# block 1

block_1/layer_met1.png
Bar = 50 um.
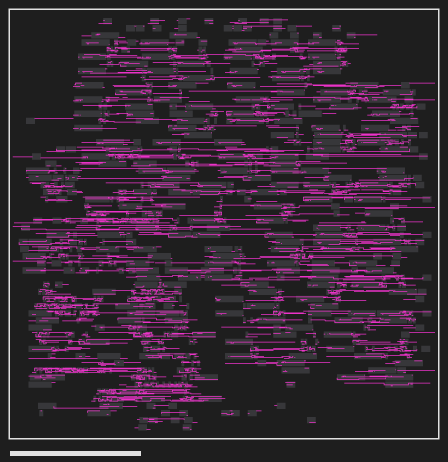

[src/rtl/weight_pkg.sv]
// Shared definitions for the weight bank read path: geometry helpers,
// FIFO depth, sequencer states and the per-word flag pair.
package weight_pkg;

    // Sequencer states
    typedef enum logic [1:0] {
        IDLE  = 2'd0,
        ISSUE = 2'd1,
        DRAIN = 2'd2,
        DONE  = 2'd3
    } state_e;

    // Markers travelling alongside each weight word
    typedef struct packed {
        logic klast;
        logic last;
    } flag_t;

    // Words held by one bank: (Tn/Y) x (Tm/X) kernels of K*K words each
    function automatic int calc_cap(input int tn, input int tm, input int k,
                                    input int x, input int y);
        return (tn / y) * (tm / x) * k * k;
    endfunction

    // Words per kernel
    function automatic int calc_kk(input int k);
        return k * k;
    endfunction

    // Output FIFO depth: enough to absorb every read still in flight
    function automatic int calc_fdepth(input int rd_lat);
        return rd_lat + 2;
    endfunction

    localparam int FDEPTH = calc_fdepth(2);

endpackage

[src/rtl/weight_rd_fifo.sv]
// Small synchronous FIFO for returning bank words plus their markers.
// Push and pop may happen in the same cycle, including when full; a push
// into an empty FIFO becomes visible on the following cycle (no bypass).
module weight_rd_fifo
    import weight_pkg::*;
#(
    parameter int DEPTH = FDEPTH,
    parameter int W     = 34,
    parameter int CW    = $clog2(DEPTH + 1)
) (
    input  logic          clk,
    input  logic          rst,
    input  logic          push,
    input  logic [W-1:0]  push_data,
    input  logic          pop,
    output logic [W-1:0]  pop_data,
    output logic [CW-1:0] count,
    output logic          full,
    output logic          empty
);

    localparam int PW = (DEPTH > 1) ? $clog2(DEPTH) : 1;

    logic [W-1:0]  mem_r [DEPTH];
    logic [PW-1:0] wr_ptr_r;
    logic [PW-1:0] rd_ptr_r;
    logic [CW-1:0] count_r;
    logic          wr_en_s;
    logic          rd_en_s;

    // Pointer advance with wrap for depths that are not a power of two
    function automatic logic [PW-1:0] ptr_inc(input logic [PW-1:0] p);
        if (p == PW'(DEPTH - 1)) begin
            return {PW{1'b0}};
        end else begin
            return p + PW'(1'b1);
        end
    endfunction

    assign full     = (count_r == CW'(DEPTH));
    assign empty    = (count_r == {CW{1'b0}});
    assign count    = count_r;
    assign pop_data = mem_r[rd_ptr_r];

    // Accept a write when there is room or a read frees a slot this cycle
    always_comb begin
        wr_en_s = push & (~full | pop);
        rd_en_s = pop & ~empty;
    end

    // Storage write; contents need no reset since occupancy gates every read
    always_ff @(posedge clk) begin
        if (wr_en_s) begin
            mem_r[wr_ptr_r] <= push_data;
        end
    end

    // Pointer and occupancy tracking
    always_ff @(posedge clk or negedge rst) begin
        if (!rst) begin
            wr_ptr_r <= {PW{1'b0}};
            rd_ptr_r <= {PW{1'b0}};
            count_r  <= {CW{1'b0}};
        end else begin
            if (wr_en_s) begin
                wr_ptr_r <= ptr_inc(wr_ptr_r);
            end
            if (rd_en_s) begin
                rd_ptr_r <= ptr_inc(rd_ptr_r);
            end
            case ({wr_en_s, rd_en_s})
                2'b10:   count_r <= count_r + CW'(1'b1);
                2'b01:   count_r <= count_r - CW'(1'b1);
                default: count_r <= count_r;
            endcase
        end
    end

endmodule

[src/rtl/weight_bank_reader.sv]
// Read-side sequencer for one weight bank. Walks addresses 0..CAP-1, tags
// each read so the returning word lands in the output FIFO exactly when the
// bank presents it, and streams the words with kernel/tile markers.
// Optional: define WEIGHT_BANK_READER_REPEAT_EN to add repeat_num, which
// streams the bank repeat_num+1 times back to back.
module weight_bank_reader
    import weight_pkg::*;
#(
    parameter int AW     = 10,
    parameter int DW     = 32,
    parameter int Tn     = 16,
    parameter int Tm     = 16,
    parameter int K      = 3,
    parameter int X      = 4,
    parameter int Y      = 4,
    parameter int RD_LAT = 2
) (
    input  logic          clk,
    input  logic          rst,
    input  logic          start,
`ifdef WEIGHT_BANK_READER_REPEAT_EN
    input  logic [7:0]    repeat_num,
`endif
    output logic          busy,
    output logic          done,
    output logic [AW-1:0] rd_addr,
    input  logic [DW-1:0] rd_data,
    output logic [DW-1:0] out_data,
    output logic          out_valid,
    input  logic          out_ready,
    output logic          out_klast,
    output logic          out_last
);

    localparam int CAP   = calc_cap(Tn, Tm, K, X, Y);
    localparam int KK    = calc_kk(K);
    localparam int DEPTH = calc_fdepth(RD_LAT);
    localparam int CW    = $clog2(DEPTH + 1);
    localparam int KW    = (KK > 1) ? $clog2(KK) : 1;
    localparam logic [AW-1:0] LAST_ADDR = AW'(CAP - 1);
    localparam logic [KW-1:0] LAST_K    = KW'(KK - 1);

    generate
        if ((CAP < 1) || (CAP > (2 ** AW)) || (RD_LAT < 1)) begin : g_bad_geometry
            $error("weight_bank_reader: bank capacity must be 1..2**AW and RD_LAT >= 1");
        end
    endgenerate

    state_e        state_r;
    state_e        state_s;
    logic          busy_r;
    logic          done_r;
    logic [AW-1:0] rd_addr_r;
    logic [KW-1:0] kcnt_r;
    logic [7:0]    pass_r;
    logic [7:0]    rep_r;
    logic [7:0]    rep_s;
    logic [7:0]    rep_cur_s;
    logic          all_issued_r;
    logic          issue_s;
    logic          final_s;
    logic          klast_s;
    logic          credit_s;
    logic [CW-1:0] inflight_s;
    logic          tag_v_r [RD_LAT];
    flag_t         tag_f_r [RD_LAT];
    logic [DW+1:0] push_data_s;
    logic [DW+1:0] pop_data_s;
    logic [CW-1:0] fifo_count_s;
    logic          fifo_full_s;
    logic          fifo_empty_s;
    logic          pop_s;
    flag_t         head_f_s;

`ifdef WEIGHT_BANK_READER_REPEAT_EN
    assign rep_s = repeat_num;
`else
    assign rep_s = 8'd0;
`endif

    // Credit: reads in flight plus words already buffered must fit the FIFO
    always_comb begin
        inflight_s = {CW{1'b0}};
        for (int i = 0; i < RD_LAT; i++) begin
            inflight_s = inflight_s + CW'(tag_v_r[i]);
        end
        credit_s = (({1'b0, inflight_s} + {1'b0, fifo_count_s}) < (CW + 1)'(DEPTH))
                   & ~fifo_full_s;
    end

    // Markers for the address being issued this cycle
    always_comb begin
        if (state_r == IDLE) begin
            rep_cur_s = rep_s;
        end else begin
            rep_cur_s = rep_r;
        end
        final_s = (rd_addr_r == LAST_ADDR) & (pass_r == rep_cur_s);
        klast_s = (kcnt_r == LAST_K);
    end

    // Next-state and issue decision; the start cycle already issues address 0
    always_comb begin
        state_s = state_r;
        issue_s = 1'b0;
        case (state_r)
            IDLE: begin
                if (start) begin
                    state_s = ISSUE;
                    issue_s = credit_s;
                end else begin
                    state_s = IDLE;
                end
            end
            ISSUE: begin
                if (all_issued_r) begin
                    state_s = DRAIN;
                end else begin
                    issue_s = credit_s;
                    if (credit_s && final_s) begin
                        state_s = DRAIN;
                    end else begin
                        state_s = ISSUE;
                    end
                end
            end
            DRAIN: begin
                if (pop_s && head_f_s.last) begin
                    state_s = DONE;
                end else begin
                    state_s = DRAIN;
                end
            end
            DONE:    state_s = IDLE;
            default: state_s = IDLE;
        endcase
    end

    // Sequencer state, status outputs and address/kernel/pass counters
    always_ff @(posedge clk or negedge rst) begin
        if (!rst) begin
            state_r      <= IDLE;
            busy_r       <= 1'b0;
            done_r       <= 1'b0;
            rd_addr_r    <= {AW{1'b0}};
            kcnt_r       <= {KW{1'b0}};
            pass_r       <= 8'd0;
            rep_r        <= 8'd0;
            all_issued_r <= 1'b0;
        end else begin
            state_r <= state_s;
            busy_r  <= (state_s == ISSUE) | (state_s == DRAIN);
            done_r  <= (state_s == DONE);
            if ((state_r == IDLE) && start) begin
                rep_r <= rep_s;
            end
            if (state_s == IDLE) begin
                rd_addr_r    <= {AW{1'b0}};
                kcnt_r       <= {KW{1'b0}};
                pass_r       <= 8'd0;
                all_issued_r <= 1'b0;
            end else if (issue_s) begin
                if (rd_addr_r == LAST_ADDR) begin
                    rd_addr_r <= {AW{1'b0}};
                    pass_r    <= pass_r + 8'd1;
                end else begin
                    rd_addr_r <= rd_addr_r + AW'(1'b1);
                end
                if (kcnt_r == LAST_K) begin
                    kcnt_r <= {KW{1'b0}};
                end else begin
                    kcnt_r <= kcnt_r + KW'(1'b1);
                end
                if (final_s) begin
                    all_issued_r <= 1'b1;
                end
            end
        end
    end

    // Tag pipe: follows each read through the bank latency
    always_ff @(posedge clk or negedge rst) begin
        if (!rst) begin
            for (int i = 0; i < RD_LAT; i++) begin
                tag_v_r[i] <= 1'b0;
                tag_f_r[i] <= '{klast: 1'b0, last: 1'b0};
            end
        end else begin
            tag_v_r[0] <= issue_s;
            tag_f_r[0] <= '{klast: klast_s, last: final_s};
            for (int i = 1; i < RD_LAT; i++) begin
                tag_v_r[i] <= tag_v_r[i-1];
                tag_f_r[i] <= tag_f_r[i-1];
            end
        end
    end

    assign push_data_s = {tag_f_r[RD_LAT-1], rd_data};
    assign pop_s       = ~fifo_empty_s & out_ready;
    assign head_f_s    = flag_t'(pop_data_s[DW+1:DW]);

    weight_rd_fifo #(
        .DEPTH (DEPTH),
        .W     (DW + 2),
        .CW    (CW)
    ) u_fifo (
        .clk       (clk),
        .rst       (rst),
        .push      (tag_v_r[RD_LAT-1]),
        .push_data (push_data_s),
        .pop       (pop_s),
        .pop_data  (pop_data_s),
        .count     (fifo_count_s),
        .full      (fifo_full_s),
        .empty     (fifo_empty_s)
    );

    // Stream outputs from the FIFO head, forced to zero while nothing is held
    always_comb begin
        out_valid = ~fifo_empty_s;
        if (!fifo_empty_s) begin
            out_data  = pop_data_s[DW-1:0];
            out_klast = head_f_s.klast;
            out_last  = head_f_s.last;
        end else begin
            out_data  = {DW{1'b0}};
            out_klast = 1'b0;
            out_last  = 1'b0;
        end
    end

    assign busy    = busy_r;
    assign done    = done_r;
    assign rd_addr = rd_addr_r;

endmodule

[config.mk]
export PLATFORM = sky130hd
export DESIGN_NAME = weight_bank_reader
export DESIGN_NICKNAME = d
export VERILOG_FILES = /design/src/rtl/weight_pkg.sv /design/src/rtl/weight_rd_fifo.sv /design/src/rtl/weight_bank_reader.sv
export SDC_FILE = /design/constraint.sdc
export NUM_CORES = 1
export LEC_CHECK = 0
export ABC_AREA = 1
export CORE_MARGIN = 2
export CORE_UTILIZATION = 30
export CTS_CLUSTER_SIZE = 25
export DETAILED_ROUTE_END_ITERATION = 10
export PLACE_DENSITY_LB_ADDON = 0.08
export SLEW_MARGIN = 20
export SYNTH_ARGS = -nofsm -noshare
export SYNTH_HDL_FRONTEND = slang
export SYNTH_SLANG_ARGS = --single-unit
[constraint.sdc]
create_clock -name clk -period 4.7 [get_ports clk]
set_clock_uncertainty 0.05 [all_clocks]
set_input_delay 0.94 -clock clk [delete_from_list [all_inputs] [get_ports clk]]
set_output_delay 0.94 -clock clk [all_outputs]
set_load 0.005 [all_outputs]
# block 2

[config.mk]
export PLATFORM = sky130hd
export DESIGN_NAME = simon_round_ctrl
export DESIGN_NICKNAME = d
export VERILOG_FILES = /design/src/rtl/simon_round_ctrl.sv
export SDC_FILE = /design/constraint.sdc
export NUM_CORES = 1
export LEC_CHECK = 0
export ABC_CLOCK_PERIOD_IN_PS = 4500
export CORE_MARGIN = 5
export CORE_UTILIZATION = 35
export DETAILED_ROUTE_END_ITERATION = 8
export SLEW_MARGIN = 5
export SYNTH_ARGS = -nofsm -noshare
export SYNTH_HDL_FRONTEND = slang
export SYNTH_SLANG_ARGS = --single-unit
[constraint.sdc]
create_clock -name clk -period 4.5 [get_ports clk]
set_input_delay 0.45 -clock clk [delete_from_list [all_inputs] [get_ports clk]]
set_output_delay 0.45 -clock clk [all_outputs]
set_load 0.02 [all_outputs]
[src/rtl/simon_round_ctrl.sv]
`default_nettype none
// ============================================================================
// Module      : simon_round_ctrl
// Description : Round sequencer for the Simon game datapath. Holds a loaded
//               colour pattern, replays the first `level` colours on the LEDs
//               with tick-timed on/off phases, then judges button entries one
//               by one. A full match grows the level; a mismatch or an input
//               timeout ends the game.
// Ports       : clk        - system clock, rising edge
//               reset      - asynchronous active-high reset
//               tick       - timebase enable; all timers advance only when high
//               pat_load   - latch pat_data (IDLE/WIN/LOSE only)
//               pat_data   - colour i = pat_data[2i+1:2i]; 00 B 01 G 10 R 11 Y
//               start      - begin game at level 1 (IDLE/WIN/LOSE only)
//               btn_valid  - one-cycle pulse, player entry on btn_color
//               btn_color  - player colour, same encoding as the pattern
//               led        - one-hot colour display, B led[0] .. Y led[3]
//               phase      - state code (IDLE 0 .. LOSE 6)
//               level      - colours in current round, 0 before first start
//               win / lose - high while in WIN / LOSE
// Revision    : 1.0 - initial release
// ============================================================================
module simon_round_ctrl #(
    parameter int MAX_LEN       = 8,
    parameter int SHOW_TICKS    = 4,
    parameter int GAP_TICKS     = 2,
    parameter int TIMEOUT_TICKS = 16
) (
    input  logic                           clk,
    input  logic                           reset,
    input  logic                           tick,
    input  logic                           pat_load,
    input  logic [2*MAX_LEN-1:0]           pat_data,
    input  logic                           start,
    input  logic                           btn_valid,
    input  logic [1:0]                     btn_color,
    output logic [3:0]                     led,
    output logic [2:0]                     phase,
    output logic [$clog2(MAX_LEN+1)-1:0]   level,
    output logic                           win,
    output logic                           lose
);

    localparam int LVL_W  = $clog2(MAX_LEN + 1);
    localparam int IDX_W  = $clog2(MAX_LEN);
    localparam int T_MAX0 = (SHOW_TICKS > GAP_TICKS) ? SHOW_TICKS : GAP_TICKS;
    localparam int T_MAX  = (T_MAX0 > TIMEOUT_TICKS) ? T_MAX0 : TIMEOUT_TICKS;
    localparam int TMR_W  = (T_MAX > 1) ? $clog2(T_MAX) : 1;

    localparam logic [TMR_W-1:0] C_SHOW_LAST = TMR_W'(SHOW_TICKS - 1);
    localparam logic [TMR_W-1:0] C_GAP_LAST  = TMR_W'(GAP_TICKS - 1);
    localparam logic [TMR_W-1:0] C_TO_LAST   = TMR_W'(TIMEOUT_TICKS - 1);
    localparam logic [LVL_W-1:0] C_MAX_LVL   = LVL_W'(MAX_LEN);
    localparam logic [LVL_W-1:0] C_LVL_ONE   = LVL_W'(1);

    typedef enum logic [2:0] {
        S_IDLE     = 3'd0,
        S_SHOW_ON  = 3'd1,
        S_SHOW_OFF = 3'd2,
        S_INPUT    = 3'd3,
        S_ROUND_OK = 3'd4,
        S_WIN      = 3'd5,
        S_LOSE     = 3'd6
    } state_t;

    state_t               state_q,   state_d;
    logic [2*MAX_LEN-1:0] pattern_q, pattern_d;
    logic [LVL_W-1:0]     level_q,   level_d;
    logic [IDX_W-1:0]     idx_q,     idx_d;
    logic [TMR_W-1:0]     timer_q,   timer_d;
    logic [3:0]           led_q,     led_d;
    logic                 win_q,     win_d;
    logic                 lose_q,    lose_d;

    logic [1:0]           cur_colour;
    logic [1:0]           next_colour;
    logic                 idx_last;

    // Colour the player is expected to enter / the one being replayed now.
    assign cur_colour = pattern_q[{idx_q, 1'b0} +: 2];
    // Last colour of the current round reached.
    assign idx_last   = (LVL_W'(idx_q) == (level_q - C_LVL_ONE));

    always_comb begin
        state_d   = state_q;
        pattern_d = pattern_q;
        level_d   = level_q;
        idx_d     = idx_q;
        timer_d   = timer_q;

        case (state_q)
            S_IDLE, S_WIN, S_LOSE: begin
                if (pat_load) begin
                    pattern_d = pat_data;
                end
                if (start) begin
                    state_d = S_SHOW_ON;
                    level_d = C_LVL_ONE;
                    idx_d   = '0;
                    timer_d = '0;
                end
            end

            S_SHOW_ON: begin
                if (tick && (timer_q == C_SHOW_LAST)) begin
                    state_d = S_SHOW_OFF;
                    timer_d = '0;
                end else if (tick) begin
                    timer_d = timer_q + TMR_W'(1);
                end
            end

            S_SHOW_OFF: begin
                if (tick && (timer_q == C_GAP_LAST)) begin
                    timer_d = '0;
                    if (idx_last) begin
                        state_d = S_INPUT;
                        idx_d   = '0;
                    end else begin
                        state_d = S_SHOW_ON;
                        idx_d   = idx_q + IDX_W'(1);
                    end
                end else if (tick) begin
                    timer_d = timer_q + TMR_W'(1);
                end
            end

            S_INPUT: begin
                // A button entry takes priority over a coincident timeout.
                if (btn_valid) begin
                    timer_d = '0;
                    if (btn_color != cur_colour) begin
                        state_d = S_LOSE;
                    end else if (!idx_last) begin
                        idx_d = idx_q + IDX_W'(1);
                    end else if (level_q == C_MAX_LVL) begin
                        state_d = S_WIN;
                    end else begin
                        state_d = S_ROUND_OK;
                    end
                end else if (tick && (timer_q == C_TO_LAST)) begin
                    state_d = S_LOSE;
                    timer_d = '0;
                end else if (tick) begin
                    timer_d = timer_q + TMR_W'(1);
                end
            end

            S_ROUND_OK: begin
                state_d = S_SHOW_ON;
                level_d = level_q + C_LVL_ONE;
                idx_d   = '0;
                timer_d = '0;
            end

            default: begin
                state_d = S_IDLE;
            end
        endcase
    end

    // Outputs are decoded from the next-state values and registered, so the
    // ports are plain flops with no path from any input.
    assign next_colour = pattern_d[{idx_d, 1'b0} +: 2];

    always_comb begin
        led_d  = 4'b0000;
        win_d  = 1'b0;
        lose_d = 1'b0;
        case (state_d)
            S_SHOW_ON: led_d  = 4'(4'b0001 << next_colour);
            S_WIN: begin
                led_d = 4'b1111;
                win_d = 1'b1;
            end
            S_LOSE:    lose_d = 1'b1;
            default:   led_d  = 4'b0000;
        endcase
    end

    always_ff @(posedge clk or posedge reset) begin
        if (reset) begin
            state_q   <= S_IDLE;
            pattern_q <= '0;
            level_q   <= '0;
            idx_q     <= '0;
            timer_q   <= '0;
            led_q     <= 4'b0000;
            win_q     <= 1'b0;
            lose_q    <= 1'b0;
        end else begin
            state_q   <= state_d;
            pattern_q <= pattern_d;
            level_q   <= level_d;
            idx_q     <= idx_d;
            timer_q   <= timer_d;
            led_q     <= led_d;
            win_q     <= win_d;
            lose_q    <= lose_d;
        end
    end

    assign led   = led_q;
    assign phase = state_q;
    assign level = level_q;
    assign win   = win_q;
    assign lose  = lose_q;

endmodule
`default_nettype wire
# block 3

$ cat src/rtl/aes_ctr_sched_if.sv
// Handshake bundle between the CTR scheduler, the mode control, the counter FSM and the cipher core.
interface aes_ctr_sched_if #(
  parameter int NumBlkW = 16
);
  logic               start_i;
  logic [NumBlkW-1:0] num_blocks_i;
  logic               clear_i;
  logic               busy_o;
  logic               done_o;
  logic [NumBlkW-1:0] blk_cnt_o;
  logic               alert_o;
  logic               ctr_incr_o;
  logic               ctr_ready_i;
  logic               ctr_alert_i;
  logic               cipher_in_valid_o;
  logic               cipher_in_ready_i;
  logic               cipher_out_valid_i;
  logic               cipher_out_ready_o;

  modport slave (
    input  start_i, num_blocks_i, clear_i, ctr_ready_i, ctr_alert_i,
           cipher_in_ready_i, cipher_out_valid_i,
    output busy_o, done_o, blk_cnt_o, alert_o, ctr_incr_o,
           cipher_in_valid_o, cipher_out_ready_o
  );

  modport master (
    output start_i, num_blocks_i, clear_i, ctr_ready_i, ctr_alert_i,
           cipher_in_ready_i, cipher_out_valid_i,
    input  busy_o, done_o, blk_cnt_o, alert_o, ctr_incr_o,
           cipher_in_valid_o, cipher_out_ready_o
  );
endinterface

$ cat src/rtl/aes_ctr_sched.sv
// AES-CTR block sequencer: feeds the cipher core, steps the counter FSM with a watchdog,
// collects keystream blocks and latches any fault into a terminal alert state.
//   state      | meaning
//   IDLE       | waiting for start_i
//   LOAD       | counter value offered to the cipher core
//   INCR_REQ   | waiting for counter FSM ready, then pulse ctr_incr_o
//   INCR_WAIT  | counter FSM busy; watchdog running
//   OUT        | accepting one keystream block
//   ERROR      | terminal, alert_o high until reset
module aes_ctr_sched #(
  parameter int NumBlkW     = 16,
  parameter int IncrTimeout = 32,
  parameter int TmoW        = $clog2(IncrTimeout + 1)
) (
  input  logic             clk_i,
  input  logic             rst_i,
  aes_ctr_sched_if.slave   bus
);

  typedef enum logic [5:0] {
    ST_IDLE      = 6'b000001,
    ST_LOAD      = 6'b000010,
    ST_INCR_REQ  = 6'b000100,
    ST_INCR_WAIT = 6'b001000,
    ST_OUT       = 6'b010000,
    ST_ERROR     = 6'b100000
  } state_e;

  // Watchdog counts down from IncrTimeout-1; the load value marks the first wait cycle.
  localparam logic [TmoW-1:0] TmoLoad = TmoW'(IncrTimeout - 1);

  state_e             state_q, state_d;
  logic [NumBlkW-1:0] cnt_q, cnt_d;
  logic [NumBlkW-1:0] num_q, num_d;
  logic [TmoW-1:0]    wdog_q, wdog_d;
  logic               done_q, done_d;
  logic               alert_q, alert_d;
  logic [NumBlkW-1:0] cnt_inc;
  logic               legal;

  assign cnt_inc = cnt_q + NumBlkW'(1);

  always_ff @(posedge clk_i) begin
    if (rst_i) begin
      state_q <= ST_IDLE;
      cnt_q   <= '0;
      num_q   <= '0;
      wdog_q  <= '0;
      done_q  <= 1'b0;
      alert_q <= 1'b0;
    end else begin
      state_q <= state_d;
      cnt_q   <= cnt_d;
      num_q   <= num_d;
      wdog_q  <= wdog_d;
      done_q  <= done_d;
      alert_q <= alert_d;
    end
  end

  always_comb begin
    state_d = state_q;
    cnt_d   = cnt_q;
    num_d   = num_q;
    wdog_d  = wdog_q;
    done_d  = 1'b0;
    legal   = 1'b1;
    unique case (state_q)
      ST_IDLE: begin
        if (bus.start_i) begin
          if (bus.num_blocks_i != '0) begin
            num_d   = bus.num_blocks_i;
            cnt_d   = '0;
            state_d = ST_LOAD;
          end else begin
            done_d = 1'b1;
          end
        end
      end
      ST_LOAD: begin
        if (bus.cipher_in_ready_i) state_d = ST_INCR_REQ;
      end
      ST_INCR_REQ: begin
        if (bus.ctr_ready_i) begin
          wdog_d  = TmoLoad;
          state_d = ST_INCR_WAIT;
        end
      end
      ST_INCR_WAIT: begin
        // Ready still high right after the request means the counter FSM ignored it.
        if (bus.ctr_ready_i) begin
          state_d = (wdog_q == TmoLoad) ? ST_ERROR : ST_OUT;
        end else if (wdog_q == '0) begin
          state_d = ST_ERROR;
        end else begin
          wdog_d = wdog_q - TmoW'(1);
        end
      end
      ST_OUT: begin
        if (bus.cipher_out_valid_i) begin
          cnt_d = cnt_inc;
          if (cnt_inc == num_q) begin
            done_d  = 1'b1;
            state_d = ST_IDLE;
          end else begin
            state_d = ST_LOAD;
          end
        end
      end
      ST_ERROR: begin
        legal = 1'b0;
      end
      default: begin
        legal   = 1'b0;
        state_d = ST_ERROR;
      end
    endcase

    if (bus.ctr_alert_i) begin
      state_d = ST_ERROR;
      cnt_d   = cnt_q;
      num_d   = num_q;
      done_d  = 1'b0;
    end else if (bus.clear_i && legal) begin
      state_d = ST_IDLE;
      cnt_d   = cnt_q;
      num_d   = num_q;
      done_d  = 1'b0;
    end

    alert_d = (state_d == ST_ERROR);
  end

  always_comb begin
    bus.busy_o             = (state_q != ST_IDLE);
    bus.cipher_in_valid_o  = (state_q == ST_LOAD);
    bus.cipher_out_ready_o = (state_q == ST_OUT);
    bus.ctr_incr_o         = (state_q == ST_INCR_REQ) && bus.ctr_ready_i;
    bus.done_o             = done_q;
    bus.alert_o            = alert_q;
    bus.blk_cnt_o          = cnt_q;
  end

endmodule
$ cat src/flat_wrapper.sv
// flat-port wrapper written by rule: the top's interface ports become plain ports
module aes_ctr_sched_flat 
#(
  parameter int NumBlkW     = 16,
  parameter int IncrTimeout = 32,
  parameter int TmoW        = $clog2(IncrTimeout + 1)
)
  (clk_i, rst_i, bus_start_i, bus_num_blocks_i, bus_clear_i, bus_ctr_ready_i, bus_ctr_alert_i, bus_cipher_in_ready_i, bus_cipher_out_valid_i, bus_busy_o, bus_done_o, bus_blk_cnt_o, bus_alert_o, bus_ctr_incr_o, bus_cipher_in_valid_o, bus_cipher_out_ready_o);
  aes_ctr_sched_if #(.NumBlkW(NumBlkW)) bus_i ();
  input  logic clk_i;
  input  logic rst_i;
  input wire logic [$bits(bus_i.start_i)-1:0] bus_start_i;
  input wire logic [$bits(bus_i.num_blocks_i)-1:0] bus_num_blocks_i;
  input wire logic [$bits(bus_i.clear_i)-1:0] bus_clear_i;
  input wire logic [$bits(bus_i.ctr_ready_i)-1:0] bus_ctr_ready_i;
  input wire logic [$bits(bus_i.ctr_alert_i)-1:0] bus_ctr_alert_i;
  input wire logic [$bits(bus_i.cipher_in_ready_i)-1:0] bus_cipher_in_ready_i;
  input wire logic [$bits(bus_i.cipher_out_valid_i)-1:0] bus_cipher_out_valid_i;
  output wire logic [$bits(bus_i.busy_o)-1:0] bus_busy_o;
  output wire logic [$bits(bus_i.done_o)-1:0] bus_done_o;
  output wire logic [$bits(bus_i.blk_cnt_o)-1:0] bus_blk_cnt_o;
  output wire logic [$bits(bus_i.alert_o)-1:0] bus_alert_o;
  output wire logic [$bits(bus_i.ctr_incr_o)-1:0] bus_ctr_incr_o;
  output wire logic [$bits(bus_i.cipher_in_valid_o)-1:0] bus_cipher_in_valid_o;
  output wire logic [$bits(bus_i.cipher_out_ready_o)-1:0] bus_cipher_out_ready_o;
  assign bus_i.start_i = bus_start_i;
  assign bus_i.num_blocks_i = bus_num_blocks_i;
  assign bus_i.clear_i = bus_clear_i;
  assign bus_i.ctr_ready_i = bus_ctr_ready_i;
  assign bus_i.ctr_alert_i = bus_ctr_alert_i;
  assign bus_i.cipher_in_ready_i = bus_cipher_in_ready_i;
  assign bus_i.cipher_out_valid_i = bus_cipher_out_valid_i;
  assign bus_busy_o = bus_i.busy_o;
  assign bus_done_o = bus_i.done_o;
  assign bus_blk_cnt_o = bus_i.blk_cnt_o;
  assign bus_alert_o = bus_i.alert_o;
  assign bus_ctr_incr_o = bus_i.ctr_incr_o;
  assign bus_cipher_in_valid_o = bus_i.cipher_in_valid_o;
  assign bus_cipher_out_ready_o = bus_i.cipher_out_ready_o;
  aes_ctr_sched #(.NumBlkW(NumBlkW), .IncrTimeout(IncrTimeout), .TmoW(TmoW)) u_core (.clk_i(clk_i), .rst_i(rst_i), .bus(bus_i));
endmodule
$ cat config.mk
export PLATFORM = sky130hd
export DESIGN_NAME = aes_ctr_sched_flat
export DESIGN_NICKNAME = d
export VERILOG_FILES = /design/src/rtl/aes_ctr_sched_if.sv /design/src/rtl/aes_ctr_sched.sv /design/src/flat_wrapper.sv
export SDC_FILE = /design/constraint.sdc
export NUM_CORES = 1
export LEC_CHECK = 0
export ABC_AREA = 1
export CORE_MARGIN = 3
export CORE_UTILIZATION = 48
export CTS_CLUSTER_SIZE = 8
export DETAILED_ROUTE_END_ITERATION = 10
export PLACE_DENSITY = 0.76
export SYNTH_ARGS = -nofsm -noshare
export SYNTH_HDL_FRONTEND = slang
export SYNTH_SLANG_ARGS = --single-unit
$ cat constraint.sdc
create_clock -name clk_i -period 1.7 [get_ports clk_i]
set_input_delay 0.34 -clock clk_i [delete_from_list [all_inputs] [get_ports clk_i]]
set_output_delay 0.34 -clock clk_i [all_outputs]
set_load 0.005 [all_outputs]

==> layout pictures side by side <==
Wiring by layer.
picture 1
Bar = 20 um. Two of the layers only.
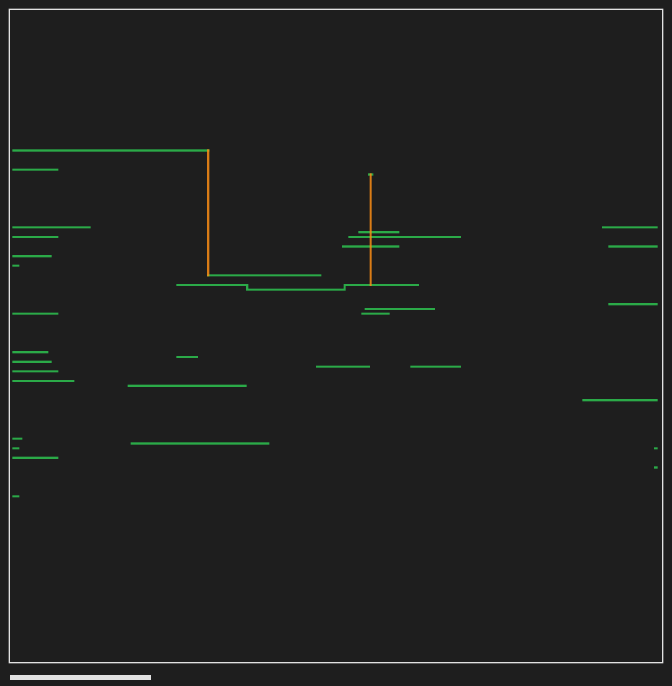
picture 2
Bar = 20 um. Two of the layers only.
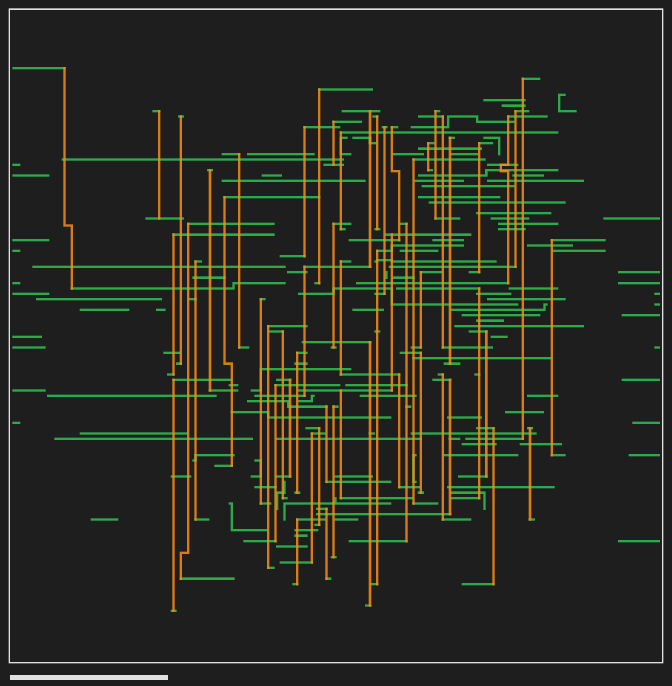
picture 3
Bar = 50 um. Two of the layers only.
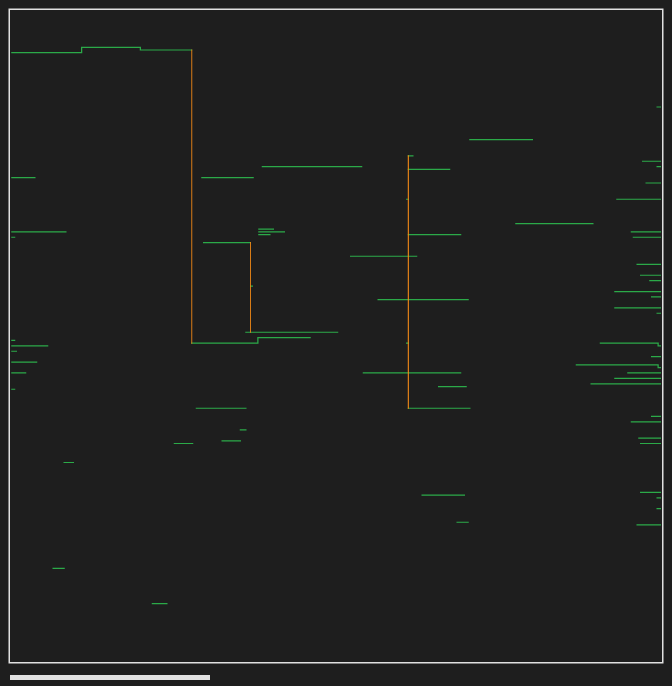
Of these, most wire: picture 3
Of these, largest die: picture 3
- block 2 = picture 1
- block 3 = picture 2
- block 1 = picture 3

Key to picture 1:
[orange] metal 4 | wire length: 33.3 um
[green] metal 3 | wire length: 275 um

block_3/detail.png
Bar = 5 um. Region (52, 52) to (72, 72) um. Cells in gray, sequential cells in the stronger gray; small squares are vias.
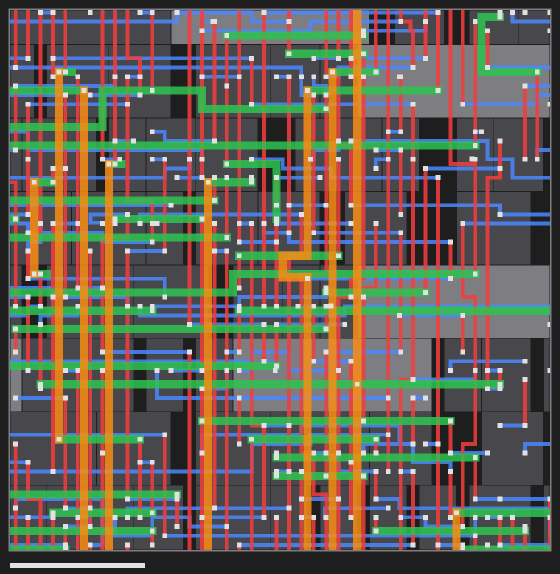
[orange] metal 4
[red] metal 2
[blue] metal 1
[green] metal 3
netlist names of flops here include: u_core.bus.blk_cnt_o (3)
sequential cells in the window: 3
most frequent: nand2_1 (9), inv_1 (7), buf_4 (7)
cells with their middle in the window: 50

==> qor.yml, block 3 <==
synth:
  yosys.area_share.aoi_pct: 13.7
  topCellsByArea: "dfxtp_1 (33%), nand2_1 (15%), inv_1 (6.8%), a21oi_1 (6.8%), nand3_1 (6.8%)"
  ys_seq_share_pct: 32.8
  xor_share_pct: 2.05
  synthArstFlopShare_pct: 0
  syn_area_mm2: 0.00281
  top_area_share_pct: 32.8
final_layout:
  inv_count: 53
  largest_cell_class: "logic gates"
  fillers: 313
  synthToLayoutAreaGrowth_pct: 69.6
  logic_gate_count: 327
  nets: 605
  final_cell_mix: "buf_4 (85), nand2_1 (72), inv_1 (43)"
  utilization_pct: 85.4
global_route:
  grt_max_degree: 31
  grt_pass1_vias: 3826
place:
  place.port_buffers: 45
  place.gp.congestion: 0.886
sta:
  holdWs_ns: 0.442
  final.min_clock_period_ns: 2.15
  rsz0062_at_grt: "yes"
  finalClockSkew_ns: 0.0146
  slew_violations: 0
  fin_ws_ns: -0.452
  tns_ns: -6.42
  setup_viol: 39
floorplan:
  fp_util_pct: 50.4
  tap_cells: 72
  ios: 46
clocking:
  numCtsBuffers: 5
  cts-htree-levels: 2
pwr:
  p_leak_uw: 0.00211
  powerDensity_mw_per_mm2: 581
worst_hold_path:
  hold_start: "bus_num_blocks_i[4]"
setup_path:
  start_kind: "flop"
  crit_slowest_cell: "dfxtp_4"
outcome:
  outcome: "finished, violations left"
  failed_checks: "setup timing"
-- block 3: report_power, final --
group / leakage [uW] / switching, uW / internal [uW]
sequential: 0.000383 / 49.9 / 1120
clock: 0.0000579 / 410 / 434
combinational: 0.00167 / 408 / 343
-- block 3: metal layers --
| layer | wire (um) | vias up | share of wire [%] | global-route usage, % |
|---|---|---|---|---|
| met3 | 1220 | 129 | 9.2 | 6.62 |
| met4 | 1210 | 0 | 9.2 | 22.1 |
| met1 | 4410 | 1824 | 33 | 32.6 |
| li1 | - | 1723 | - | - |
| met2 | 6380 | 319 | 48 | 62.3 |
| met5 | 0 | - | 0 | 0 |
-- block 3: state kept, by name, indices dropped and copies added (netlist names) --
register	flops
u_core.bus.done_o	1
u_core.bus.blk_cnt_o	16
u_core.state_q	6
u_core.wdog_q	6
u_core.bus.alert_o	1
u_core.num_q	16
-- block 3: what timing repair did --
action	4_1_cts	5_1_grt
buffers inserted	22	10
endpoints found under the setup margin	41	51
pin swaps	34	37
cloned	6	0
gates resized	123	76
block_1/congestion.png
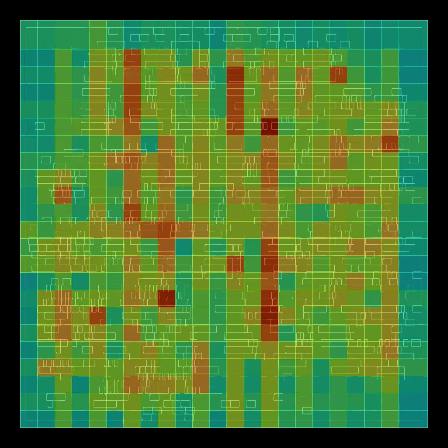
Total GRT Usage: 14.2%
grt met1 use: 18.8%
fin util: 37.5%
grt met2 use: 23.9%

About block_1/layer_met1.png:
longest straight run: 58.4 um
share of all routed wire: 48%

==> qor.yml, block 1 <==
worst_hold_path:
  whs_endpoint: "push_data_s[33]"
  hold_start: "tag_f_r[3]"
synth:
  fa_ha_area_share_pct: 2.56
  topCellsByArea: "edfxtp_1 (54%), dfrtp_1 (13%), nor2_1 (7.8%), nand2_1 (3.8%), o21ai_0 (3.6%)"
  yosys.area_share.aoi_pct: 8.38
  synthCells: 691
route:
  drtIter0Drc: 326
  drt-vias-per-instance: 4.56
  dr.pass1.iters: 4
global_route:
  antenna_found_initial: 0
setup_path:
  path_max_fanout: 42
  rr_startpoint: "u_fifo.rd_ptr_r[0]"
  rrSetupSlack_ns: 1.77
pwr:
  comb_power_share_pct: 38.4
  top_power_group: "combinational cells"
  p_total_uw: 5840
outcome:
  outcome: "finished, final reports clean"
place:
  place.port_buffers: 82
sta:
  hold_viol: 0
  final.min_clock_period_ns: 3.82
  rsz0062_at_grt: "no"
-- block 1: routing by layer --
layer / vias to the layer above / part of all wire (%) / track usage [%]
met2: 91 / 48 / 23.9
met1: 2478 / 48 / 18.8
li1: 2518 / - / -
met3: 11 / 3.2 / 2.69
met5: - / 0 / 0
met4: 0 / 0.88 / 4.10
-- block 1: synth_stat cells (6+ instances only) --
master and count:
a21oi_1 40, buf_2 8, buf_4 6, clkbuf_1 8
dfrtp_1 40, edfxtp_1 136, ha_1 14, inv_1 37
inv_2 9, nand2_1 78, nand3_1 22, nand4_1 11
nor2_1 158, nor2_4 6, o21ai_0 55, o21ai_1 26
-- block 1: worst max-delay path: cells and delay by family, from the launching register on --
kind | cells | cell delay [ns]
AOI/OAI and AO/OA | 2 | 0.34
buffers and inverters | 2 | 1.08
DFF | 1 | 0.77
and+or+nand+nor | 2 | 0.19
-- block 1: area by class of cell --
cell class                 instances  area, um2  share of cell area (%)
sequential                       176       5090                    54.2
multi-input combinational        440       2220                    23.7
timing repair buffer              93        911                    9.70
clock buffer                      17        425                    4.53
tap                              330        413                    4.40
inverter                          46        173                    1.84
clock inverter                    15        158                    1.68
block_2/layer_met1.png
Bar = 20 um.
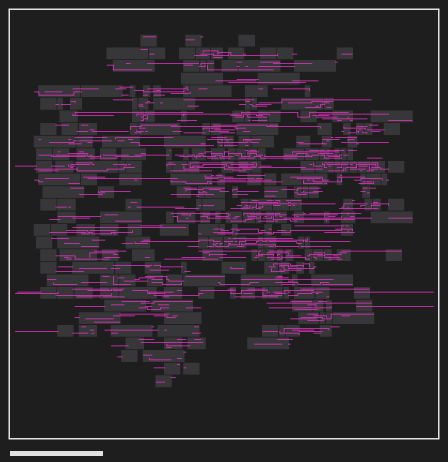
share of all routed wire: 47%
longest straight run: 27.6 um
nets with wire on the layer: 254
main direction: horizontal
wire length on this layer: 2550 um

block_2/detail.png
Bar = 5 um. Region (59, 59) to (79, 79) um. Cells in gray, sequential cells in the stronger gray; small squares are vias.
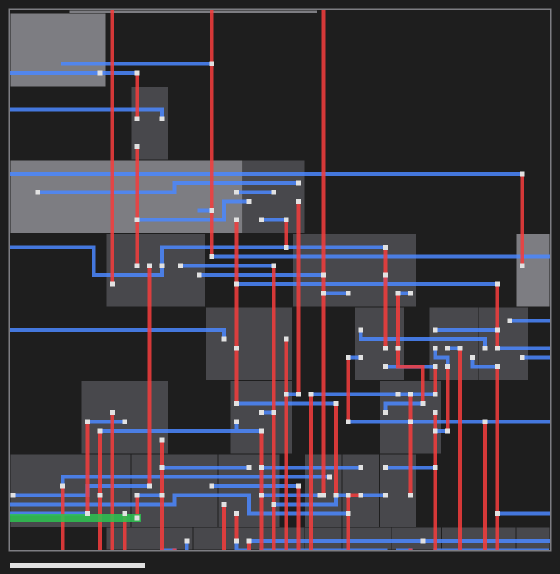
[green] metal 3
[red] metal 2
[blue] metal 1
netlist names of flops here include: level (1)
cells with their middle in the window: 18
sequential cells in the window: 1
most frequent: xor2_1 (3)

==> qor.yml, block 2 <==
route:
  drt-vias-per-instance: 5.44
  vias: 1889
  detail-route-antenna-nets: 0
  dr_wl_met2_um: 2580
synth:
  top_area_share_pct: 38.0
  synthArstFlopShare_pct: 100
  top_logic_kind: "multiplexers"
  yosys.area_share.aoi_pct: 15.8
  fa_ha_area_share_pct: 3.69
  synth.distinct_cells: 60
  syn_area_mm2: 0.00237
  ys_seq_share_pct: 38.0
global_route:
  gr-total-overflow: 0
setup_path:
  crit_slowest_cell: "o211ai_2"
  critical_path_class: "reg2reg"
  end_kind: "flop"
clocking:
  ctsResizeCount: 0
  post-cts-setup-buffers: 0
floorplan:
  dieArea_mm2: 0.00852
  fp-row-count: 30
sta:
  holdWs_ns: 0.528
  hold_viol: 0
  fin_crit_sh_pct: 85.3
final_layout:
  synthToLayoutAreaGrowth_pct: 21.3
  final_layout_size_suffix_gt1_share_pct: 16.9
place:
  place_area_mm2: 0.00278
pwr:
  powerDensity_mw_per_mm2: 732
worst_hold_path:
  whs_endpoint: "pattern_q[15]"
outcome:
  outcome: "finished, final reports clean"
block 2: registers in the layout, indices dropped and copies added (netlist names):
signal,count
idx_q,3
led,4
level,4
lose,1
pattern_q,16
phase,3
timer_q,4
win,1
block 2: power by group:
group	internal (uW)	switching [uW]	total (uW)	leakage (uW)
sequential	455	156	610	0.000450
clock	125	123	247	0.0000445
combinational	623	625	1250	0.000697
block 2: stage by stage:
step                util [%]  setup WS [ns]
CTS                     43.0          0.631
global route            43.0          0.383
finish                  43.0          0.660
global placement        41.6          0.806
detailed placement      41.6          0.663
floorplan                  -           1.06
block 2: area by class of cell:
type	count	area [um2]
inverters	12	45.0
repair buffers	39	383
multi-input cells	172	1350
fillers	650	3810
clock inverters	1	7.51
clock buffers	7	86.3
well taps	80	100
flip-flops and latches	36	901
block 2: worst max-delay path, delay by kind of cell, from the launching register on:
kind,cells,cell delay (ns)
AOI/OAI and AO/OA,3,1.12
xor gates and xnor gates,1,0.19
and+or+nand+nor,3,0.72
adders and majority gates,2,0.43
muxes,3,0.65
buffers and inverters,2,0.18
DFF,1,0.46
block 2: kinds of logic after synthesis:
group | after synthesis
flops | 36
fa+ha+maj | 7
compound gates | 54
simple gates | 66
buf+inv | 24
xor+xnor | 8
mux | 37

# block 4

block_4/layer_met1.png
Bar = 20 um.
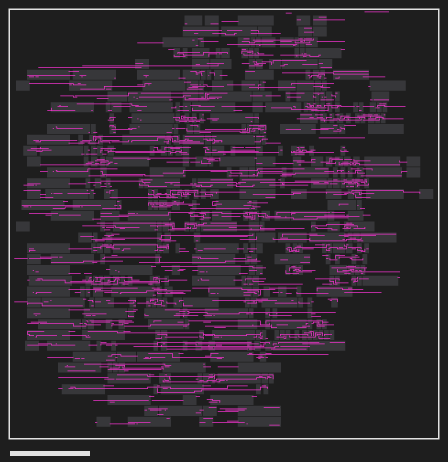

===== config.mk =====
export PLATFORM = sky130hd
export DESIGN_NAME = xcorr_ssp_tx
export DESIGN_NICKNAME = d
export VERILOG_FILES = /design/src/rtl/xcorr_ssp_tx.sv
export SDC_FILE = /design/constraint.sdc
export NUM_CORES = 1
export LEC_CHECK = 0
export ABC_AREA = 1
export CAP_MARGIN = 20
export CORE_UTILIZATION = 40
export CTS_BUF_LIST = sky130_fd_sc_hd__clkbuf_4 sky130_fd_sc_hd__clkbuf_8
export DETAILED_ROUTE_END_ITERATION = 12
export GPL_TIMING_DRIVEN = 0
export PLACE_DENSITY = 0.63
export SYNTH_ARGS = -nofsm -noshare
export SYNTH_HDL_FRONTEND = slang
export SYNTH_SLANG_ARGS = --single-unit

===== constraint.sdc =====
create_clock -name ck_1356meg -period 4.8 [get_ports ck_1356meg]
set_clock_uncertainty 0.05 [all_clocks]
set_input_delay 0.48 -clock ck_1356meg [delete_from_list [all_inputs] [get_ports ck_1356meg]]
set_output_delay 0.48 -clock ck_1356meg [all_outputs]
set_load 0.01 [all_outputs]

===== src/rtl/xcorr_ssp_tx.sv =====
// xcorr_ssp_tx: buffers signed I/Q correlation byte pairs in a small FIFO
// and shifts each 16-bit word out MSB first over an SSP-style link
// (ssp_clk / active-low ssp_frame / ssp_din) to the ARM.
//
// Ports
//   ck_1356meg  in   sole clock, rising edge
//   rst         in   asynchronous active-high reset
//   corr_i      in   [7:0] in-phase byte, lands in word bits 15:8
//   corr_q      in   [7:0] quadrature byte, lands in word bits 7:0
//   corr_valid  in   one-cycle write strobe
//   tx_enable   in   permits the start of the next word transfer
//   corr_ready  out  FIFO has room
//   ssp_clk     out  serial clock, idles low
//   ssp_frame   out  active-low word frame
//   ssp_din     out  serial data, changes only as ssp_clk falls
//   overflow    out  sticky, a word was dropped on a full FIFO
//   fifo_level  out  FIFO occupancy
//
// state  | meaning
// -------+---------------------------------------------------------
// IDLE   | nothing to send, or sending blocked by tx_enable
// LOAD   | pop head word, frame low, present bit 15
// SHIFT  | 16 bits, each CLK_DIV cycles low then CLK_DIV cycles high
// GAP    | frame high / clock low for GAP_CYCLES before next word

module xcorr_ssp_tx #(
    parameter int FIFO_DEPTH = 4,
    parameter int CLK_DIV    = 2,
    parameter int GAP_CYCLES = 2
) (
    input  logic                          ck_1356meg,
    input  logic                          rst,
    input  logic [7:0]                    corr_i,
    input  logic [7:0]                    corr_q,
    input  logic                          corr_valid,
    input  logic                          tx_enable,
    output logic                          corr_ready,
    output logic                          ssp_clk,
    output logic                          ssp_frame,
    output logic                          ssp_din,
    output logic                          overflow,
    output logic [$clog2(FIFO_DEPTH):0]   fifo_level
);

    localparam int AW = $clog2(FIFO_DEPTH);
    localparam int LW = AW + 1;
    localparam int DW = $clog2(CLK_DIV) + 1;
    localparam int GW = $clog2(GAP_CYCLES) + 1;

    localparam logic [LW-1:0] LVL_FULL   = LW'(FIFO_DEPTH);
    localparam logic [DW-1:0] DIV_RELOAD = DW'(CLK_DIV - 1);
    localparam logic [GW-1:0] GAP_RELOAD = GW'(GAP_CYCLES - 1);

    typedef enum logic [1:0] {
        S_IDLE,
        S_LOAD,
        S_SHIFT,
        S_GAP
    } state_t;

    state_t        state_q;

    logic [15:0]   mem_q [FIFO_DEPTH];
    logic [AW-1:0] wr_ptr_q, wr_ptr_d;
    logic [AW-1:0] rd_ptr_q, rd_ptr_d;
    logic [LW-1:0] level_q, level_d;
    logic          overflow_q, overflow_d;

    // Bit 15 of the word goes straight to ssp_din at LOAD, so only the
    // remaining 15 bits need to be held for shifting.
    logic [14:0]   sreg_q;
    logic [3:0]    bit_q;
    logic [DW-1:0] div_q;
    logic [GW-1:0] gap_q;
    logic          clk_q;
    logic          frame_q;
    logic          din_q;

    logic          full;
    logic          push;
    logic          pop;
    logic          start_ok;
    logic [15:0]   head;

    // Room is judged on the registered level only: a pop in the same
    // cycle does not free a slot for a push into a full FIFO.
    assign full     = (level_q == LVL_FULL);
    assign push     = corr_valid && !full;
    assign pop      = (state_q == S_LOAD);
    assign start_ok = (level_q != '0) && tx_enable;
    assign head     = mem_q[rd_ptr_q];

    always_comb begin
        wr_ptr_d   = wr_ptr_q;
        rd_ptr_d   = rd_ptr_q;
        level_d    = level_q;
        overflow_d = overflow_q;
        if (push) begin
            wr_ptr_d = wr_ptr_q + AW'(1);
        end
        if (pop) begin
            rd_ptr_d = rd_ptr_q + AW'(1);
        end
        case ({push, pop})
            2'b10:   level_d = level_q + LW'(1);
            2'b01:   level_d = level_q - LW'(1);
            default: level_d = level_q;
        endcase
        if (corr_valid && full) begin
            overflow_d = 1'b1;
        end
    end

    always_ff @(posedge ck_1356meg) begin
        if (push) begin
            mem_q[wr_ptr_q] <= {corr_i, corr_q};
        end
    end

    always_ff @(posedge ck_1356meg or posedge rst) begin
        if (rst) begin
            wr_ptr_q   <= '0;
            rd_ptr_q   <= '0;
            level_q    <= '0;
            overflow_q <= 1'b0;
        end else begin
            wr_ptr_q   <= wr_ptr_d;
            rd_ptr_q   <= rd_ptr_d;
            level_q    <= level_d;
            overflow_q <= overflow_d;
        end
    end

    always_ff @(posedge ck_1356meg or posedge rst) begin
        if (rst) begin
            state_q <= S_IDLE;
            sreg_q  <= '0;
            bit_q   <= '0;
            div_q   <= '0;
            gap_q   <= '0;
            clk_q   <= 1'b0;
            frame_q <= 1'b1;
            din_q   <= 1'b0;
        end else begin
            unique case (state_q)
                S_IDLE: begin
                    if (start_ok) begin
                        state_q <= S_LOAD;
                    end
                end
                S_LOAD: begin
                    sreg_q  <= head[14:0];
                    bit_q   <= '0;
                    div_q   <= DIV_RELOAD;
                    clk_q   <= 1'b0;
                    frame_q <= 1'b0;
                    din_q   <= head[15];
                    state_q <= S_SHIFT;
                end
                S_SHIFT: begin
                    if (div_q != '0) begin
                        div_q <= div_q - DW'(1);
                    end else begin
                        div_q <= DIV_RELOAD;
                        if (!clk_q) begin
                            clk_q <= 1'b1;
                        end else begin
                            // Falling edge: the only point where ssp_din moves.
                            clk_q <= 1'b0;
                            if (bit_q == 4'd15) begin
                                frame_q <= 1'b1;
                                din_q   <= 1'b0;
                                gap_q   <= GAP_RELOAD;
                                state_q <= S_GAP;
                            end else begin
                                bit_q  <= bit_q + 4'd1;
                                din_q  <= sreg_q[14];
                                sreg_q <= {sreg_q[13:0], 1'b0};
                            end
                        end
                    end
                end
                S_GAP: begin
                    if (gap_q != '0) begin
                        gap_q <= gap_q - GW'(1);
                    end else if (start_ok) begin
                        state_q <= S_LOAD;
                    end else begin
                        state_q <= S_IDLE;
                    end
                end
                default: state_q <= S_IDLE;
            endcase
        end
    end

    assign corr_ready = !full;
    assign fifo_level = level_q;
    assign overflow   = overflow_q;
    assign ssp_clk    = clk_q;
    assign ssp_frame  = frame_q;
    assign ssp_din    = din_q;

endmodule


# block 5

## src/rtl/dino_game_if.sv

```systemverilog
// Bus between the Dino-Jump game engine and its consumers: the jump button in,
// and the sprite coordinates, death flag, score and tick strobe out.
interface dino_game_if;
  logic        jump;
  logic [11:0] dinoX;
  logic [11:0] dinoY;
  logic [11:0] obsX;
  logic [11:0] obsY;
  logic        state;
  logic [15:0] score;
  logic        tick;

  modport master (
    input  jump,
    output dinoX, dinoY, obsX, obsY, state, score, tick
  );

  modport slave (
    output jump,
    input  dinoX, dinoY, obsX, obsY, state, score, tick
  );
endinterface

```

## src/rtl/dino_game_engine.sv

```systemverilog
// Dino-Jump game-state engine: jump FSM, cactus scroll, collision and score,
// all advanced once per game tick derived from the system clock.
module dino_game_engine #(
  parameter int TICK_DIV  = 833333,
  parameter int DINO_X    = 40,
  parameter int GROUND_Y  = 459,
  parameter int JUMP_H    = 90,
  parameter int JUMP_STEP = 3,
  parameter int OBS_Y     = 429,
  parameter int OBS_START = 640,
  parameter int OBS_SPEED = 4
) (
  input  logic        clk,
  input  logic        rst,
  dino_game_if.master bus
);

  localparam int CNT_W = (TICK_DIV > 1) ? $clog2(TICK_DIV) : 1;

  localparam logic [11:0] DINO_X_C  = 12'(DINO_X);
  localparam logic [11:0] GROUND_C  = 12'(GROUND_Y);
  localparam logic [11:0] APEX_C    = 12'(GROUND_Y - JUMP_H);
  localparam logic [11:0] STEP_C    = 12'(JUMP_STEP);
  localparam logic [11:0] OBS_Y_C   = 12'(OBS_Y);
  localparam logic [11:0] START_C   = 12'(OBS_START);
  localparam logic [11:0] SPEED_C   = 12'(OBS_SPEED);
  localparam logic [11:0] HIT_DINO_Y = 12'(OBS_Y + 2);
  localparam logic [11:0] HIT_OBS_X_MAX = 12'd58;
  localparam logic [11:0] OBS_REACH = 12'd13;

  localparam logic [1:0] S_RUN  = 2'd0;
  localparam logic [1:0] S_RISE = 2'd1;
  localparam logic [1:0] S_FALL = 2'd2;
  localparam logic [1:0] S_DEAD = 2'd3;

  logic [CNT_W-1:0] cnt_q, cnt_d;
  logic [1:0]       sync_q;
  logic             prev_q;
  logic             pend_q, pend_d;
  logic [1:0]       fsm_q, fsm_d;
  logic [11:0]      dino_y_q, dino_y_d;
  logic [11:0]      obs_x_q, obs_x_d;
  logic [15:0]      score_q, score_d;

  logic        tick_w;
  logic        jump_edge;
  logic        collide;
  logic        pend_clr;
  logic [11:0] rise_y;
  logic [11:0] fall_y;

  assign tick_w    = (cnt_q == CNT_W'(TICK_DIV - 1));
  assign cnt_d     = tick_w ? '0 : cnt_q + 1'b1;
  assign jump_edge = sync_q[1] & ~prev_q;
  assign rise_y    = dino_y_q - STEP_C;
  assign fall_y    = dino_y_q + STEP_C;

  // Exact overlap of the renderer's open-interval sprite boxes.
  assign collide = (obs_x_q <= HIT_OBS_X_MAX) &&
                   (obs_x_q + OBS_REACH >= DINO_X_C) &&
                   (dino_y_q >= HIT_DINO_Y);

  always_comb begin
    // NOTE: every output gets a hold default first so no path infers a latch.
    fsm_d    = fsm_q;
    dino_y_d = dino_y_q;
    obs_x_d  = obs_x_q;
    score_d  = score_q;
    pend_clr = 1'b0;

    if (tick_w) begin
      if (fsm_q != S_DEAD && collide) begin
        fsm_d    = S_DEAD;
        pend_clr = 1'b1;
      end else if (fsm_q == S_DEAD) begin
        if (pend_q) begin
          fsm_d    = S_RUN;
          dino_y_d = GROUND_C;
          obs_x_d  = START_C;
          score_d  = '0;
          pend_clr = 1'b1;
        end
      end else begin
        score_d = (score_q == 16'hFFFF) ? score_q : score_q + 16'd1;
        obs_x_d = (obs_x_q < SPEED_C) ? START_C : obs_x_q - SPEED_C;
        case (fsm_q)
          S_RUN: begin
            if (pend_q) begin
              pend_clr = 1'b1;
              fsm_d    = S_RISE;
              dino_y_d = rise_y;
            end
          end
          S_RISE: begin
            dino_y_d = rise_y;
            if (rise_y <= APEX_C) fsm_d = S_FALL;
          end
          S_FALL: begin
            if (fall_y >= GROUND_C) begin
              dino_y_d = GROUND_C;
              fsm_d    = S_RUN;
            end else begin
              dino_y_d = fall_y;
            end
          end
          default: ;
        endcase
      end
    end
  end

  // A fresh edge wins over a same-cycle consume, so it fires on the next tick.
  assign pend_d = jump_edge | (pend_q & ~pend_clr);

  // NOTE: sequential state uses non-blocking assignments so all flops update together.
  always_ff @(posedge clk or posedge rst) begin
    if (rst) begin
      cnt_q    <= '0;
      sync_q   <= '0;
      prev_q   <= 1'b0;
      pend_q   <= 1'b0;
      fsm_q    <= S_RUN;
      dino_y_q <= GROUND_C;
      obs_x_q  <= START_C;
      score_q  <= '0;
    end else begin
      cnt_q    <= cnt_d;
      sync_q   <= {sync_q[0], bus.jump};
      prev_q   <= sync_q[1];
      pend_q   <= pend_d;
      fsm_q    <= fsm_d;
      dino_y_q <= dino_y_d;
      obs_x_q  <= obs_x_d;
      score_q  <= score_d;
    end
  end

  assign bus.dinoX = DINO_X_C;
  assign bus.dinoY = dino_y_q;
  assign bus.obsX  = obs_x_q;
  assign bus.obsY  = OBS_Y_C;
  assign bus.state = (fsm_q == S_DEAD);
  assign bus.score = score_q;
  assign bus.tick  = tick_w;

endmodule

```

## src/flat_wrapper.sv

```systemverilog
// flat-port wrapper written by rule: the top's interface ports become plain ports
module dino_game_engine_flat 
#(
  parameter int TICK_DIV  = 833333,
  parameter int DINO_X    = 40,
  parameter int GROUND_Y  = 459,
  parameter int JUMP_H    = 90,
  parameter int JUMP_STEP = 3,
  parameter int OBS_Y     = 429,
  parameter int OBS_START = 640,
  parameter int OBS_SPEED = 4
)
  (clk, rst, bus_jump, bus_dinoX, bus_dinoY, bus_obsX, bus_obsY, bus_state, bus_score, bus_tick);
  dino_game_if bus_i ();
  input  logic clk;
  input  logic rst;
  input wire logic [$bits(bus_i.jump)-1:0] bus_jump;
  output wire logic [$bits(bus_i.dinoX)-1:0] bus_dinoX;
  output wire logic [$bits(bus_i.dinoY)-1:0] bus_dinoY;
  output wire logic [$bits(bus_i.obsX)-1:0] bus_obsX;
  output wire logic [$bits(bus_i.obsY)-1:0] bus_obsY;
  output wire logic [$bits(bus_i.state)-1:0] bus_state;
  output wire logic [$bits(bus_i.score)-1:0] bus_score;
  output wire logic [$bits(bus_i.tick)-1:0] bus_tick;
  assign bus_i.jump = bus_jump;
  assign bus_dinoX = bus_i.dinoX;
  assign bus_dinoY = bus_i.dinoY;
  assign bus_obsX = bus_i.obsX;
  assign bus_obsY = bus_i.obsY;
  assign bus_state = bus_i.state;
  assign bus_score = bus_i.score;
  assign bus_tick = bus_i.tick;
  dino_game_engine #(.TICK_DIV(TICK_DIV), .DINO_X(DINO_X), .GROUND_Y(GROUND_Y), .JUMP_H(JUMP_H), .JUMP_STEP(JUMP_STEP), .OBS_Y(OBS_Y), .OBS_START(OBS_START), .OBS_SPEED(OBS_SPEED)) u_core (.clk(clk), .rst(rst), .bus(bus_i));
endmodule
```

## config.mk

```make
export PLATFORM = sky130hd
export DESIGN_NAME = dino_game_engine_flat
export DESIGN_NICKNAME = d
export VERILOG_FILES = /design/src/rtl/dino_game_if.sv /design/src/rtl/dino_game_engine.sv /design/src/flat_wrapper.sv
export SDC_FILE = /design/constraint.sdc
export NUM_CORES = 1
export LEC_CHECK = 0
export ABC_AREA = 1
export CORE_MARGIN = 4
export CORE_UTILIZATION = 50
export DETAILED_ROUTE_END_ITERATION = 10
export GPL_TIMING_DRIVEN = 1
export MAX_ROUTING_LAYER = met4
export PLACE_DENSITY = 0.74
export SYNTH_ARGS = -nofsm -noshare
export SYNTH_HDL_FRONTEND = slang
export SYNTH_SLANG_ARGS = --single-unit
```

## constraint.sdc

```tcl
create_clock -name clk -period 2.5 [get_ports clk]
set_clock_uncertainty 0.1 [all_clocks]
set_input_delay 0.375 -clock clk [delete_from_list [all_inputs] [get_ports clk]]
set_output_delay 0.375 -clock clk [all_outputs]
set_load 0.05 [all_outputs]
```

block_5/congestion.png
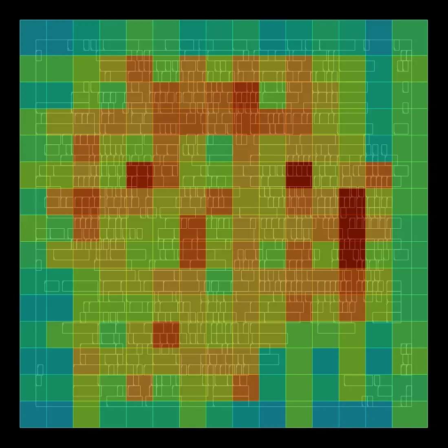
Wirelength per Cell: 12.9 um
gr busiest metal: met2

block_5/detail.png
Bar = 5 um. Region (69, 69) to (89, 89) um. Cells in gray, sequential cells in the stronger gray; small squares are vias.
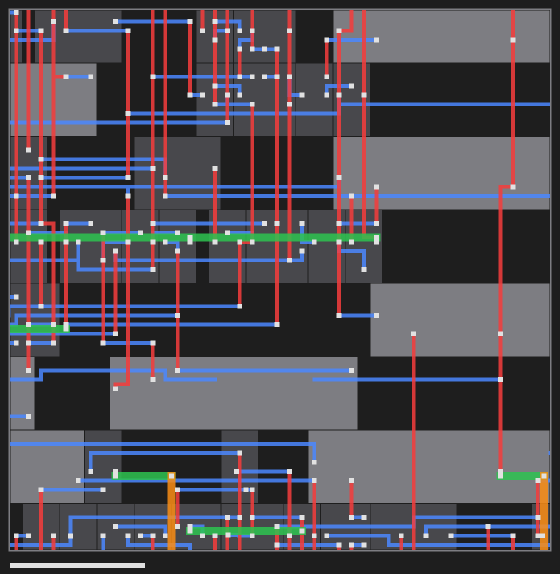
[blue] metal 1
[green] metal 3
[red] metal 2
[orange] metal 4
netlist names of flops here include: u_core.bus.score (3), u_core.bus.dinoY (2)
cells with their middle in the window: 34
most frequent: nand2_1 (11), nand4_1 (7), dfrtp_1 (5)
sequential cells in the window: 5

==> qor.yml, block 5 <==
setup_path:
  rrSetupSlack_ns: 0.23
  start_kind: "flop"
  r2r_cells: 13
  critical_path_buf_inv_count: 1
  r2r-end: "u_core.bus.dinoY[8]"
  crit_slowest_cell: "clkdlybuf4s50_1"
synth:
  yosys.area_share.aoi_pct: 5.94
  syn_area_mm2: 0.00478
  top_cells_by_count: "nand2_1 (170), nor2_1 (84), inv_1 (79)"
  fa_ha_area_share_pct: 3.66
  topCellsByArea: "dfrtp_1 (29%), nand2_1 (13%), nor2_1 (6.6%), inv_1 (6.2%), nand3_1 (6.1%)"
  ys_cells: 674
  synthMuxAreaShare_pct: 0
  synth.distinct_cells: 47
  top_area_cell: "dfrtp_1"
  top_area_share_pct: 29.3
final_layout:
  n_antenna_cell: 0
  lay_top_count: "nand2_1"
clocking:
  clk_pin_slew_ns: 0.07
  cts-root-buf: "clkbuf_8"
  cts_tree: "yes"
  insertion_delay_ns: 0.34
  clock_path_buffers: 2
worst_hold_path:
  holdPathStages: 0
  hold_class: "reg2reg"
pwr:
  switching_share_pct: 23.6
  power_switching_uw: 520
  p_leak_uw: 0.00280
  p_total_uw: 2210
  top_power_group: "clock"
floorplan:
  die_w_um: 106
  die.size.y_um: 106
  ios: 69
sta:
  hold_viol: 0
  setup_viol: 0
place:
  dp_hpwl_um: 8020
  place.port_buffers: 42
global_route:
  gr-total-overflow: 0
  grt_usage_pct: 20.5
outcome:
  outcome: "finished, final reports clean"
route:
  vias: 4431
## block 5: state kept, by name, summed over array words and instances (netlist names)
signal and cells:
u_core.fsm_q 2, u_core.pend_q 1, u_core.prev_q 1, u_core.bus.obsX 10, u_core.bus.dinoY 12, u_core.cnt_q 20
u_core.sync_q 2, u_core.bus.score 16
## block 5: metrics by stage
stage                     instance area [um2]  TNS, ns  setup WS [ns]  hold WS, ns  std cells
after floorplan                          4870        0          0.154        0.231        698
after global placement                   5250        0          0.197        0.237        835
after detailed placement                 5250        0          0.119        0.240        835
after CTS                                5490        0          0.107        0.256        851
after global routing                     5520  -0.0163        -0.0163        0.271        852
final                                    5520        0          0.190        0.252        852
## block 5: area by class of cell
type,instances,area (um2)
fillers,843,3770
multi-input cells,507,2660
flip-flops and latches,64,1610
repair buffers,50,513
inverters,86,330
clock buffers,12,165
well taps,129,161
clock inverters,4,75.1
## block 5: layer usage
metal	global-route usage (%)	routed length [um]
met5	-	0
met4	5.92	154
met3	3.67	718
met2	31.8	5040
met1	27.5	5090
block_4/wires.png
Bar = 20 um. Two of the layers only.
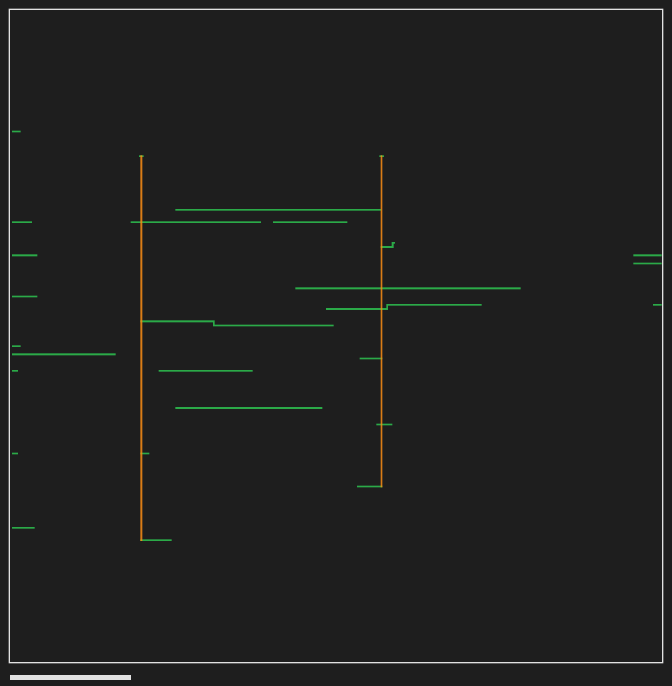
[green] metal 3 | wire length: 264 um
[orange] metal 4 | wire length: 118 um

## Picture notes: block_4/layer_met1.png
longest straight run: 34.0 um
share of all routed wire: 47%

==> qor.yml, block 4 <==
outcome:
  outcome: "finished, final reports clean"
setup_path:
  path_max_fanout: 8
  start_kind: "flop"
  rrSetupSlack_ns: 2.57
  critical_path_class: "reg2reg"
  endpoint: "fifo_level[2]"
floorplan:
  fp_util_pct: 41.0
  die.size.y_um: 107
  core_area_mm2: 0.0108
route:
  wirelength_um: 8580
  drtIter0Drc: 164
  wire_per_inst_um: 13.9
  dr.pass1.iters: 6
pwr:
  p_leak_uw: 0.00221
  power_switching_uw: 1290
  pwr-share-clk_pct: 16.2
  p_int_uw: 1970
  seq_power_share_pct: 39.3
synth:
  numSynthFlops: 100
  ys_warn_count: 0
  fa_ha_area_share_pct: 3.83
  synthCells: 428
  syn_area_mm2: 0.00444
  ys.flop_type: "edfxtp_1"
  topCellsByArea: "edfxtp_1 (43%), dfrtp_1 (20%), nand2_1 (13%), nand3_1 (6.2%), ha_1 (3.4%)"
  synth-edff-count: 64
  synth.avg_cell_area_um2: 10.4
  synth.distinct_cells: 27
sta:
  slew_headroom_pct: 49.8
  final.min_clock_period_ns: 2.23
  fin_crit_sh_pct: 46.5
  setup_viol: 0
final_layout:
  synthToLayoutAreaGrowth_pct: 15.9
  fin_area_mm2: 0.00515
  logic_gate_count: 283
  flops: 100
  clkCellAreaFrac_pct: 3.74
  n_antenna_cell: 0
global_route:
  grt_pass1_vias: 2865
  grt_usage_pct: 16.4
  antenna_found_initial: 0
clocking:
  cts-root-buf: "clkbuf_8"
  cts_tree: "yes"
  ctsResizeCount: 0
worst_hold_path:
  hold_class: "reg2reg"
[block 4: through the flow]
step	setup WS, ns	utilization (%)	hold slack (ns)	cells
after global routing	2.36	47.5	0.457	615
final	2.57	47.5	0.425	615
after global placement	1.81	45.1	0.404	595
after floorplan	2.73	-	0.392	428
after detailed placement	2.36	45.7	0.409	599
after CTS	2.55	47.5	0.429	615
[block 4: placed cells by master (no fill, tap or decap), types with 5 or more instances in the layout]
cell	count
ha_1	12
dfrtp_1	35
nand3_1	55
inv_2	5
buf_2	12
inv_1	23
clkdlybuf4s50_1	27
edfxtp_1	64
o21ai_0	11
nand2_1	157
clkbuf_8	9
nand2_2	11
nor2_1	13
xor2_1	5
[block 4: worst max-delay path, cell delays in order, from the launching register on]
cell	delay, ns
dfrtp_1	0.42
nor2_1	0.22
nand2_1	0.09
nand2_1	0.31
ha_1	0.21
inv_1	0.06
fa_1	0.37
a21oi_1	0.14
o21ai_0	0.11
xor2_1	0.15
[block 4: routing by layer]
metal / share of wire [%] / track usage (%)
met1: 47 / 21.1
met2: 49 / 27.8
met3: 3.1 / 2.12
met4: 1.4 / 7.05
met5: 0 / 0

# block 6

block_6/detail.png
Bar = 5 um. Region (100, 102) to (120, 122) um. Cells in gray, sequential cells in the stronger gray; small squares are vias.
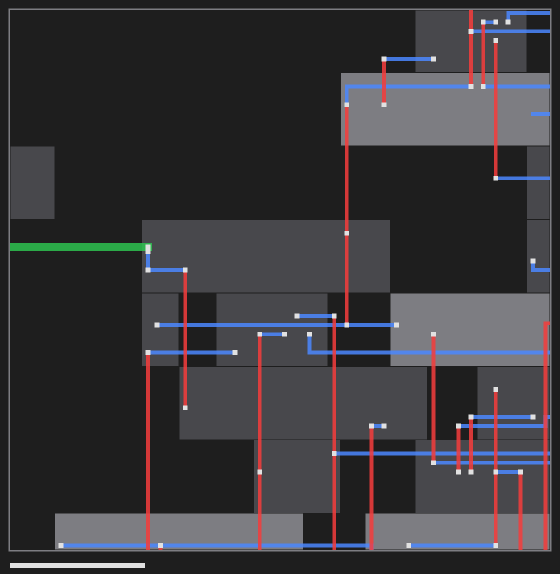

File: src/rtl/fetch_pkg.sv
// Shared types and constants for the instruction fetch sequencer and its buffer.
package fetch_pkg;

  localparam logic [31:0] RESET_PC_DEFAULT = 32'h0000_0000;
  localparam int          BUF_DEPTH        = 2;

  typedef enum logic [1:0] {
    S_IDLE    = 2'd0,
    S_REQ     = 2'd1,
    S_DISCARD = 2'd2
  } fetch_state_e;

  typedef struct packed {
    logic [31:0] instr;
    logic [31:0] pc;
  } buf_entry_t;

  function automatic logic [31:0] align_word(input logic [31:0] addr);
    return {addr[31:2], 2'b00};
  endfunction

endpackage

File: src/rtl/fetch_buf.sv
// Two-entry synchronous FIFO holding fetched {instr, pc} pairs; flush wins over push/pop.
module fetch_buf
  import fetch_pkg::*;
(
  input  logic        clk,
  input  logic        rst_n,
  input  logic        push_i,
  input  logic [63:0] push_data_i,
  input  logic        pop_i,
  input  logic        flush_i,
  output logic [63:0] head_o,
  output logic [1:0]  count_o
);

  buf_entry_t mem_q [BUF_DEPTH];
  logic       wr_ptr_q;
  logic       rd_ptr_q;
  logic [1:0] count_q;
  logic       do_push;
  logic       do_pop;

  assign do_pop  = pop_i & (count_q != 2'd0);
  // A push into a full buffer is only legal when the head leaves in the same cycle.
  assign do_push = push_i & ((count_q != 2'(BUF_DEPTH)) | do_pop);

  always_ff @(posedge clk or negedge rst_n) begin
    if (!rst_n) begin
      for (int i = 0; i < BUF_DEPTH; i++) mem_q[i] <= '0;
      wr_ptr_q <= 1'b0;
      rd_ptr_q <= 1'b0;
      count_q  <= 2'd0;
    end else if (flush_i) begin
      wr_ptr_q <= 1'b0;
      rd_ptr_q <= 1'b0;
      count_q  <= 2'd0;
    end else begin
      if (do_push) begin
        mem_q[wr_ptr_q] <= push_data_i;
        wr_ptr_q        <= ~wr_ptr_q;
      end
      if (do_pop) rd_ptr_q <= ~rd_ptr_q;
      count_q <= count_q + {1'b0, do_push} - {1'b0, do_pop};
    end
  end

  assign head_o  = mem_q[rd_ptr_q];
  assign count_o = count_q;

endmodule

File: src/rtl/fetch_sequencer.sv
// Instruction fetch sequencer: one outstanding memory read, 2-entry buffer to decode,
// redirect handling that drains an in-flight request before refetching.
module fetch_sequencer #(
  parameter logic [31:0] RESET_PC  = fetch_pkg::RESET_PC_DEFAULT,
  parameter int          BUF_DEPTH = fetch_pkg::BUF_DEPTH
) (
  input  logic        clk,
  input  logic        rst_n,
  output logic        mem_req,
  output logic [31:0] mem_addr,
  input  logic        mem_ack,
  input  logic [31:0] mem_rdata,
  input  logic        redirect,
  input  logic [31:0] redirect_pc,
  output logic        out_valid,
  input  logic        out_ready,
  output logic [31:0] out_instr,
  output logic [31:0] out_pc,
  output logic [1:0]  dbg_state_o
);
  import fetch_pkg::*;

  localparam logic [1:0] DEPTH_L = 2'(BUF_DEPTH);

  fetch_state_e state_q, state_d;
  logic [31:0]  fetch_pc_q, fetch_pc_d;
  logic [31:0]  target_q, target_d;
  logic         req_q, req_d;

  logic         ack;
  logic         pop;
  logic         push;
  logic         flush;
  logic [1:0]   count;
  logic [1:0]   cnt_next;
  logic [31:0]  redirect_tgt;
  logic [63:0]  head_raw;
  buf_entry_t   head;
  buf_entry_t   push_entry;

  assign ack          = req_q & mem_ack;
  assign pop          = out_valid & out_ready;
  assign redirect_tgt = align_word(redirect_pc);
  assign cnt_next     = count + {1'b0, ack} - {1'b0, pop};
  assign push_entry   = '{instr: mem_rdata, pc: fetch_pc_q};

  always_comb begin
    state_d    = state_q;
    fetch_pc_d = fetch_pc_q;
    target_d   = target_q;
    req_d      = req_q;
    push       = 1'b0;
    flush      = 1'b0;
    unique case (state_q)
      S_IDLE: begin
        state_d = S_REQ;
        req_d   = 1'b1;
        if (redirect) fetch_pc_d = redirect_tgt;
      end
      S_REQ: begin
        if (redirect) begin
          flush = 1'b1;
          // An unanswered request cannot be withdrawn; drain it in DISCARD.
          if (req_q && !mem_ack) begin
            state_d  = S_DISCARD;
            target_d = redirect_tgt;
          end else begin
            fetch_pc_d = redirect_tgt;
            req_d      = 1'b1;
          end
        end else begin
          push = ack;
          if (ack) fetch_pc_d = fetch_pc_q + 32'd4;
          req_d = (req_q & ~ack) | (cnt_next < DEPTH_L);
        end
      end
      S_DISCARD: begin
        req_d = 1'b1;
        if (redirect) target_d = redirect_tgt;
        if (ack) begin
          state_d    = S_REQ;
          fetch_pc_d = redirect ? redirect_tgt : target_q;
        end
      end
      default: begin
        state_d = S_IDLE;
        req_d   = 1'b0;
      end
    endcase
  end

  always_ff @(posedge clk or negedge rst_n) begin
    if (!rst_n) begin
      state_q    <= S_IDLE;
      fetch_pc_q <= RESET_PC;
      target_q   <= RESET_PC;
      req_q      <= 1'b0;
    end else begin
      state_q    <= state_d;
      fetch_pc_q <= fetch_pc_d;
      target_q   <= target_d;
      req_q      <= req_d;
    end
  end

  fetch_buf u_buf (
    .clk         (clk),
    .rst_n       (rst_n),
    .push_i      (push),
    .push_data_i (push_entry),
    .pop_i       (pop),
    .flush_i     (flush),
    .head_o      (head_raw),
    .count_o     (count)
  );

  assign head        = head_raw;
  assign mem_req     = req_q;
  assign mem_addr    = fetch_pc_q;
  assign out_valid   = (count != 2'd0);
  assign out_instr   = head.instr;
  assign out_pc      = head.pc;
  assign dbg_state_o = state_q;

endmodule

File: config.mk
export PLATFORM = sky130hd
export DESIGN_NAME = fetch_sequencer
export DESIGN_NICKNAME = d
export VERILOG_FILES = /design/src/rtl/fetch_pkg.sv /design/src/rtl/fetch_buf.sv /design/src/rtl/fetch_sequencer.sv
export SDC_FILE = /design/constraint.sdc
export NUM_CORES = 1
export LEC_CHECK = 0
export CORE_AREA = 2 2 145 147
export CTS_BUF_LIST = sky130_fd_sc_hd__clkbuf_16
export DETAILED_ROUTE_END_ITERATION = 10
export DIE_AREA = 0 0 147 149
export PLACE_DENSITY = 0.82
export REMOVE_ABC_BUFFERS = 1
export SETUP_SLACK_MARGIN = 0.2
export SLEW_MARGIN = 15
export SYNTH_ARGS = -nofsm -noshare
export SYNTH_HDL_FRONTEND = slang
export SYNTH_SLANG_ARGS = --single-unit
export TNS_END_PERCENT = 1
File: constraint.sdc
create_clock -name clk -period 2.2 [get_ports clk]
set_clock_uncertainty 0.15 [all_clocks]
set_input_delay 0.22 -clock clk [delete_from_list [all_inputs] [get_ports clk]]
set_output_delay 0.22 -clock clk [all_outputs]
set_load 0.03 [all_outputs]
# block 7

## config.mk

```make
export PLATFORM = sky130hd
export DESIGN_NAME = fragment_writer
export DESIGN_NICKNAME = d
export VERILOG_FILES = /design/src/rtl/fragment_writer.sv
export SDC_FILE = /design/constraint.sdc
export NUM_CORES = 1
export LEC_CHECK = 0
export CAP_MARGIN = 20
export CELL_PAD_IN_SITES_DETAIL_PLACEMENT = 1
export CELL_PAD_IN_SITES_GLOBAL_PLACEMENT = 1
export CORE_MARGIN = 8
export CORE_UTILIZATION = 35
export CTS_BUF_LIST = sky130_fd_sc_hd__clkbuf_8
export CTS_CLUSTER_DIAMETER = 50
export DETAILED_ROUTE_END_ITERATION = 16
export PLACE_DENSITY_LB_ADDON = 0.1
export SKIP_LAST_GASP = 1
export SLEW_MARGIN = 0
export SYNTH_ARGS = -nofsm -noshare
export SYNTH_HDL_FRONTEND = slang
export SYNTH_SLANG_ARGS = --single-unit
```

## constraint.sdc

```tcl
create_clock -name clk -period 7.9 [get_ports clk]
set_input_delay 0.79 -clock clk [delete_from_list [all_inputs] [get_ports clk]]
set_output_delay 0.79 -clock clk [all_outputs]
set_load 0.01 [all_outputs]
```

## src/rtl/fragment_writer.sv

```systemverilog
// Rasterizer fragment sink: clips fragments to the framebuffer, linearises x/y into an
// address and queues {addr, colour} writes in a fall-through FIFO toward the framebuffer port.
//
// state      | meaning
// -----------+------------------------------------------------------------
// ST_IDLE    | no triangle in progress; fragments are still sampled
// ST_ACTIVE  | rasterizer busy; colour latched, counters running
// ST_DRAIN   | rasterizer done; waiting for stage register and FIFO to empty
module fragment_writer #(
   parameter int CORD_WIDTH  = 10,
   parameter int FB_WIDTH    = 640,
   parameter int FB_HEIGHT   = 480,
   parameter int ADDR_WIDTH  = 19,
   parameter int FB_BASE     = 0,
   parameter int COLOR_WIDTH = 16,
   parameter int FIFO_DEPTH  = 8
) (
   input  logic                          clk,
   input  logic                          rst_n,
   input  logic                          i_fragment_valid,
   input  logic signed [CORD_WIDTH-1:0]  i_fragment_x,
   input  logic signed [CORD_WIDTH-1:0]  i_fragment_y,
   input  logic                          i_raster_done,
   input  logic [COLOR_WIDTH-1:0]        i_color,
   input  logic                          i_clear,
   output logic                          o_mem_valid,
   input  logic                          i_mem_ready,
   output logic [ADDR_WIDTH-1:0]         o_mem_addr,
   output logic [COLOR_WIDTH-1:0]        o_mem_data,
   output logic                          o_busy,
   output logic                          o_frame_done,
   output logic                          o_overflow,
   output logic [15:0]                   o_frag_count,
   output logic [15:0]                   o_clip_count
);

   localparam int PW = $clog2(FIFO_DEPTH);
   localparam int WW = CORD_WIDTH + 34;
   localparam int EW = ADDR_WIDTH + COLOR_WIDTH;
   localparam logic [15:0] CNT_MAX = 16'hFFFF;

   localparam logic [1:0] ST_IDLE   = 2'd0;
   localparam logic [1:0] ST_ACTIVE = 2'd1;
   localparam logic [1:0] ST_DRAIN  = 2'd2;

   logic [1:0]             state;
   logic [COLOR_WIDTH-1:0] color_q;
   logic                   stg_valid;
   logic                   stg_in_bounds;
   logic [ADDR_WIDTH-1:0]  stg_addr;
   logic [EW-1:0]          fifo_mem [FIFO_DEPTH];
   logic [PW-1:0]          wr_ptr;
   logic [PW-1:0]          rd_ptr;
   logic [PW:0]            fifo_count;
   logic                   frame_done_q;
   logic                   overflow_q;
   logic [15:0]            frag_cnt;
   logic [15:0]            clip_cnt;

   logic signed [WW-1:0]   x_w;
   logic signed [WW-1:0]   y_w;
   logic [ADDR_WIDTH-1:0]  x_a;
   logic [ADDR_WIDTH-1:0]  y_a;
   logic [ADDR_WIDTH-1:0]  addr_lin;
   logic                   in_bounds;
   logic [EW-1:0]          head;

   logic fifo_empty;
   logic fifo_full;
   logic pop;
   logic push_req;
   logic push;
   logic drop;
   logic clip;
   logic start;
   logic drain_done;

   assign x_w = WW'(i_fragment_x);
   assign y_w = WW'(i_fragment_y);
   assign in_bounds = !x_w[WW-1] && (x_w < WW'(FB_WIDTH)) &&
                      !y_w[WW-1] && (y_w < WW'(FB_HEIGHT));

   // Low address bits depend only on low operand bits, so the modulo-2^ADDR_WIDTH
   // result can be formed directly at ADDR_WIDTH.
   assign x_a      = ADDR_WIDTH'(i_fragment_x);
   assign y_a      = ADDR_WIDTH'(i_fragment_y);
   assign addr_lin = ADDR_WIDTH'(FB_BASE) + y_a * ADDR_WIDTH'(FB_WIDTH) + x_a;

   assign fifo_empty = (fifo_count == '0);
   assign fifo_full  = (fifo_count == (PW+1)'(FIFO_DEPTH));
   assign pop        = !fifo_empty && i_mem_ready;
   assign push_req   = stg_valid && stg_in_bounds;
   assign push       = push_req && (!fifo_full || pop);
   assign drop       = push_req && !push;
   assign clip       = stg_valid && !stg_in_bounds;
   assign start      = (state == ST_IDLE) && !i_raster_done;
   assign drain_done = (state == ST_DRAIN) && !stg_valid && fifo_empty;

   function automatic logic [15:0] sat_inc(input logic [15:0] v, input logic inc);
      return (inc && (v != CNT_MAX)) ? v + 16'd1 : v;
   endfunction

   always_ff @(posedge clk or negedge rst_n) begin
      if (!rst_n) begin
         state <= ST_IDLE;
      end else begin
         case (state)
            ST_IDLE:   if (!i_raster_done) state <= ST_ACTIVE;
            ST_ACTIVE: if (i_raster_done)  state <= ST_DRAIN;
            ST_DRAIN:  if (drain_done)     state <= ST_IDLE;
            default:                       state <= ST_IDLE;
         endcase
      end
   end

   always_ff @(posedge clk or negedge rst_n) begin
      if (!rst_n) begin
         stg_valid     <= 1'b0;
         stg_in_bounds <= 1'b0;
         stg_addr      <= '0;
      end else begin
         stg_valid     <= i_fragment_valid;
         stg_in_bounds <= in_bounds;
         stg_addr      <= addr_lin;
      end
   end

   always_ff @(posedge clk) begin
      if (push) fifo_mem[wr_ptr] <= {stg_addr, color_q};
   end

   // A full FIFO still accepts when the head leaves on the same edge.
   always_ff @(posedge clk or negedge rst_n) begin
      if (!rst_n) begin
         wr_ptr     <= '0;
         rd_ptr     <= '0;
         fifo_count <= '0;
      end else begin
         if (push) wr_ptr <= wr_ptr + 1'b1;
         if (pop)  rd_ptr <= rd_ptr + 1'b1;
         fifo_count <= fifo_count + (PW+1)'(push) - (PW+1)'(pop);
      end
   end

   always_ff @(posedge clk or negedge rst_n) begin
      if (!rst_n) begin
         color_q      <= '0;
         frag_cnt     <= '0;
         clip_cnt     <= '0;
         overflow_q   <= 1'b0;
         frame_done_q <= 1'b0;
      end else begin
         if (start) color_q <= i_color;
         frag_cnt     <= sat_inc(start ? 16'd0 : frag_cnt, push);
         clip_cnt     <= sat_inc(start ? 16'd0 : clip_cnt, clip);
         frame_done_q <= drain_done;
         if (drop)         overflow_q <= 1'b1;
         else if (i_clear) overflow_q <= 1'b0;
      end
   end

   assign head         = fifo_empty ? '0 : fifo_mem[rd_ptr];
   assign o_mem_valid  = !fifo_empty;
   assign o_mem_addr   = head[EW-1:COLOR_WIDTH];
   assign o_mem_data   = head[COLOR_WIDTH-1:0];
   assign o_busy       = (state != ST_IDLE);
   assign o_frame_done = frame_done_q;
   assign o_overflow   = overflow_q;
   assign o_frag_count = frag_cnt;
   assign o_clip_count = clip_cnt;

endmodule
```

# block 8

`src/rtl/lsu_mem_queue.sv`:
```
// In-order load/store issue queue feeding the byte-addressed data memory.
// It accepts up to two ops per cycle and issues one access every two cycles, with an enable-low gap between accesses.
module lsu_mem_queue #(
    parameter int DEPTH = 4,
    parameter int XLEN  = 64
) (
    input  logic            clk,
    input  logic            reset_n,
    input  logic            req0_valid,
    input  logic            req0_is_store,
    input  logic [2:0]      req0_funct3,
    input  logic [XLEN-1:0] req0_addr,
    input  logic [XLEN-1:0] req0_wdata,
    input  logic [4:0]      req0_rd,
    input  logic            req1_valid,
    input  logic            req1_is_store,
    input  logic [2:0]      req1_funct3,
    input  logic [XLEN-1:0] req1_addr,
    input  logic [XLEN-1:0] req1_wdata,
    input  logic [4:0]      req1_rd,
    output logic            req_ready,
    output logic [2:0]      mem_load_format,
    output logic [1:0]      mem_store_format,
    output logic            mem_write_en,
    output logic            mem_read_en,
    output logic [XLEN-1:0] mem_addr,
    output logic [XLEN-1:0] mem_data_input,
    input  logic [XLEN-1:0] mem_data_output,
    output logic            ld_valid,
    output logic [4:0]      ld_rd,
    output logic [XLEN-1:0] ld_data,
    output logic            busy
);
    localparam int PW = $clog2(DEPTH);
    localparam int CW = PW + 1;

    typedef enum logic [1:0] {IDLE, ACCESS, RELEASE} state_t;

    state_t          state;
    logic            q_store [DEPTH];
    logic [2:0]      q_funct3 [DEPTH];
    logic [XLEN-1:0] q_addr [DEPTH];
    logic [XLEN-1:0] q_wdata [DEPTH];
    logic [4:0]      q_rd [DEPTH];
    logic [PW-1:0]   wr_ptr, rd_ptr, wr_idx1;
    logic [CW-1:0]   count, n_push;
    logic            push0, push1, pop;
    logic            cur_load;
    logic [2:0]      cur_funct3;
    logic [4:0]      cur_rd;

    function automatic logic [2:0] load_format(input logic [1:0] size);
        case (size)
            2'b00:   return 3'b000;
            2'b01:   return 3'b001;
            2'b10:   return 3'b010;
            default: return 3'b101;
        endcase
    endfunction

    // Upper bytes from the memory are stale, so mask to the access size before extending.
    function automatic logic [XLEN-1:0] extend_load(input logic [XLEN-1:0] d, input logic [2:0] f3);
        logic zx;
        zx = f3[2];
        case (f3[1:0])
            2'b00:   return {{(XLEN-8){~zx & d[7]}}, d[7:0]};
            2'b01:   return {{(XLEN-16){~zx & d[15]}}, d[15:0]};
            2'b10:   return {{(XLEN-32){~zx & d[31]}}, d[31:0]};
            default: return d;
        endcase
    endfunction

    assign req_ready = (count <= CW'(DEPTH - 2));
    assign push0     = req_ready & req0_valid;
    assign push1     = req_ready & req1_valid;
    assign wr_idx1   = wr_ptr + PW'(push0);
    assign n_push    = CW'(push0) + CW'(push1);
    assign pop       = (state != ACCESS) && (count != '0);
    assign busy      = (count != '0) || (state != IDLE);

    // Lane0 is older, so it takes the first free slot; lane1 follows it (or takes it alone).
    always_ff @(posedge clk) begin
        if (push0) begin
            q_store[wr_ptr]  <= req0_is_store;
            q_funct3[wr_ptr] <= req0_funct3;
            q_addr[wr_ptr]   <= req0_addr;
            q_wdata[wr_ptr]  <= req0_wdata;
            q_rd[wr_ptr]     <= req0_rd;
        end
        if (push1) begin
            q_store[wr_idx1]  <= req1_is_store;
            q_funct3[wr_idx1] <= req1_funct3;
            q_addr[wr_idx1]   <= req1_addr;
            q_wdata[wr_idx1]  <= req1_wdata;
            q_rd[wr_idx1]     <= req1_rd;
        end
    end

    always_ff @(posedge clk or negedge reset_n) begin
        if (!reset_n) begin
            state            <= IDLE;
            wr_ptr           <= '0;
            rd_ptr           <= '0;
            count            <= '0;
            mem_load_format  <= '0;
            mem_store_format <= '0;
            mem_write_en     <= 1'b0;
            mem_read_en      <= 1'b0;
            mem_addr         <= '0;
            mem_data_input   <= '0;
            ld_valid         <= 1'b0;
            ld_rd            <= '0;
            ld_data          <= '0;
            cur_load         <= 1'b0;
            cur_funct3       <= '0;
            cur_rd           <= '0;
        end else begin
            wr_ptr   <= wr_ptr + PW'(n_push);
            count    <= count + n_push - CW'(pop);
            ld_valid <= 1'b0;
            if (pop) begin
                rd_ptr <= rd_ptr + PW'(1);
            end
            case (state)
                IDLE, RELEASE: begin
                    mem_write_en <= 1'b0;
                    mem_read_en  <= 1'b0;
                    if (pop) begin
                        state            <= ACCESS;
                        mem_addr         <= q_addr[rd_ptr];
                        mem_data_input   <= q_wdata[rd_ptr];
                        mem_store_format <= q_funct3[rd_ptr][1:0];
                        mem_load_format  <= load_format(q_funct3[rd_ptr][1:0]);
                        mem_write_en     <= q_store[rd_ptr];
                        mem_read_en      <= ~q_store[rd_ptr];
                        cur_load         <= ~q_store[rd_ptr];
                        cur_funct3       <= q_funct3[rd_ptr];
                        cur_rd           <= q_rd[rd_ptr];
                    end else begin
                        state <= IDLE;
                    end
                end
                ACCESS: begin
                    // Load data is valid from the memory during ACCESS; capture it at the closing edge.
                    state        <= RELEASE;
                    mem_write_en <= 1'b0;
                    mem_read_en  <= 1'b0;
                    if (cur_load) begin
                        ld_valid <= 1'b1;
                        ld_rd    <= cur_rd;
                        ld_data  <= extend_load(mem_data_output, cur_funct3);
                    end
                end
                default: state <= IDLE;
            endcase
        end
    end
endmodule

```
`config.mk`:
```
export PLATFORM = sky130hd
export DESIGN_NAME = lsu_mem_queue
export DESIGN_NICKNAME = d
export VERILOG_FILES = /design/src/rtl/lsu_mem_queue.sv
export SDC_FILE = /design/constraint.sdc
export NUM_CORES = 1
export LEC_CHECK = 0
export ABC_AREA = 1
export CELL_PAD_IN_SITES_DETAIL_PLACEMENT = 0
export CELL_PAD_IN_SITES_GLOBAL_PLACEMENT = 1
export CORE_UTILIZATION = 25
export CTS_CLUSTER_DIAMETER = 50
export CTS_CLUSTER_SIZE = 10
export DETAILED_ROUTE_END_ITERATION = 12
export PLACE_DENSITY_LB_ADDON = 0.1
export SETUP_SLACK_MARGIN = 0.05
export SYNTH_ARGS = -nofsm -noshare
export SYNTH_HDL_FRONTEND = slang
export SYNTH_SLANG_ARGS = --single-unit
```
`constraint.sdc`:
```
create_clock -name clk -period 11.24 [get_ports clk]
set_clock_uncertainty 0.1 [all_clocks]
set_input_delay 2.248 -clock clk [delete_from_list [all_inputs] [get_ports clk]]
set_output_delay 2.248 -clock clk [all_outputs]
set_load 0.02 [all_outputs]
```
# block 9

[config.mk]
export PLATFORM = sky130hd
export DESIGN_NAME = alu_arbiter
export DESIGN_NICKNAME = d
export VERILOG_FILES = /design/src/rtl/alu_arbiter.sv
export SDC_FILE = /design/constraint.sdc
export NUM_CORES = 1
export LEC_CHECK = 0
export CAP_MARGIN = 20
export CORE_AREA = 2 2 172 174
export DETAILED_ROUTE_END_ITERATION = 8
export DIE_AREA = 0 0 174 176
export PLACE_DENSITY = 0.9
export SYNTH_ARGS = -nofsm -noshare
export SYNTH_HDL_FRONTEND = slang
export SYNTH_SLANG_ARGS = --single-unit
export TNS_END_PERCENT = 50
[constraint.sdc]
create_clock -name clk -period 10.18 [get_ports clk]
set_input_delay 3.054 -clock clk [delete_from_list [all_inputs] [get_ports clk]]
set_output_delay 3.054 -clock clk [all_outputs]
set_load 0.01 [all_outputs]
[src/rtl/alu_arbiter.sv]
// Two-port round-robin arbiter sharing one 64-bit ALU_64, with a registered tagged result
// and the Y86-64 condition codes. Define ALU_ARB_LOCK_EN to let port 1 hold the ALU via lock1.

module ALU_64 (
  input  logic [1:0]  op,
  input  logic [63:0] a,
  input  logic [63:0] b,
  output logic [63:0] res,
  output logic        ovf
);
  always_comb begin
    res = 64'd0;
    ovf = 1'b0;
    case (op)
      2'b00: begin
        res = a + b;
        ovf = (a[63] == b[63]) && (res[63] != a[63]);
      end
      2'b01: begin
        res = a - b;
        ovf = (a[63] != b[63]) && (res[63] != a[63]);
      end
      2'b10: res = a & b;
      default: res = a ^ b;
    endcase
  end
endmodule

module alu_arbiter #(
  parameter int W       = 64,
  parameter int RR_INIT = 0
) (
  input  logic         clk,
  input  logic         reset,
  input  logic         req0_valid,
  output logic         req0_ready,
  input  logic [1:0]   req0_op,
  input  logic [W-1:0] req0_a,
  input  logic [W-1:0] req0_b,
  input  logic         req0_setcc,
  input  logic         req1_valid,
  output logic         req1_ready,
  input  logic [1:0]   req1_op,
  input  logic [W-1:0] req1_a,
  input  logic [W-1:0] req1_b,
  input  logic         lock1,
  output logic         rsp_valid,
  input  logic         rsp_ready,
  output logic         rsp_tag,
  output logic [W-1:0] rsp_data,
  output logic         cc_zf,
  output logic         cc_sf,
  output logic         cc_of
);

  // Handshake: a request transfers on any edge where reqN_valid && reqN_ready; the result
  // transfers on any edge where rsp_valid && rsp_ready. Ready never depends on the next valid.
  typedef enum logic [0:0] {IDLE = 1'b0, FULL = 1'b1} state_t;

  state_t       state;
  logic         ptr;
  logic         free;
  logic         fav1;
  logic         g0;
  logic         g1;
  logic [1:0]   alu_op;
  logic [63:0]  alu_a;
  logic [63:0]  alu_b;
  logic [63:0]  alu_res;
  logic         alu_ovf;

`ifdef ALU_ARB_LOCK_EN
  logic lock_q;
  // Port 1 stays favoured only while the locking requester keeps lock1 high.
  assign fav1 = (lock_q && lock1) ? 1'b1 : ptr;
`else
  assign fav1 = ptr | (lock1 & 1'b0);
`endif

  assign free = (state == IDLE) || rsp_ready;

  always_comb begin
    g0 = 1'b0;
    g1 = 1'b0;
    if (!reset && free) begin
      g1 = req1_valid && (!req0_valid || fav1);
      g0 = req0_valid && (!req1_valid || !fav1);
    end
  end

  assign req0_ready = g0;
  assign req1_ready = g1;
  assign rsp_valid  = (state == FULL);

  always_comb begin
    alu_op = g1 ? req1_op : req0_op;
    alu_a  = g1 ? req1_a  : req0_a;
    alu_b  = g1 ? req1_b  : req0_b;
  end

  ALU_64 u_alu (
    .op  (alu_op),
    .a   (alu_a),
    .b   (alu_b),
    .res (alu_res),
    .ovf (alu_ovf)
  );

  always_ff @(posedge clk) begin
    if (reset) begin
      state    <= IDLE;
      rsp_tag  <= 1'b0;
      rsp_data <= '0;
      cc_zf    <= 1'b1;
      cc_sf    <= 1'b0;
      cc_of    <= 1'b0;
      ptr      <= 1'(RR_INIT);
    end else begin
      if (g0 || g1) begin
        state    <= FULL;
        rsp_tag  <= g1;
        rsp_data <= alu_res;
        ptr      <= g0;
        if (g0 && req0_setcc) begin
          cc_zf <= (alu_res == 64'd0);
          cc_sf <= alu_res[63];
          cc_of <= (alu_op[1] == 1'b0) ? alu_ovf : 1'b0;
        end
      end else if (rsp_ready) begin
        state <= IDLE;
      end
    end
  end

`ifdef ALU_ARB_LOCK_EN
  always_ff @(posedge clk) begin
    if (reset) begin
      lock_q <= 1'b0;
    end else if (g1) begin
      lock_q <= lock1;
    end else begin
      lock_q <= lock_q && lock1 && req1_valid;
    end
  end
`endif

endmodule
# block 10

===== src/rtl/resize_out_collector.sv =====
// Collects the resize engine's pixel stream into the result RAM in raster order,
// tracking pixel count, checksum, frame completion and protocol errors.
module resize_out_collector #(
   parameter int unsigned DATA_W = 8,
   parameter int unsigned DIM_W  = 5,
   parameter int unsigned ADDR_W = 10
) (
   input  logic              clk,
   input  logic              RST,
   input  logic              START,
   input  logic [DIM_W-1:0]  OUT_W,
   input  logic [DIM_W-1:0]  OUT_H,
   input  logic              I_VALID,
   input  logic [DATA_W-1:0] I_DATA,
   output logic              WEN,
   output logic [ADDR_W-1:0] WADDR,
   output logic [DATA_W-1:0] WDATA,
   output logic              DONE,
   output logic              ERR,
   output logic [ADDR_W-1:0] PIX_CNT,
   output logic [15:0]       CHKSUM
);

   typedef enum logic [1:0] {StIdle, StCollect, StDone} state_t;

   state_t            state;
   logic [DIM_W-1:0]  cap_w;
   logic [DIM_W-1:0]  cap_h;
   logic [DIM_W-1:0]  col;
   logic [DIM_W-1:0]  row;
   logic [DIM_W-1:0]  col_last;
   logic [DIM_W-1:0]  row_last;
   logic              col_wrap;
   logic              frame_end;

   assign col_last  = cap_w - DIM_W'(1);
   assign row_last  = cap_h - DIM_W'(1);
   assign col_wrap  = (col == col_last);
   assign frame_end = col_wrap && (row == row_last);

   // PIX_CNT doubles as the running linear address: pixels arrive in raster order.
   always_ff @(posedge clk or posedge RST) begin
      if (RST) begin
         state   <= StIdle;
         cap_w   <= '0;
         cap_h   <= '0;
         col     <= '0;
         row     <= '0;
         WEN     <= 1'b1;
         WADDR   <= '0;
         WDATA   <= '0;
         DONE    <= 1'b0;
         ERR     <= 1'b0;
         PIX_CNT <= '0;
         CHKSUM  <= '0;
      end else begin
         WEN <= 1'b1;
         if (START) begin
            cap_w   <= OUT_W;
            cap_h   <= OUT_H;
            col     <= '0;
            row     <= '0;
            PIX_CNT <= '0;
            CHKSUM  <= '0;
            if ((OUT_W == '0) || (OUT_H == '0)) begin
               state <= StDone;
               DONE  <= 1'b1;
               ERR   <= 1'b1;
            end else begin
               state <= StCollect;
               DONE  <= 1'b0;
               ERR   <= 1'b0;
            end
         end else begin
            unique case (state)
               StIdle: begin
                  if (I_VALID) ERR <= 1'b1;
               end
               StCollect: begin
                  if (I_VALID) begin
                     WEN     <= 1'b0;
                     WADDR   <= PIX_CNT;
                     WDATA   <= I_DATA;
                     PIX_CNT <= PIX_CNT + ADDR_W'(1);
                     CHKSUM  <= CHKSUM + 16'(I_DATA);
                     if (col_wrap) begin
                        col <= '0;
                        row <= row + DIM_W'(1);
                     end else begin
                        col <= col + DIM_W'(1);
                     end
                     if (frame_end) begin
                        state <= StDone;
                        DONE  <= 1'b1;
                     end
                  end
               end
               StDone: begin
                  if (I_VALID) ERR <= 1'b1;
               end
               default: state <= StIdle;
            endcase
         end
      end
   end

endmodule


===== config.mk =====
export PLATFORM = sky130hd
export DESIGN_NAME = resize_out_collector
export DESIGN_NICKNAME = d
export VERILOG_FILES = /design/src/rtl/resize_out_collector.sv
export SDC_FILE = /design/constraint.sdc
export NUM_CORES = 1
export LEC_CHECK = 0
export ABC_AREA = 1
export CORE_MARGIN = 4
export CORE_UTILIZATION = 35
export DETAILED_ROUTE_END_ITERATION = 16
export GPL_TIMING_DRIVEN = 0
export PLACE_DENSITY_LB_ADDON = 0.1
export SYNTH_ARGS = -nofsm -noshare
export SYNTH_HDL_FRONTEND = slang
export SYNTH_SLANG_ARGS = --single-unit

===== constraint.sdc =====
create_clock -name clk -period 2 [get_ports clk]
set_input_delay 0.2 -clock clk [delete_from_list [all_inputs] [get_ports clk]]
set_output_delay 0.2 -clock clk [all_outputs]
set_load 0.1 [all_outputs]

block_8/layer_met1.png
Bar = 100 um.
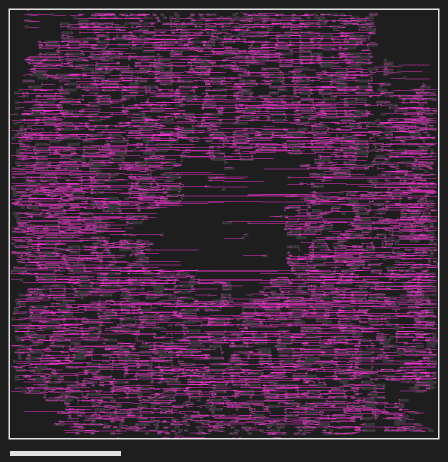
nets with wire on the layer: 4667
share of all routed wire: 45%
wire length on this layer: 63.6 mm
main direction: horizontal
longest straight run: 107 um

block_8/wires.png
Bar = 100 um. Two of the layers only.
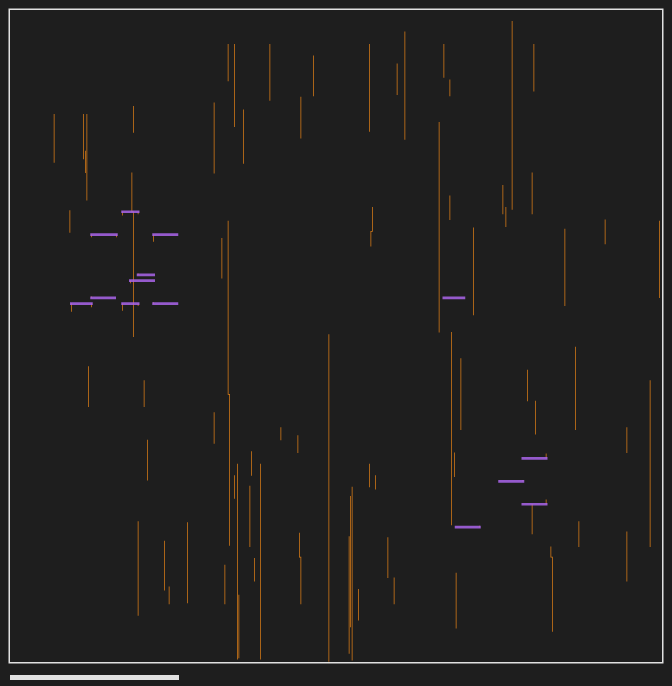
[purple] metal 5 | wire length: 177 um
[orange] metal 4 | wire length: 3090 um

==> qor.yml, block 8 <==
final_layout:
  fin_area_mm2: 0.0482
  synthToLayoutAreaGrowth_pct: 30.3
  clkbuf_count: 181
  n_antenna_cell: 10
  comb_area_mm2: 0.0126
  regArea_mm2: 0.0220
  signal_buffers: 592
setup_path:
  required_ns: 11.51
  path_max_fanout: 40
  critical_path_buf_inv_count: 5
  crit_chain: "clkdlybuf4s50_1 -> inv_1 -> nor2_1 -> ha_1 -> inv_1 -> nand2_1 -> o21ai_4 -> buf_4 -> buf_4"
  arrival_ns: 5.86
  crit_slowest_cell: "o21ai_4"
  critical_path_class: "in2reg"
floorplan:
  ios: 549
global_route:
  gr-total-overflow: 0
sta:
  setup_viol: 0
  rsz0062_at_grt: "no"
  final.min_clock_period_ns: 5.59
outcome:
  outcome: "finished, final reports clean"
run:
  stage_log_warnings: 38
clocking:
  ctsResizeCount: 0
  cts_tree: "yes"
synth:
  top_area_cell: "edfxtp_1"
  top_logic_kind: "simple AND/OR/NAND/NOR gates"
  ys_cells: 4265
pwr:
  power_switching_uw: 5730
route:
  detail-route-antenna-nets: 0
  vias: 29900
worst_hold_path:
  hold_class: "reg2reg"
==> block 8: final timing paths <==
check / start / endpoint / slack (ns) / cells after the start
max: req0_valid / q_wdata[2][48] / 5.65 / 9
max in group asynchronous: reset_n / mem_data_input[9] / 7.53 / 3
min reg2reg: cur_rd[4] / ld_rd[4] / 0.37 / 2
min in group asynchronous: reset_n / mem_addr[4] / 1.42 / 1
min: cur_rd[4] / ld_rd[4] / 0.37 / 2
max reg2reg: count[0] / q_wdata[2][48] / 6.88 / 9
==> block 8: per-stage QoR <==
stage                     instances  worst slack, ns
after CTS                      6749             5.60
after detailed placement       6501             4.77
after floorplan                4265             1.41
after global routing           6758             5.39
final                          6759             5.65
after global placement         6501             4.76
==> block 8: routing by layer <==
layer	up-vias	part of all wire, %
met3	208	4.8
li1	14700	-
met4	28	2.2
met2	705	47
met1	14200	45
met5	-	0.13
==> block 8: power by group through the flow <==
stage / Clock [uW] / Sequential (uW) / Combinational [uW]
after global routing: 4380 / 4740 / 6230
after floorplan: 0 / 5110 / 2950
after CTS: 4260 / 4660 / 5740
final: 4140 / 4640 / 5560
after detailed placement: 0 / 4700 / 5730
after global placement: 0 / 4690 / 5720
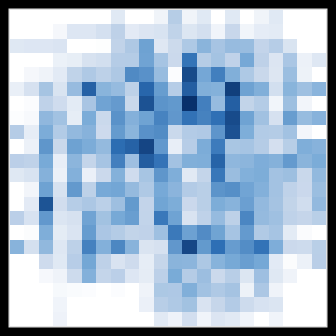
block_10/metal_density.png
The die is cut into 22 by 22 equal tiles; white is low, dark blue is high, scaled to the fullest tile. Values are wire area over tile area, all layers added.
densest ninth of the die: middle
nearly empty tiles: 17%
tiles over half the peak: 19%
mean over tiles: 0.11
fullest tile: 0.38

==> qor.yml, block 10 <==
outcome:
  outcome: "finished, final reports clean"
clocking:
  ctsResizeCount: 47
  cts-root-buf: "clkbuf_8"
  clk_pin_slew_ns: 0.08
  clkSinkCount: 69
  post-cts-setup-buffers: 0
global_route:
  grt.busiest_layer: "met2"
  grt_pass1_vias: 3250
  use_met1_pct: 19.9
setup_path:
  start_kind: "flop"
  required_ns: 1.80
  path_delay_family: "buffers and inverters"
  r2r_cells: 9
  critPathMaxStageDelay_ns: 0.84
synth:
  synth_chip_area_mm2: 0.00377
  yosys.area_share.aoi_pct: 10.2
  topCellsByArea: "dfrtp_1 (45%), nand2_1 (17%), o21ai_0 (5.2%), inv_1 (4.5%), ha_1 (4.3%)"
  most_common_cell: "nand2_1"
  top_area_share_pct: 45.1
  ys_warn_count: 0
  ys_cells: 493
  ys.flop_type: "dfrtp_1"
  top_area_cell: "dfrtp_1"
final_layout:
  final_layout_size_suffix_gt1_share_pct: 8.65
  final_cell_mix: "nand2_1 (173), dfrtp_1 (60), dlygate4sd2_1 (47)"
  nets: 609
floorplan:
  fp-row-count: 37
  fp_util_pct: 36.2
  ios: 69
  dieArea_mm2: 0.0125
route:
  wire_per_inst_um: 12.7
  vias: 3326
  detail-route-antenna-nets: 0
  dr.pass1.iters: 6
  drc: 0
  drt-vias-per-instance: 4.66
place:
  dp_hpwl_um: 6840
  dpl_worst_slack_ns: -0.183
sta:
  worst_pin_slew_ns: 0.988
  hold_viol: 0
  fmax_mhz: 524
  final.min_clock_period_ns: 1.91
pwr:
  max-vdd-ir-drop_v: 0.000467
  switching_share_pct: 39.4
  powerDensity_mw_per_mm2: 803
  comb-power_uw: 1160
  comb_power_share_pct: 30.1
  p_seq_uw: 1570
  p_clk_uw: 1130
  top_power_group: "registers"
run:
  cap_viol_max_count: 0
block 10: metrics by stage:
step | hold slack (ns) | area (um2) | power [uW]
4_1_cts | 0.315 | 4790 | 3910
5_1_grt | 0.348 | 4810 | 4080
3_5_place_dp | 0.464 | 4660 | 2820
6_report | 0.303 | 4810 | 3860
3_3_place_gp | 0.461 | 4640 | 2810
2_1_floorplan | 0.310 | 3780 | 2500
block 10: layout make-up:
class | instances | area, um2 | share of cell area [%]
multi-input cells | 365 | 1830 | 38.1
repair buffers | 69 | 642 | 13.4
inverters | 49 | 188 | 3.90
clock inverters | 6 | 63.8 | 1.33
plain buffers | 10 | 47.5 | 0.989
clock buffers | 10 | 128 | 2.65
flip-flops and latches | 69 | 1740 | 36.2
well taps | 136 | 170 | 3.54
block 10: state kept, by name, summed over array words and instances, names as in the netlist:
name     count
ERR          1
DONE         1
PIX_CNT     10
state        2
WADDR       10
WDATA        8
cap_w        5
WEN          1
cap_h        5
col          5
row          5
CHKSUM      16
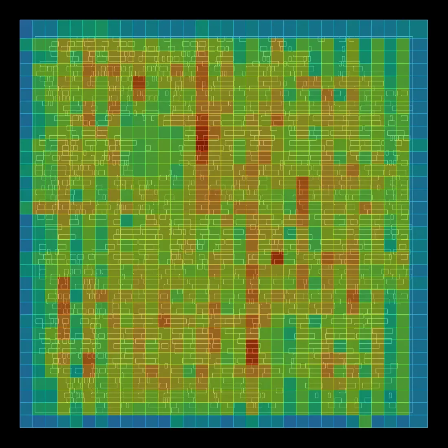
block_7/congestion.png
Wirelength per Cell: 20.6 um
fin util: 42.7%
gr busiest metal: met2
grt met1 use: 18.8%
grt met2 use: 23.2%

==> qor.yml, block 7 <==
sta:
  hold_viol: 0
  rsz0062_at_grt: "no"
  slew_violations: 0
  fmax_mhz: 227
  fin_ws_ns: 3.49
route:
  dr.pass1.iters: 4
  vias: 8153
  drtIter0Drc: 285
  wirelength_um: 35000
  dr_wl_met2_um: 17000
synth:
  synth.avg_cell_area_um2: 16.8
  fa_ha_area_share_pct: 3.70
  ys_sh_simple_pct: 7.27
  synth_chip_area_mm2: 0.0151
  synthCells: 899
  synthArstFlopShare_pct: 22.9
  synth-edff-count: 280
clocking:
  clk_pin_slew_ns: 0.06
  insertion_delay_ns: 0.58
  cts-root-buf: "clkbuf_8"
  cts-htree-levels: 3
floorplan:
  die.size.y_um: 224
  dieArea_mm2: 0.0502
pwr:
  comb_power_share_pct: 27.6
  p_clk_uw: 1690
  comb-power_uw: 1670
  p_total_uw: 6040
  pwr-share-clk_pct: 27.9
  power_switching_uw: 1840
  p_seq_uw: 2690
  seq_power_share_pct: 44.6
setup_path:
  critical_path_buf_inv_count: 2
  rr_startpoint: "fifo_count[1]"
  crit_chain: "buf_4 -> mux4_2 -> mux2i_1 -> nor2_1 -> clkdlybuf4s50_1"
  start_kind: "flop"
final_layout:
  sh_seq_area_pct: 57.3
  signal_buffers: 128
place:
  place_inst: 1580
run:
  cap_viol_max_count: 0
outcome:
  outcome: "finished, final reports clean"
global_route:
  grt_first_pass_wirelength_um: 55100
==> block 7: cells in the final DEF, fill, tap and decap left out, drive strengths merged, types with 6 or more instances in the layout <==
cell type / instances
nor3: 10
mux4: 70
nor2: 75
and2: 6
dfrtp: 83
buf: 17
nand2: 82
inv: 55
nand4: 8
xnor2: 24
a21o: 6
nand2b: 6
ha: 40
xor2: 24
edfxtp: 280
a21oi: 9
clkbuf: 74
and3: 6
clkinv: 15
nand3: 14
o21ai: 11
clkdlybuf4s50: 111
mux2i: 37
==> block 7: path summary, 6_finish.rpt <==
kind	slack, ns	end	depth (start not counted)
worst min-delay path	0.17	color_q[7]	1
worst min register to register	0.51	o_frame_done	1
max in group asynchronous	6.51	stg_addr[15]	2
worst max register to register	4.63	fifo_count[2]	12
min in group clk	0.51	o_frame_done	1
worst max-delay path	3.49	o_mem_addr[16]	5
==> block 7: registers in the layout, indices dropped and copies added (netlist names) <==
name and cells:
color_q 16, fifo_count 4, fifo_mem 280, o_clip_count 16
o_frag_count 16, o_frame_done 1, o_overflow 1, rd_ptr 3
state 2, stg_addr 19, stg_in_bounds 1, stg_valid 1
wr_ptr 3
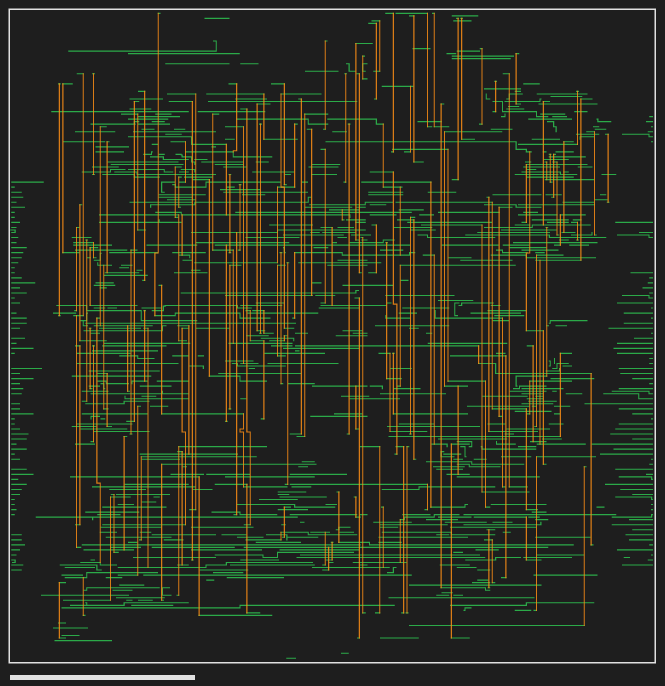
block_9/wires.png
Bar = 50 um. Two of the layers only.
[orange] metal 4 | wire length: 6170 um
[green] metal 3 | wire length: 7870 um

block_9/metal_density.png
The die is cut into 35 by 35 equal tiles; white is low, dark blue is high, scaled to the fullest tile. Values are wire area over tile area, all layers added.
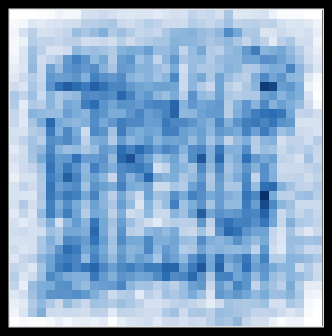
nearly empty tiles: 1.1%
fullest tile: 1.0
densest ninth of the die: middle
tiles over half the peak: 33%

==> qor.yml, block 9 <==
pwr:
  p_clk_uw: 320
  switching_share_pct: 53.4
  top_power_group: "combinational cells"
  comb_power_share_pct: 72.8
floorplan:
  dieArea_mm2: 0.0306
  die_w_um: 174
  core_area_mm2: 0.0285
sta:
  final.min_clock_period_ns: 9.48
  fmax_mhz: 105
  worst_pin_slew_ns: 1.06
  slew_violations: 0
  slew_headroom_pct: 28.8
  rsz0062_at_grt: "no"
  finalClockSkew_ns: 0.0210
  holdWs_ns: 0.453
  fin_ws_ns: 0.698
synth:
  synth-edff-count: 0
  fp_nets: 2814
  most_common_cell: "nand2_1"
  top_cells_by_count: "nand2_1 (564), nor2_1 (220), a21oi_1 (200)"
  ys_cells: 2420
  topCellsByArea: "nand2_1 (14%), ha_1 (10%), dfxtp_1 (9.3%), a21oi_1 (6.7%), nor2_1 (5.5%)"
  synth.distinct_cells: 109
route:
  wire_per_inst_um: 23.8
  drt-met1-wl_um: 26700
  dr.pass1.iters: 6
  detail-route-antenna-nets: 0
  vias: 20600
outcome:
  outcome: "finished, final reports clean"
place:
  place_inst: 3047
  place.port_buffers: 336
  place.gp.congestion: 1.07
final_layout:
  top_register: "rsp_data"
  final_cell_mix: "nand2_1 (564), clkdlybuf4s50_1 (335), nor2_1 (218)"
  utilization_pct: 66.8
  comb-cell-share_pct: 65.8
  fillers: 2553
  layout.cells.non_filler: 3064
  largest_reg_flops: 64
  signal_buffers: 399
  lay_top_count: "nand2_1"
  synthToLayoutAreaGrowth_pct: 27.0
  nets: 3068
  final_layout_size_suffix_gt1_share_pct: 5.86
  flops: 70
setup_path:
  critPathMaxStageDelay_ns: 0.71
  critical_path_class: "in2reg"
  arrival_ns: 9.78
  cpMostUsedCell: "nand2_1"
clocking:
  ctsResizeCount: 0
  hold_buffers: 0
  clock_path_buffers: 2
  post-cts-setup-buffers: 0
run:
  cap_viol_max_count: 0
global_route:
  grt_max_degree: 80
  gr-total-overflow: 0
[block 9: path summary, 6_finish.rpt]
check | cells after the start | slack, ns | start | endpoint
setup / recovery | 21 | 0.70 | rsp_ready | cc_zf
hold / removal | 2 | 0.45 | rsp_data[60] | rsp_data[60]
setup reg to reg | 20 | 3.57 | rsp_valid | cc_zf
hold reg to reg | 2 | 0.45 | rsp_data[60] | rsp_data[60]
[block 9: tightest hold or removal path: stages (launching register included)]
cell and delay (ns):
dfxtp_1 0.31, nand2_1 0.05, a21oi_1 0.05
[block 9: cell families (layout without fill, tap and decap cells)]
logic type / after synthesis / after routing / share of synthesized area [%]
AND-OR/OR-AND: 736 / 736 / 34.3
XOR/XNOR: 23 / 23 / 1.34
adder cells (fa/ha/maj): 127 / 127 / 10.7
buffers and inverters: 283 / 542 / 7.47
flip-flops: 70 / 70 / 9.33
multiplexers: 27 / 27 / 1.88
other: 0 / 1 / 0
AND/OR/NAND/NOR: 1154 / 1154 / 35.0
block_6/metal_density.png
The die is cut into 29 by 30 equal tiles; white is low, dark blue is high, scaled to the fullest tile. Values are wire area over tile area, all layers added.
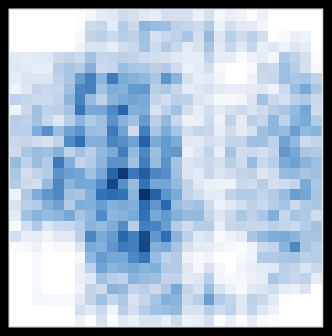
mean over tiles: 0.18
nearly empty tiles: 11%
fullest tile: 0.67

Notes on block_6/detail.png above:
[green] metal 3
[blue] metal 1
[red] metal 2
netlist names of flops here include: u_buf.mem_q (4)
cells with their middle in the window: 12
sequential cells in the window: 4
most frequent: dfrtp_1 (4), mux2_2 (3), clkbuf_16 (2)

==> qor.yml, block 6 <==
outcome:
  outcome: "finished, final reports clean"
pwr:
  p_int_uw: 12600
  seq_power_share_pct: 30.1
  switching_share_pct: 40.1
route:
  drc: 0
  wirelength_um: 25200
  met3_length_um: 1450
  wire_per_inst_um: 19.6
final_layout:
  utilization_pct: 63.4
  largest_reg_flops: 128
  top_register: "u_buf.mem_q"
synth:
  synthCells: 768
  top_logic_kind: "multiplexers"
  top_area_share_pct: 52.0
  synthArstFlopShare_pct: 100
  synth.avg_cell_area_um2: 12.5
  top_cells_by_count: "mux2_2 (222), dfrtp_1 (199), o21ai_0 (58)"
  ys_warn_count: 0
  yosys.area_share.aoi_pct: 10.3
setup_path:
  path_max_fanout: 14
  r2r-end: "u_buf.mem_q[87]"
  endpoint: "out_pc[11]"
  cp-startpoint: "u_buf.rd_ptr_q"
  path_depth: 4
floorplan:
  core_area_mm2: 0.0206
  fp_util_pct: 46.6
sta:
  tns_ns: 0
  fin_ws_ns: 0.0566
clocking:
  numCtsBuffers: 17
  cts-root-buf: "clkbuf_16"
run:
  stage_log_warnings: 32
place:
  dp_hpwl_um: 16500
==> block 6: repair_timing <==
action,CTS,global route
hold buffers,1,0
cloned,0,7
endpoints found under the setup margin,270,268
buffers inserted,0,13
hold endpoints to repair,50,0
pin swaps,0,5
gates resized,346,87
==> block 6: metal layers <==
metal / up-vias / global-route usage, %
met2: 312 / 35.5
li1: 3300 / -
met4: 0 / 6.44
met1: 3720 / 29.9
met5: - / 0
met3: 46 / 3.94
==> block 6: layout by cell type (no fill, tap or decap), types with 10 or more instances in the layout <==
cell / n
nor3_1: 11
buf_12: 15
a21oi_1: 11
buf_2: 13
clkdlybuf4s50_1: 82
o21ai_0: 54
nor2_1: 26
inv_1: 12
clkbuf_16: 22
buf_6: 31
nand3_1: 10
mux2_2: 196
a22o_1: 13
mux2_4: 26
dfrtp_1: 197
buf_4: 82
dlygate4sd2_1: 19
a22oi_1: 10
nand2_1: 21
a31oi_1: 10
==> block 6: area by class of cell <==
class	count	area (um2)	share of cell area, %
antenna	1	2.50	0.0192
clock buffer	17	425	3.26
clock inverter	15	151	1.16
inverter	12	45.0	0.346
multi-input combinational	506	4500	34.5
sequential	199	4980	38.3
tap	275	344	2.64
timing repair buffer	259	2580	19.8


==> gallery <==
Signal metal coverage by tile.
(a)
The die is cut into 21 by 21 equal tiles; white is low, dark blue is high, scaled to the fullest tile. Values are wire area over tile area, all layers added.
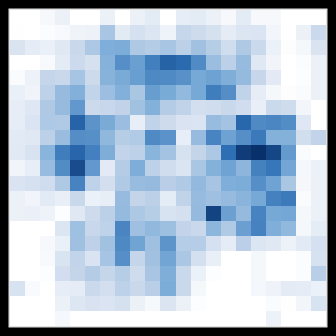
(b)
The die is cut into 16 by 16 equal tiles; white is low, dark blue is high, scaled to the fullest tile. Values are wire area over tile area, all layers added.
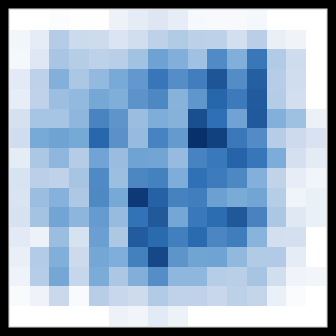
(c)
The die is cut into 18 by 18 equal tiles; white is low, dark blue is high, scaled to the fullest tile. Values are wire area over tile area, all layers added.
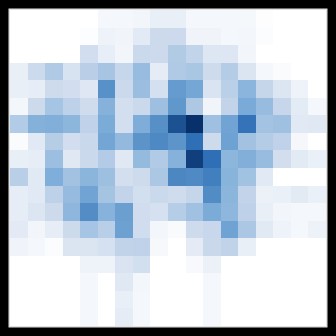
(d)
The die is cut into 39 by 39 equal tiles; white is low, dark blue is high, scaled to the fullest tile. Values are wire area over tile area, all layers added.
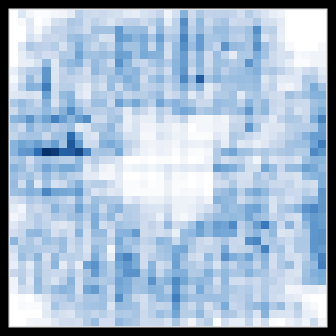
(e)
The die is cut into 21 by 21 equal tiles; white is low, dark blue is high, scaled to the fullest tile. Values are wire area over tile area, all layers added.
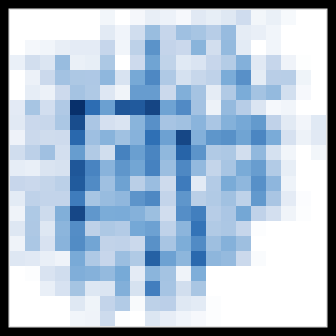
(f)
The die is cut into 33 by 33 equal tiles; white is low, dark blue is high, scaled to the fullest tile. Values are wire area over tile area, all layers added.
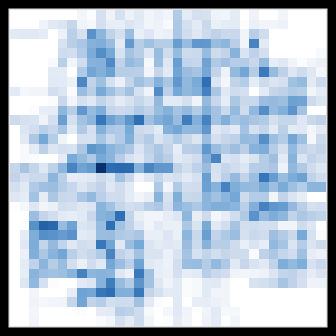
For block 2, see (c).
For block 4, see (e).
For block 5, see (a).
For block 3, see (b).
For block 1, see (f).
For block 8, see (d).

Key to (d):
mean over tiles: 0.15
fullest tile: 0.50
emptiest ninth of the die: middle
nearly empty tiles: 4.3%


==> notes/layouts.md <==
Pictures saved along the way, in no particular order.

Met1 routing.
Plate I
Bar = 50 um.
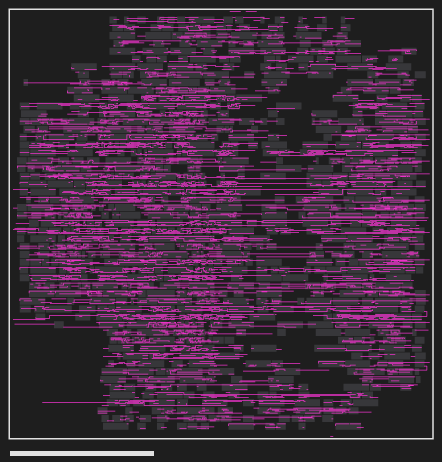
Plate II
Bar = 20 um.
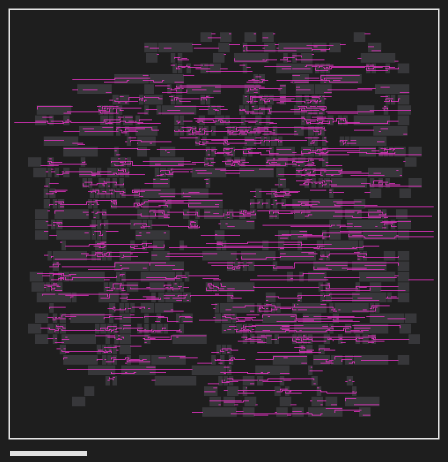
Plate III
Bar = 20 um.
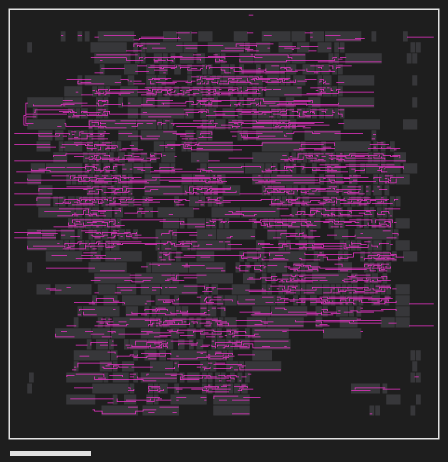
Plate IV
Bar = 20 um.
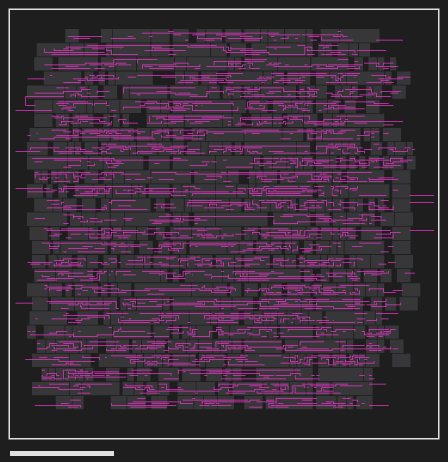
Plate V
Bar = 50 um.
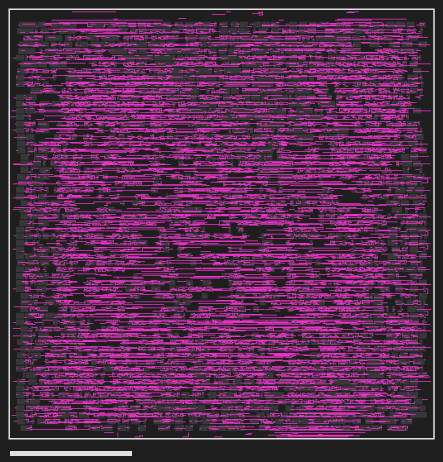
Plate VI
Bar = 50 um.
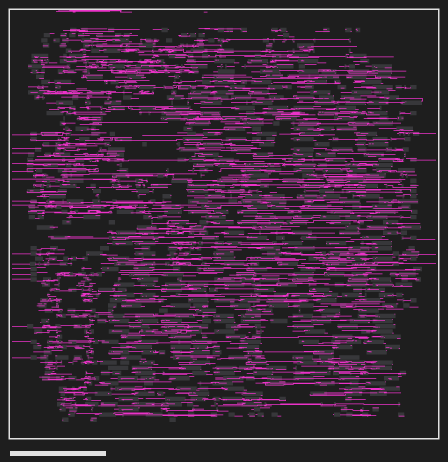
Of these, smallest die: Plate IV
Of these, largest die: Plate VI
| from | picture |
|---|---|
| block 3 | Plate IV |
| block 7 | Plate VI |
| block 6 | Plate I |
| block 10 | Plate II |
| block 5 | Plate III |
| block 9 | Plate V |

Power figures rest on the tool's default switching activity, not on a simulated workload.
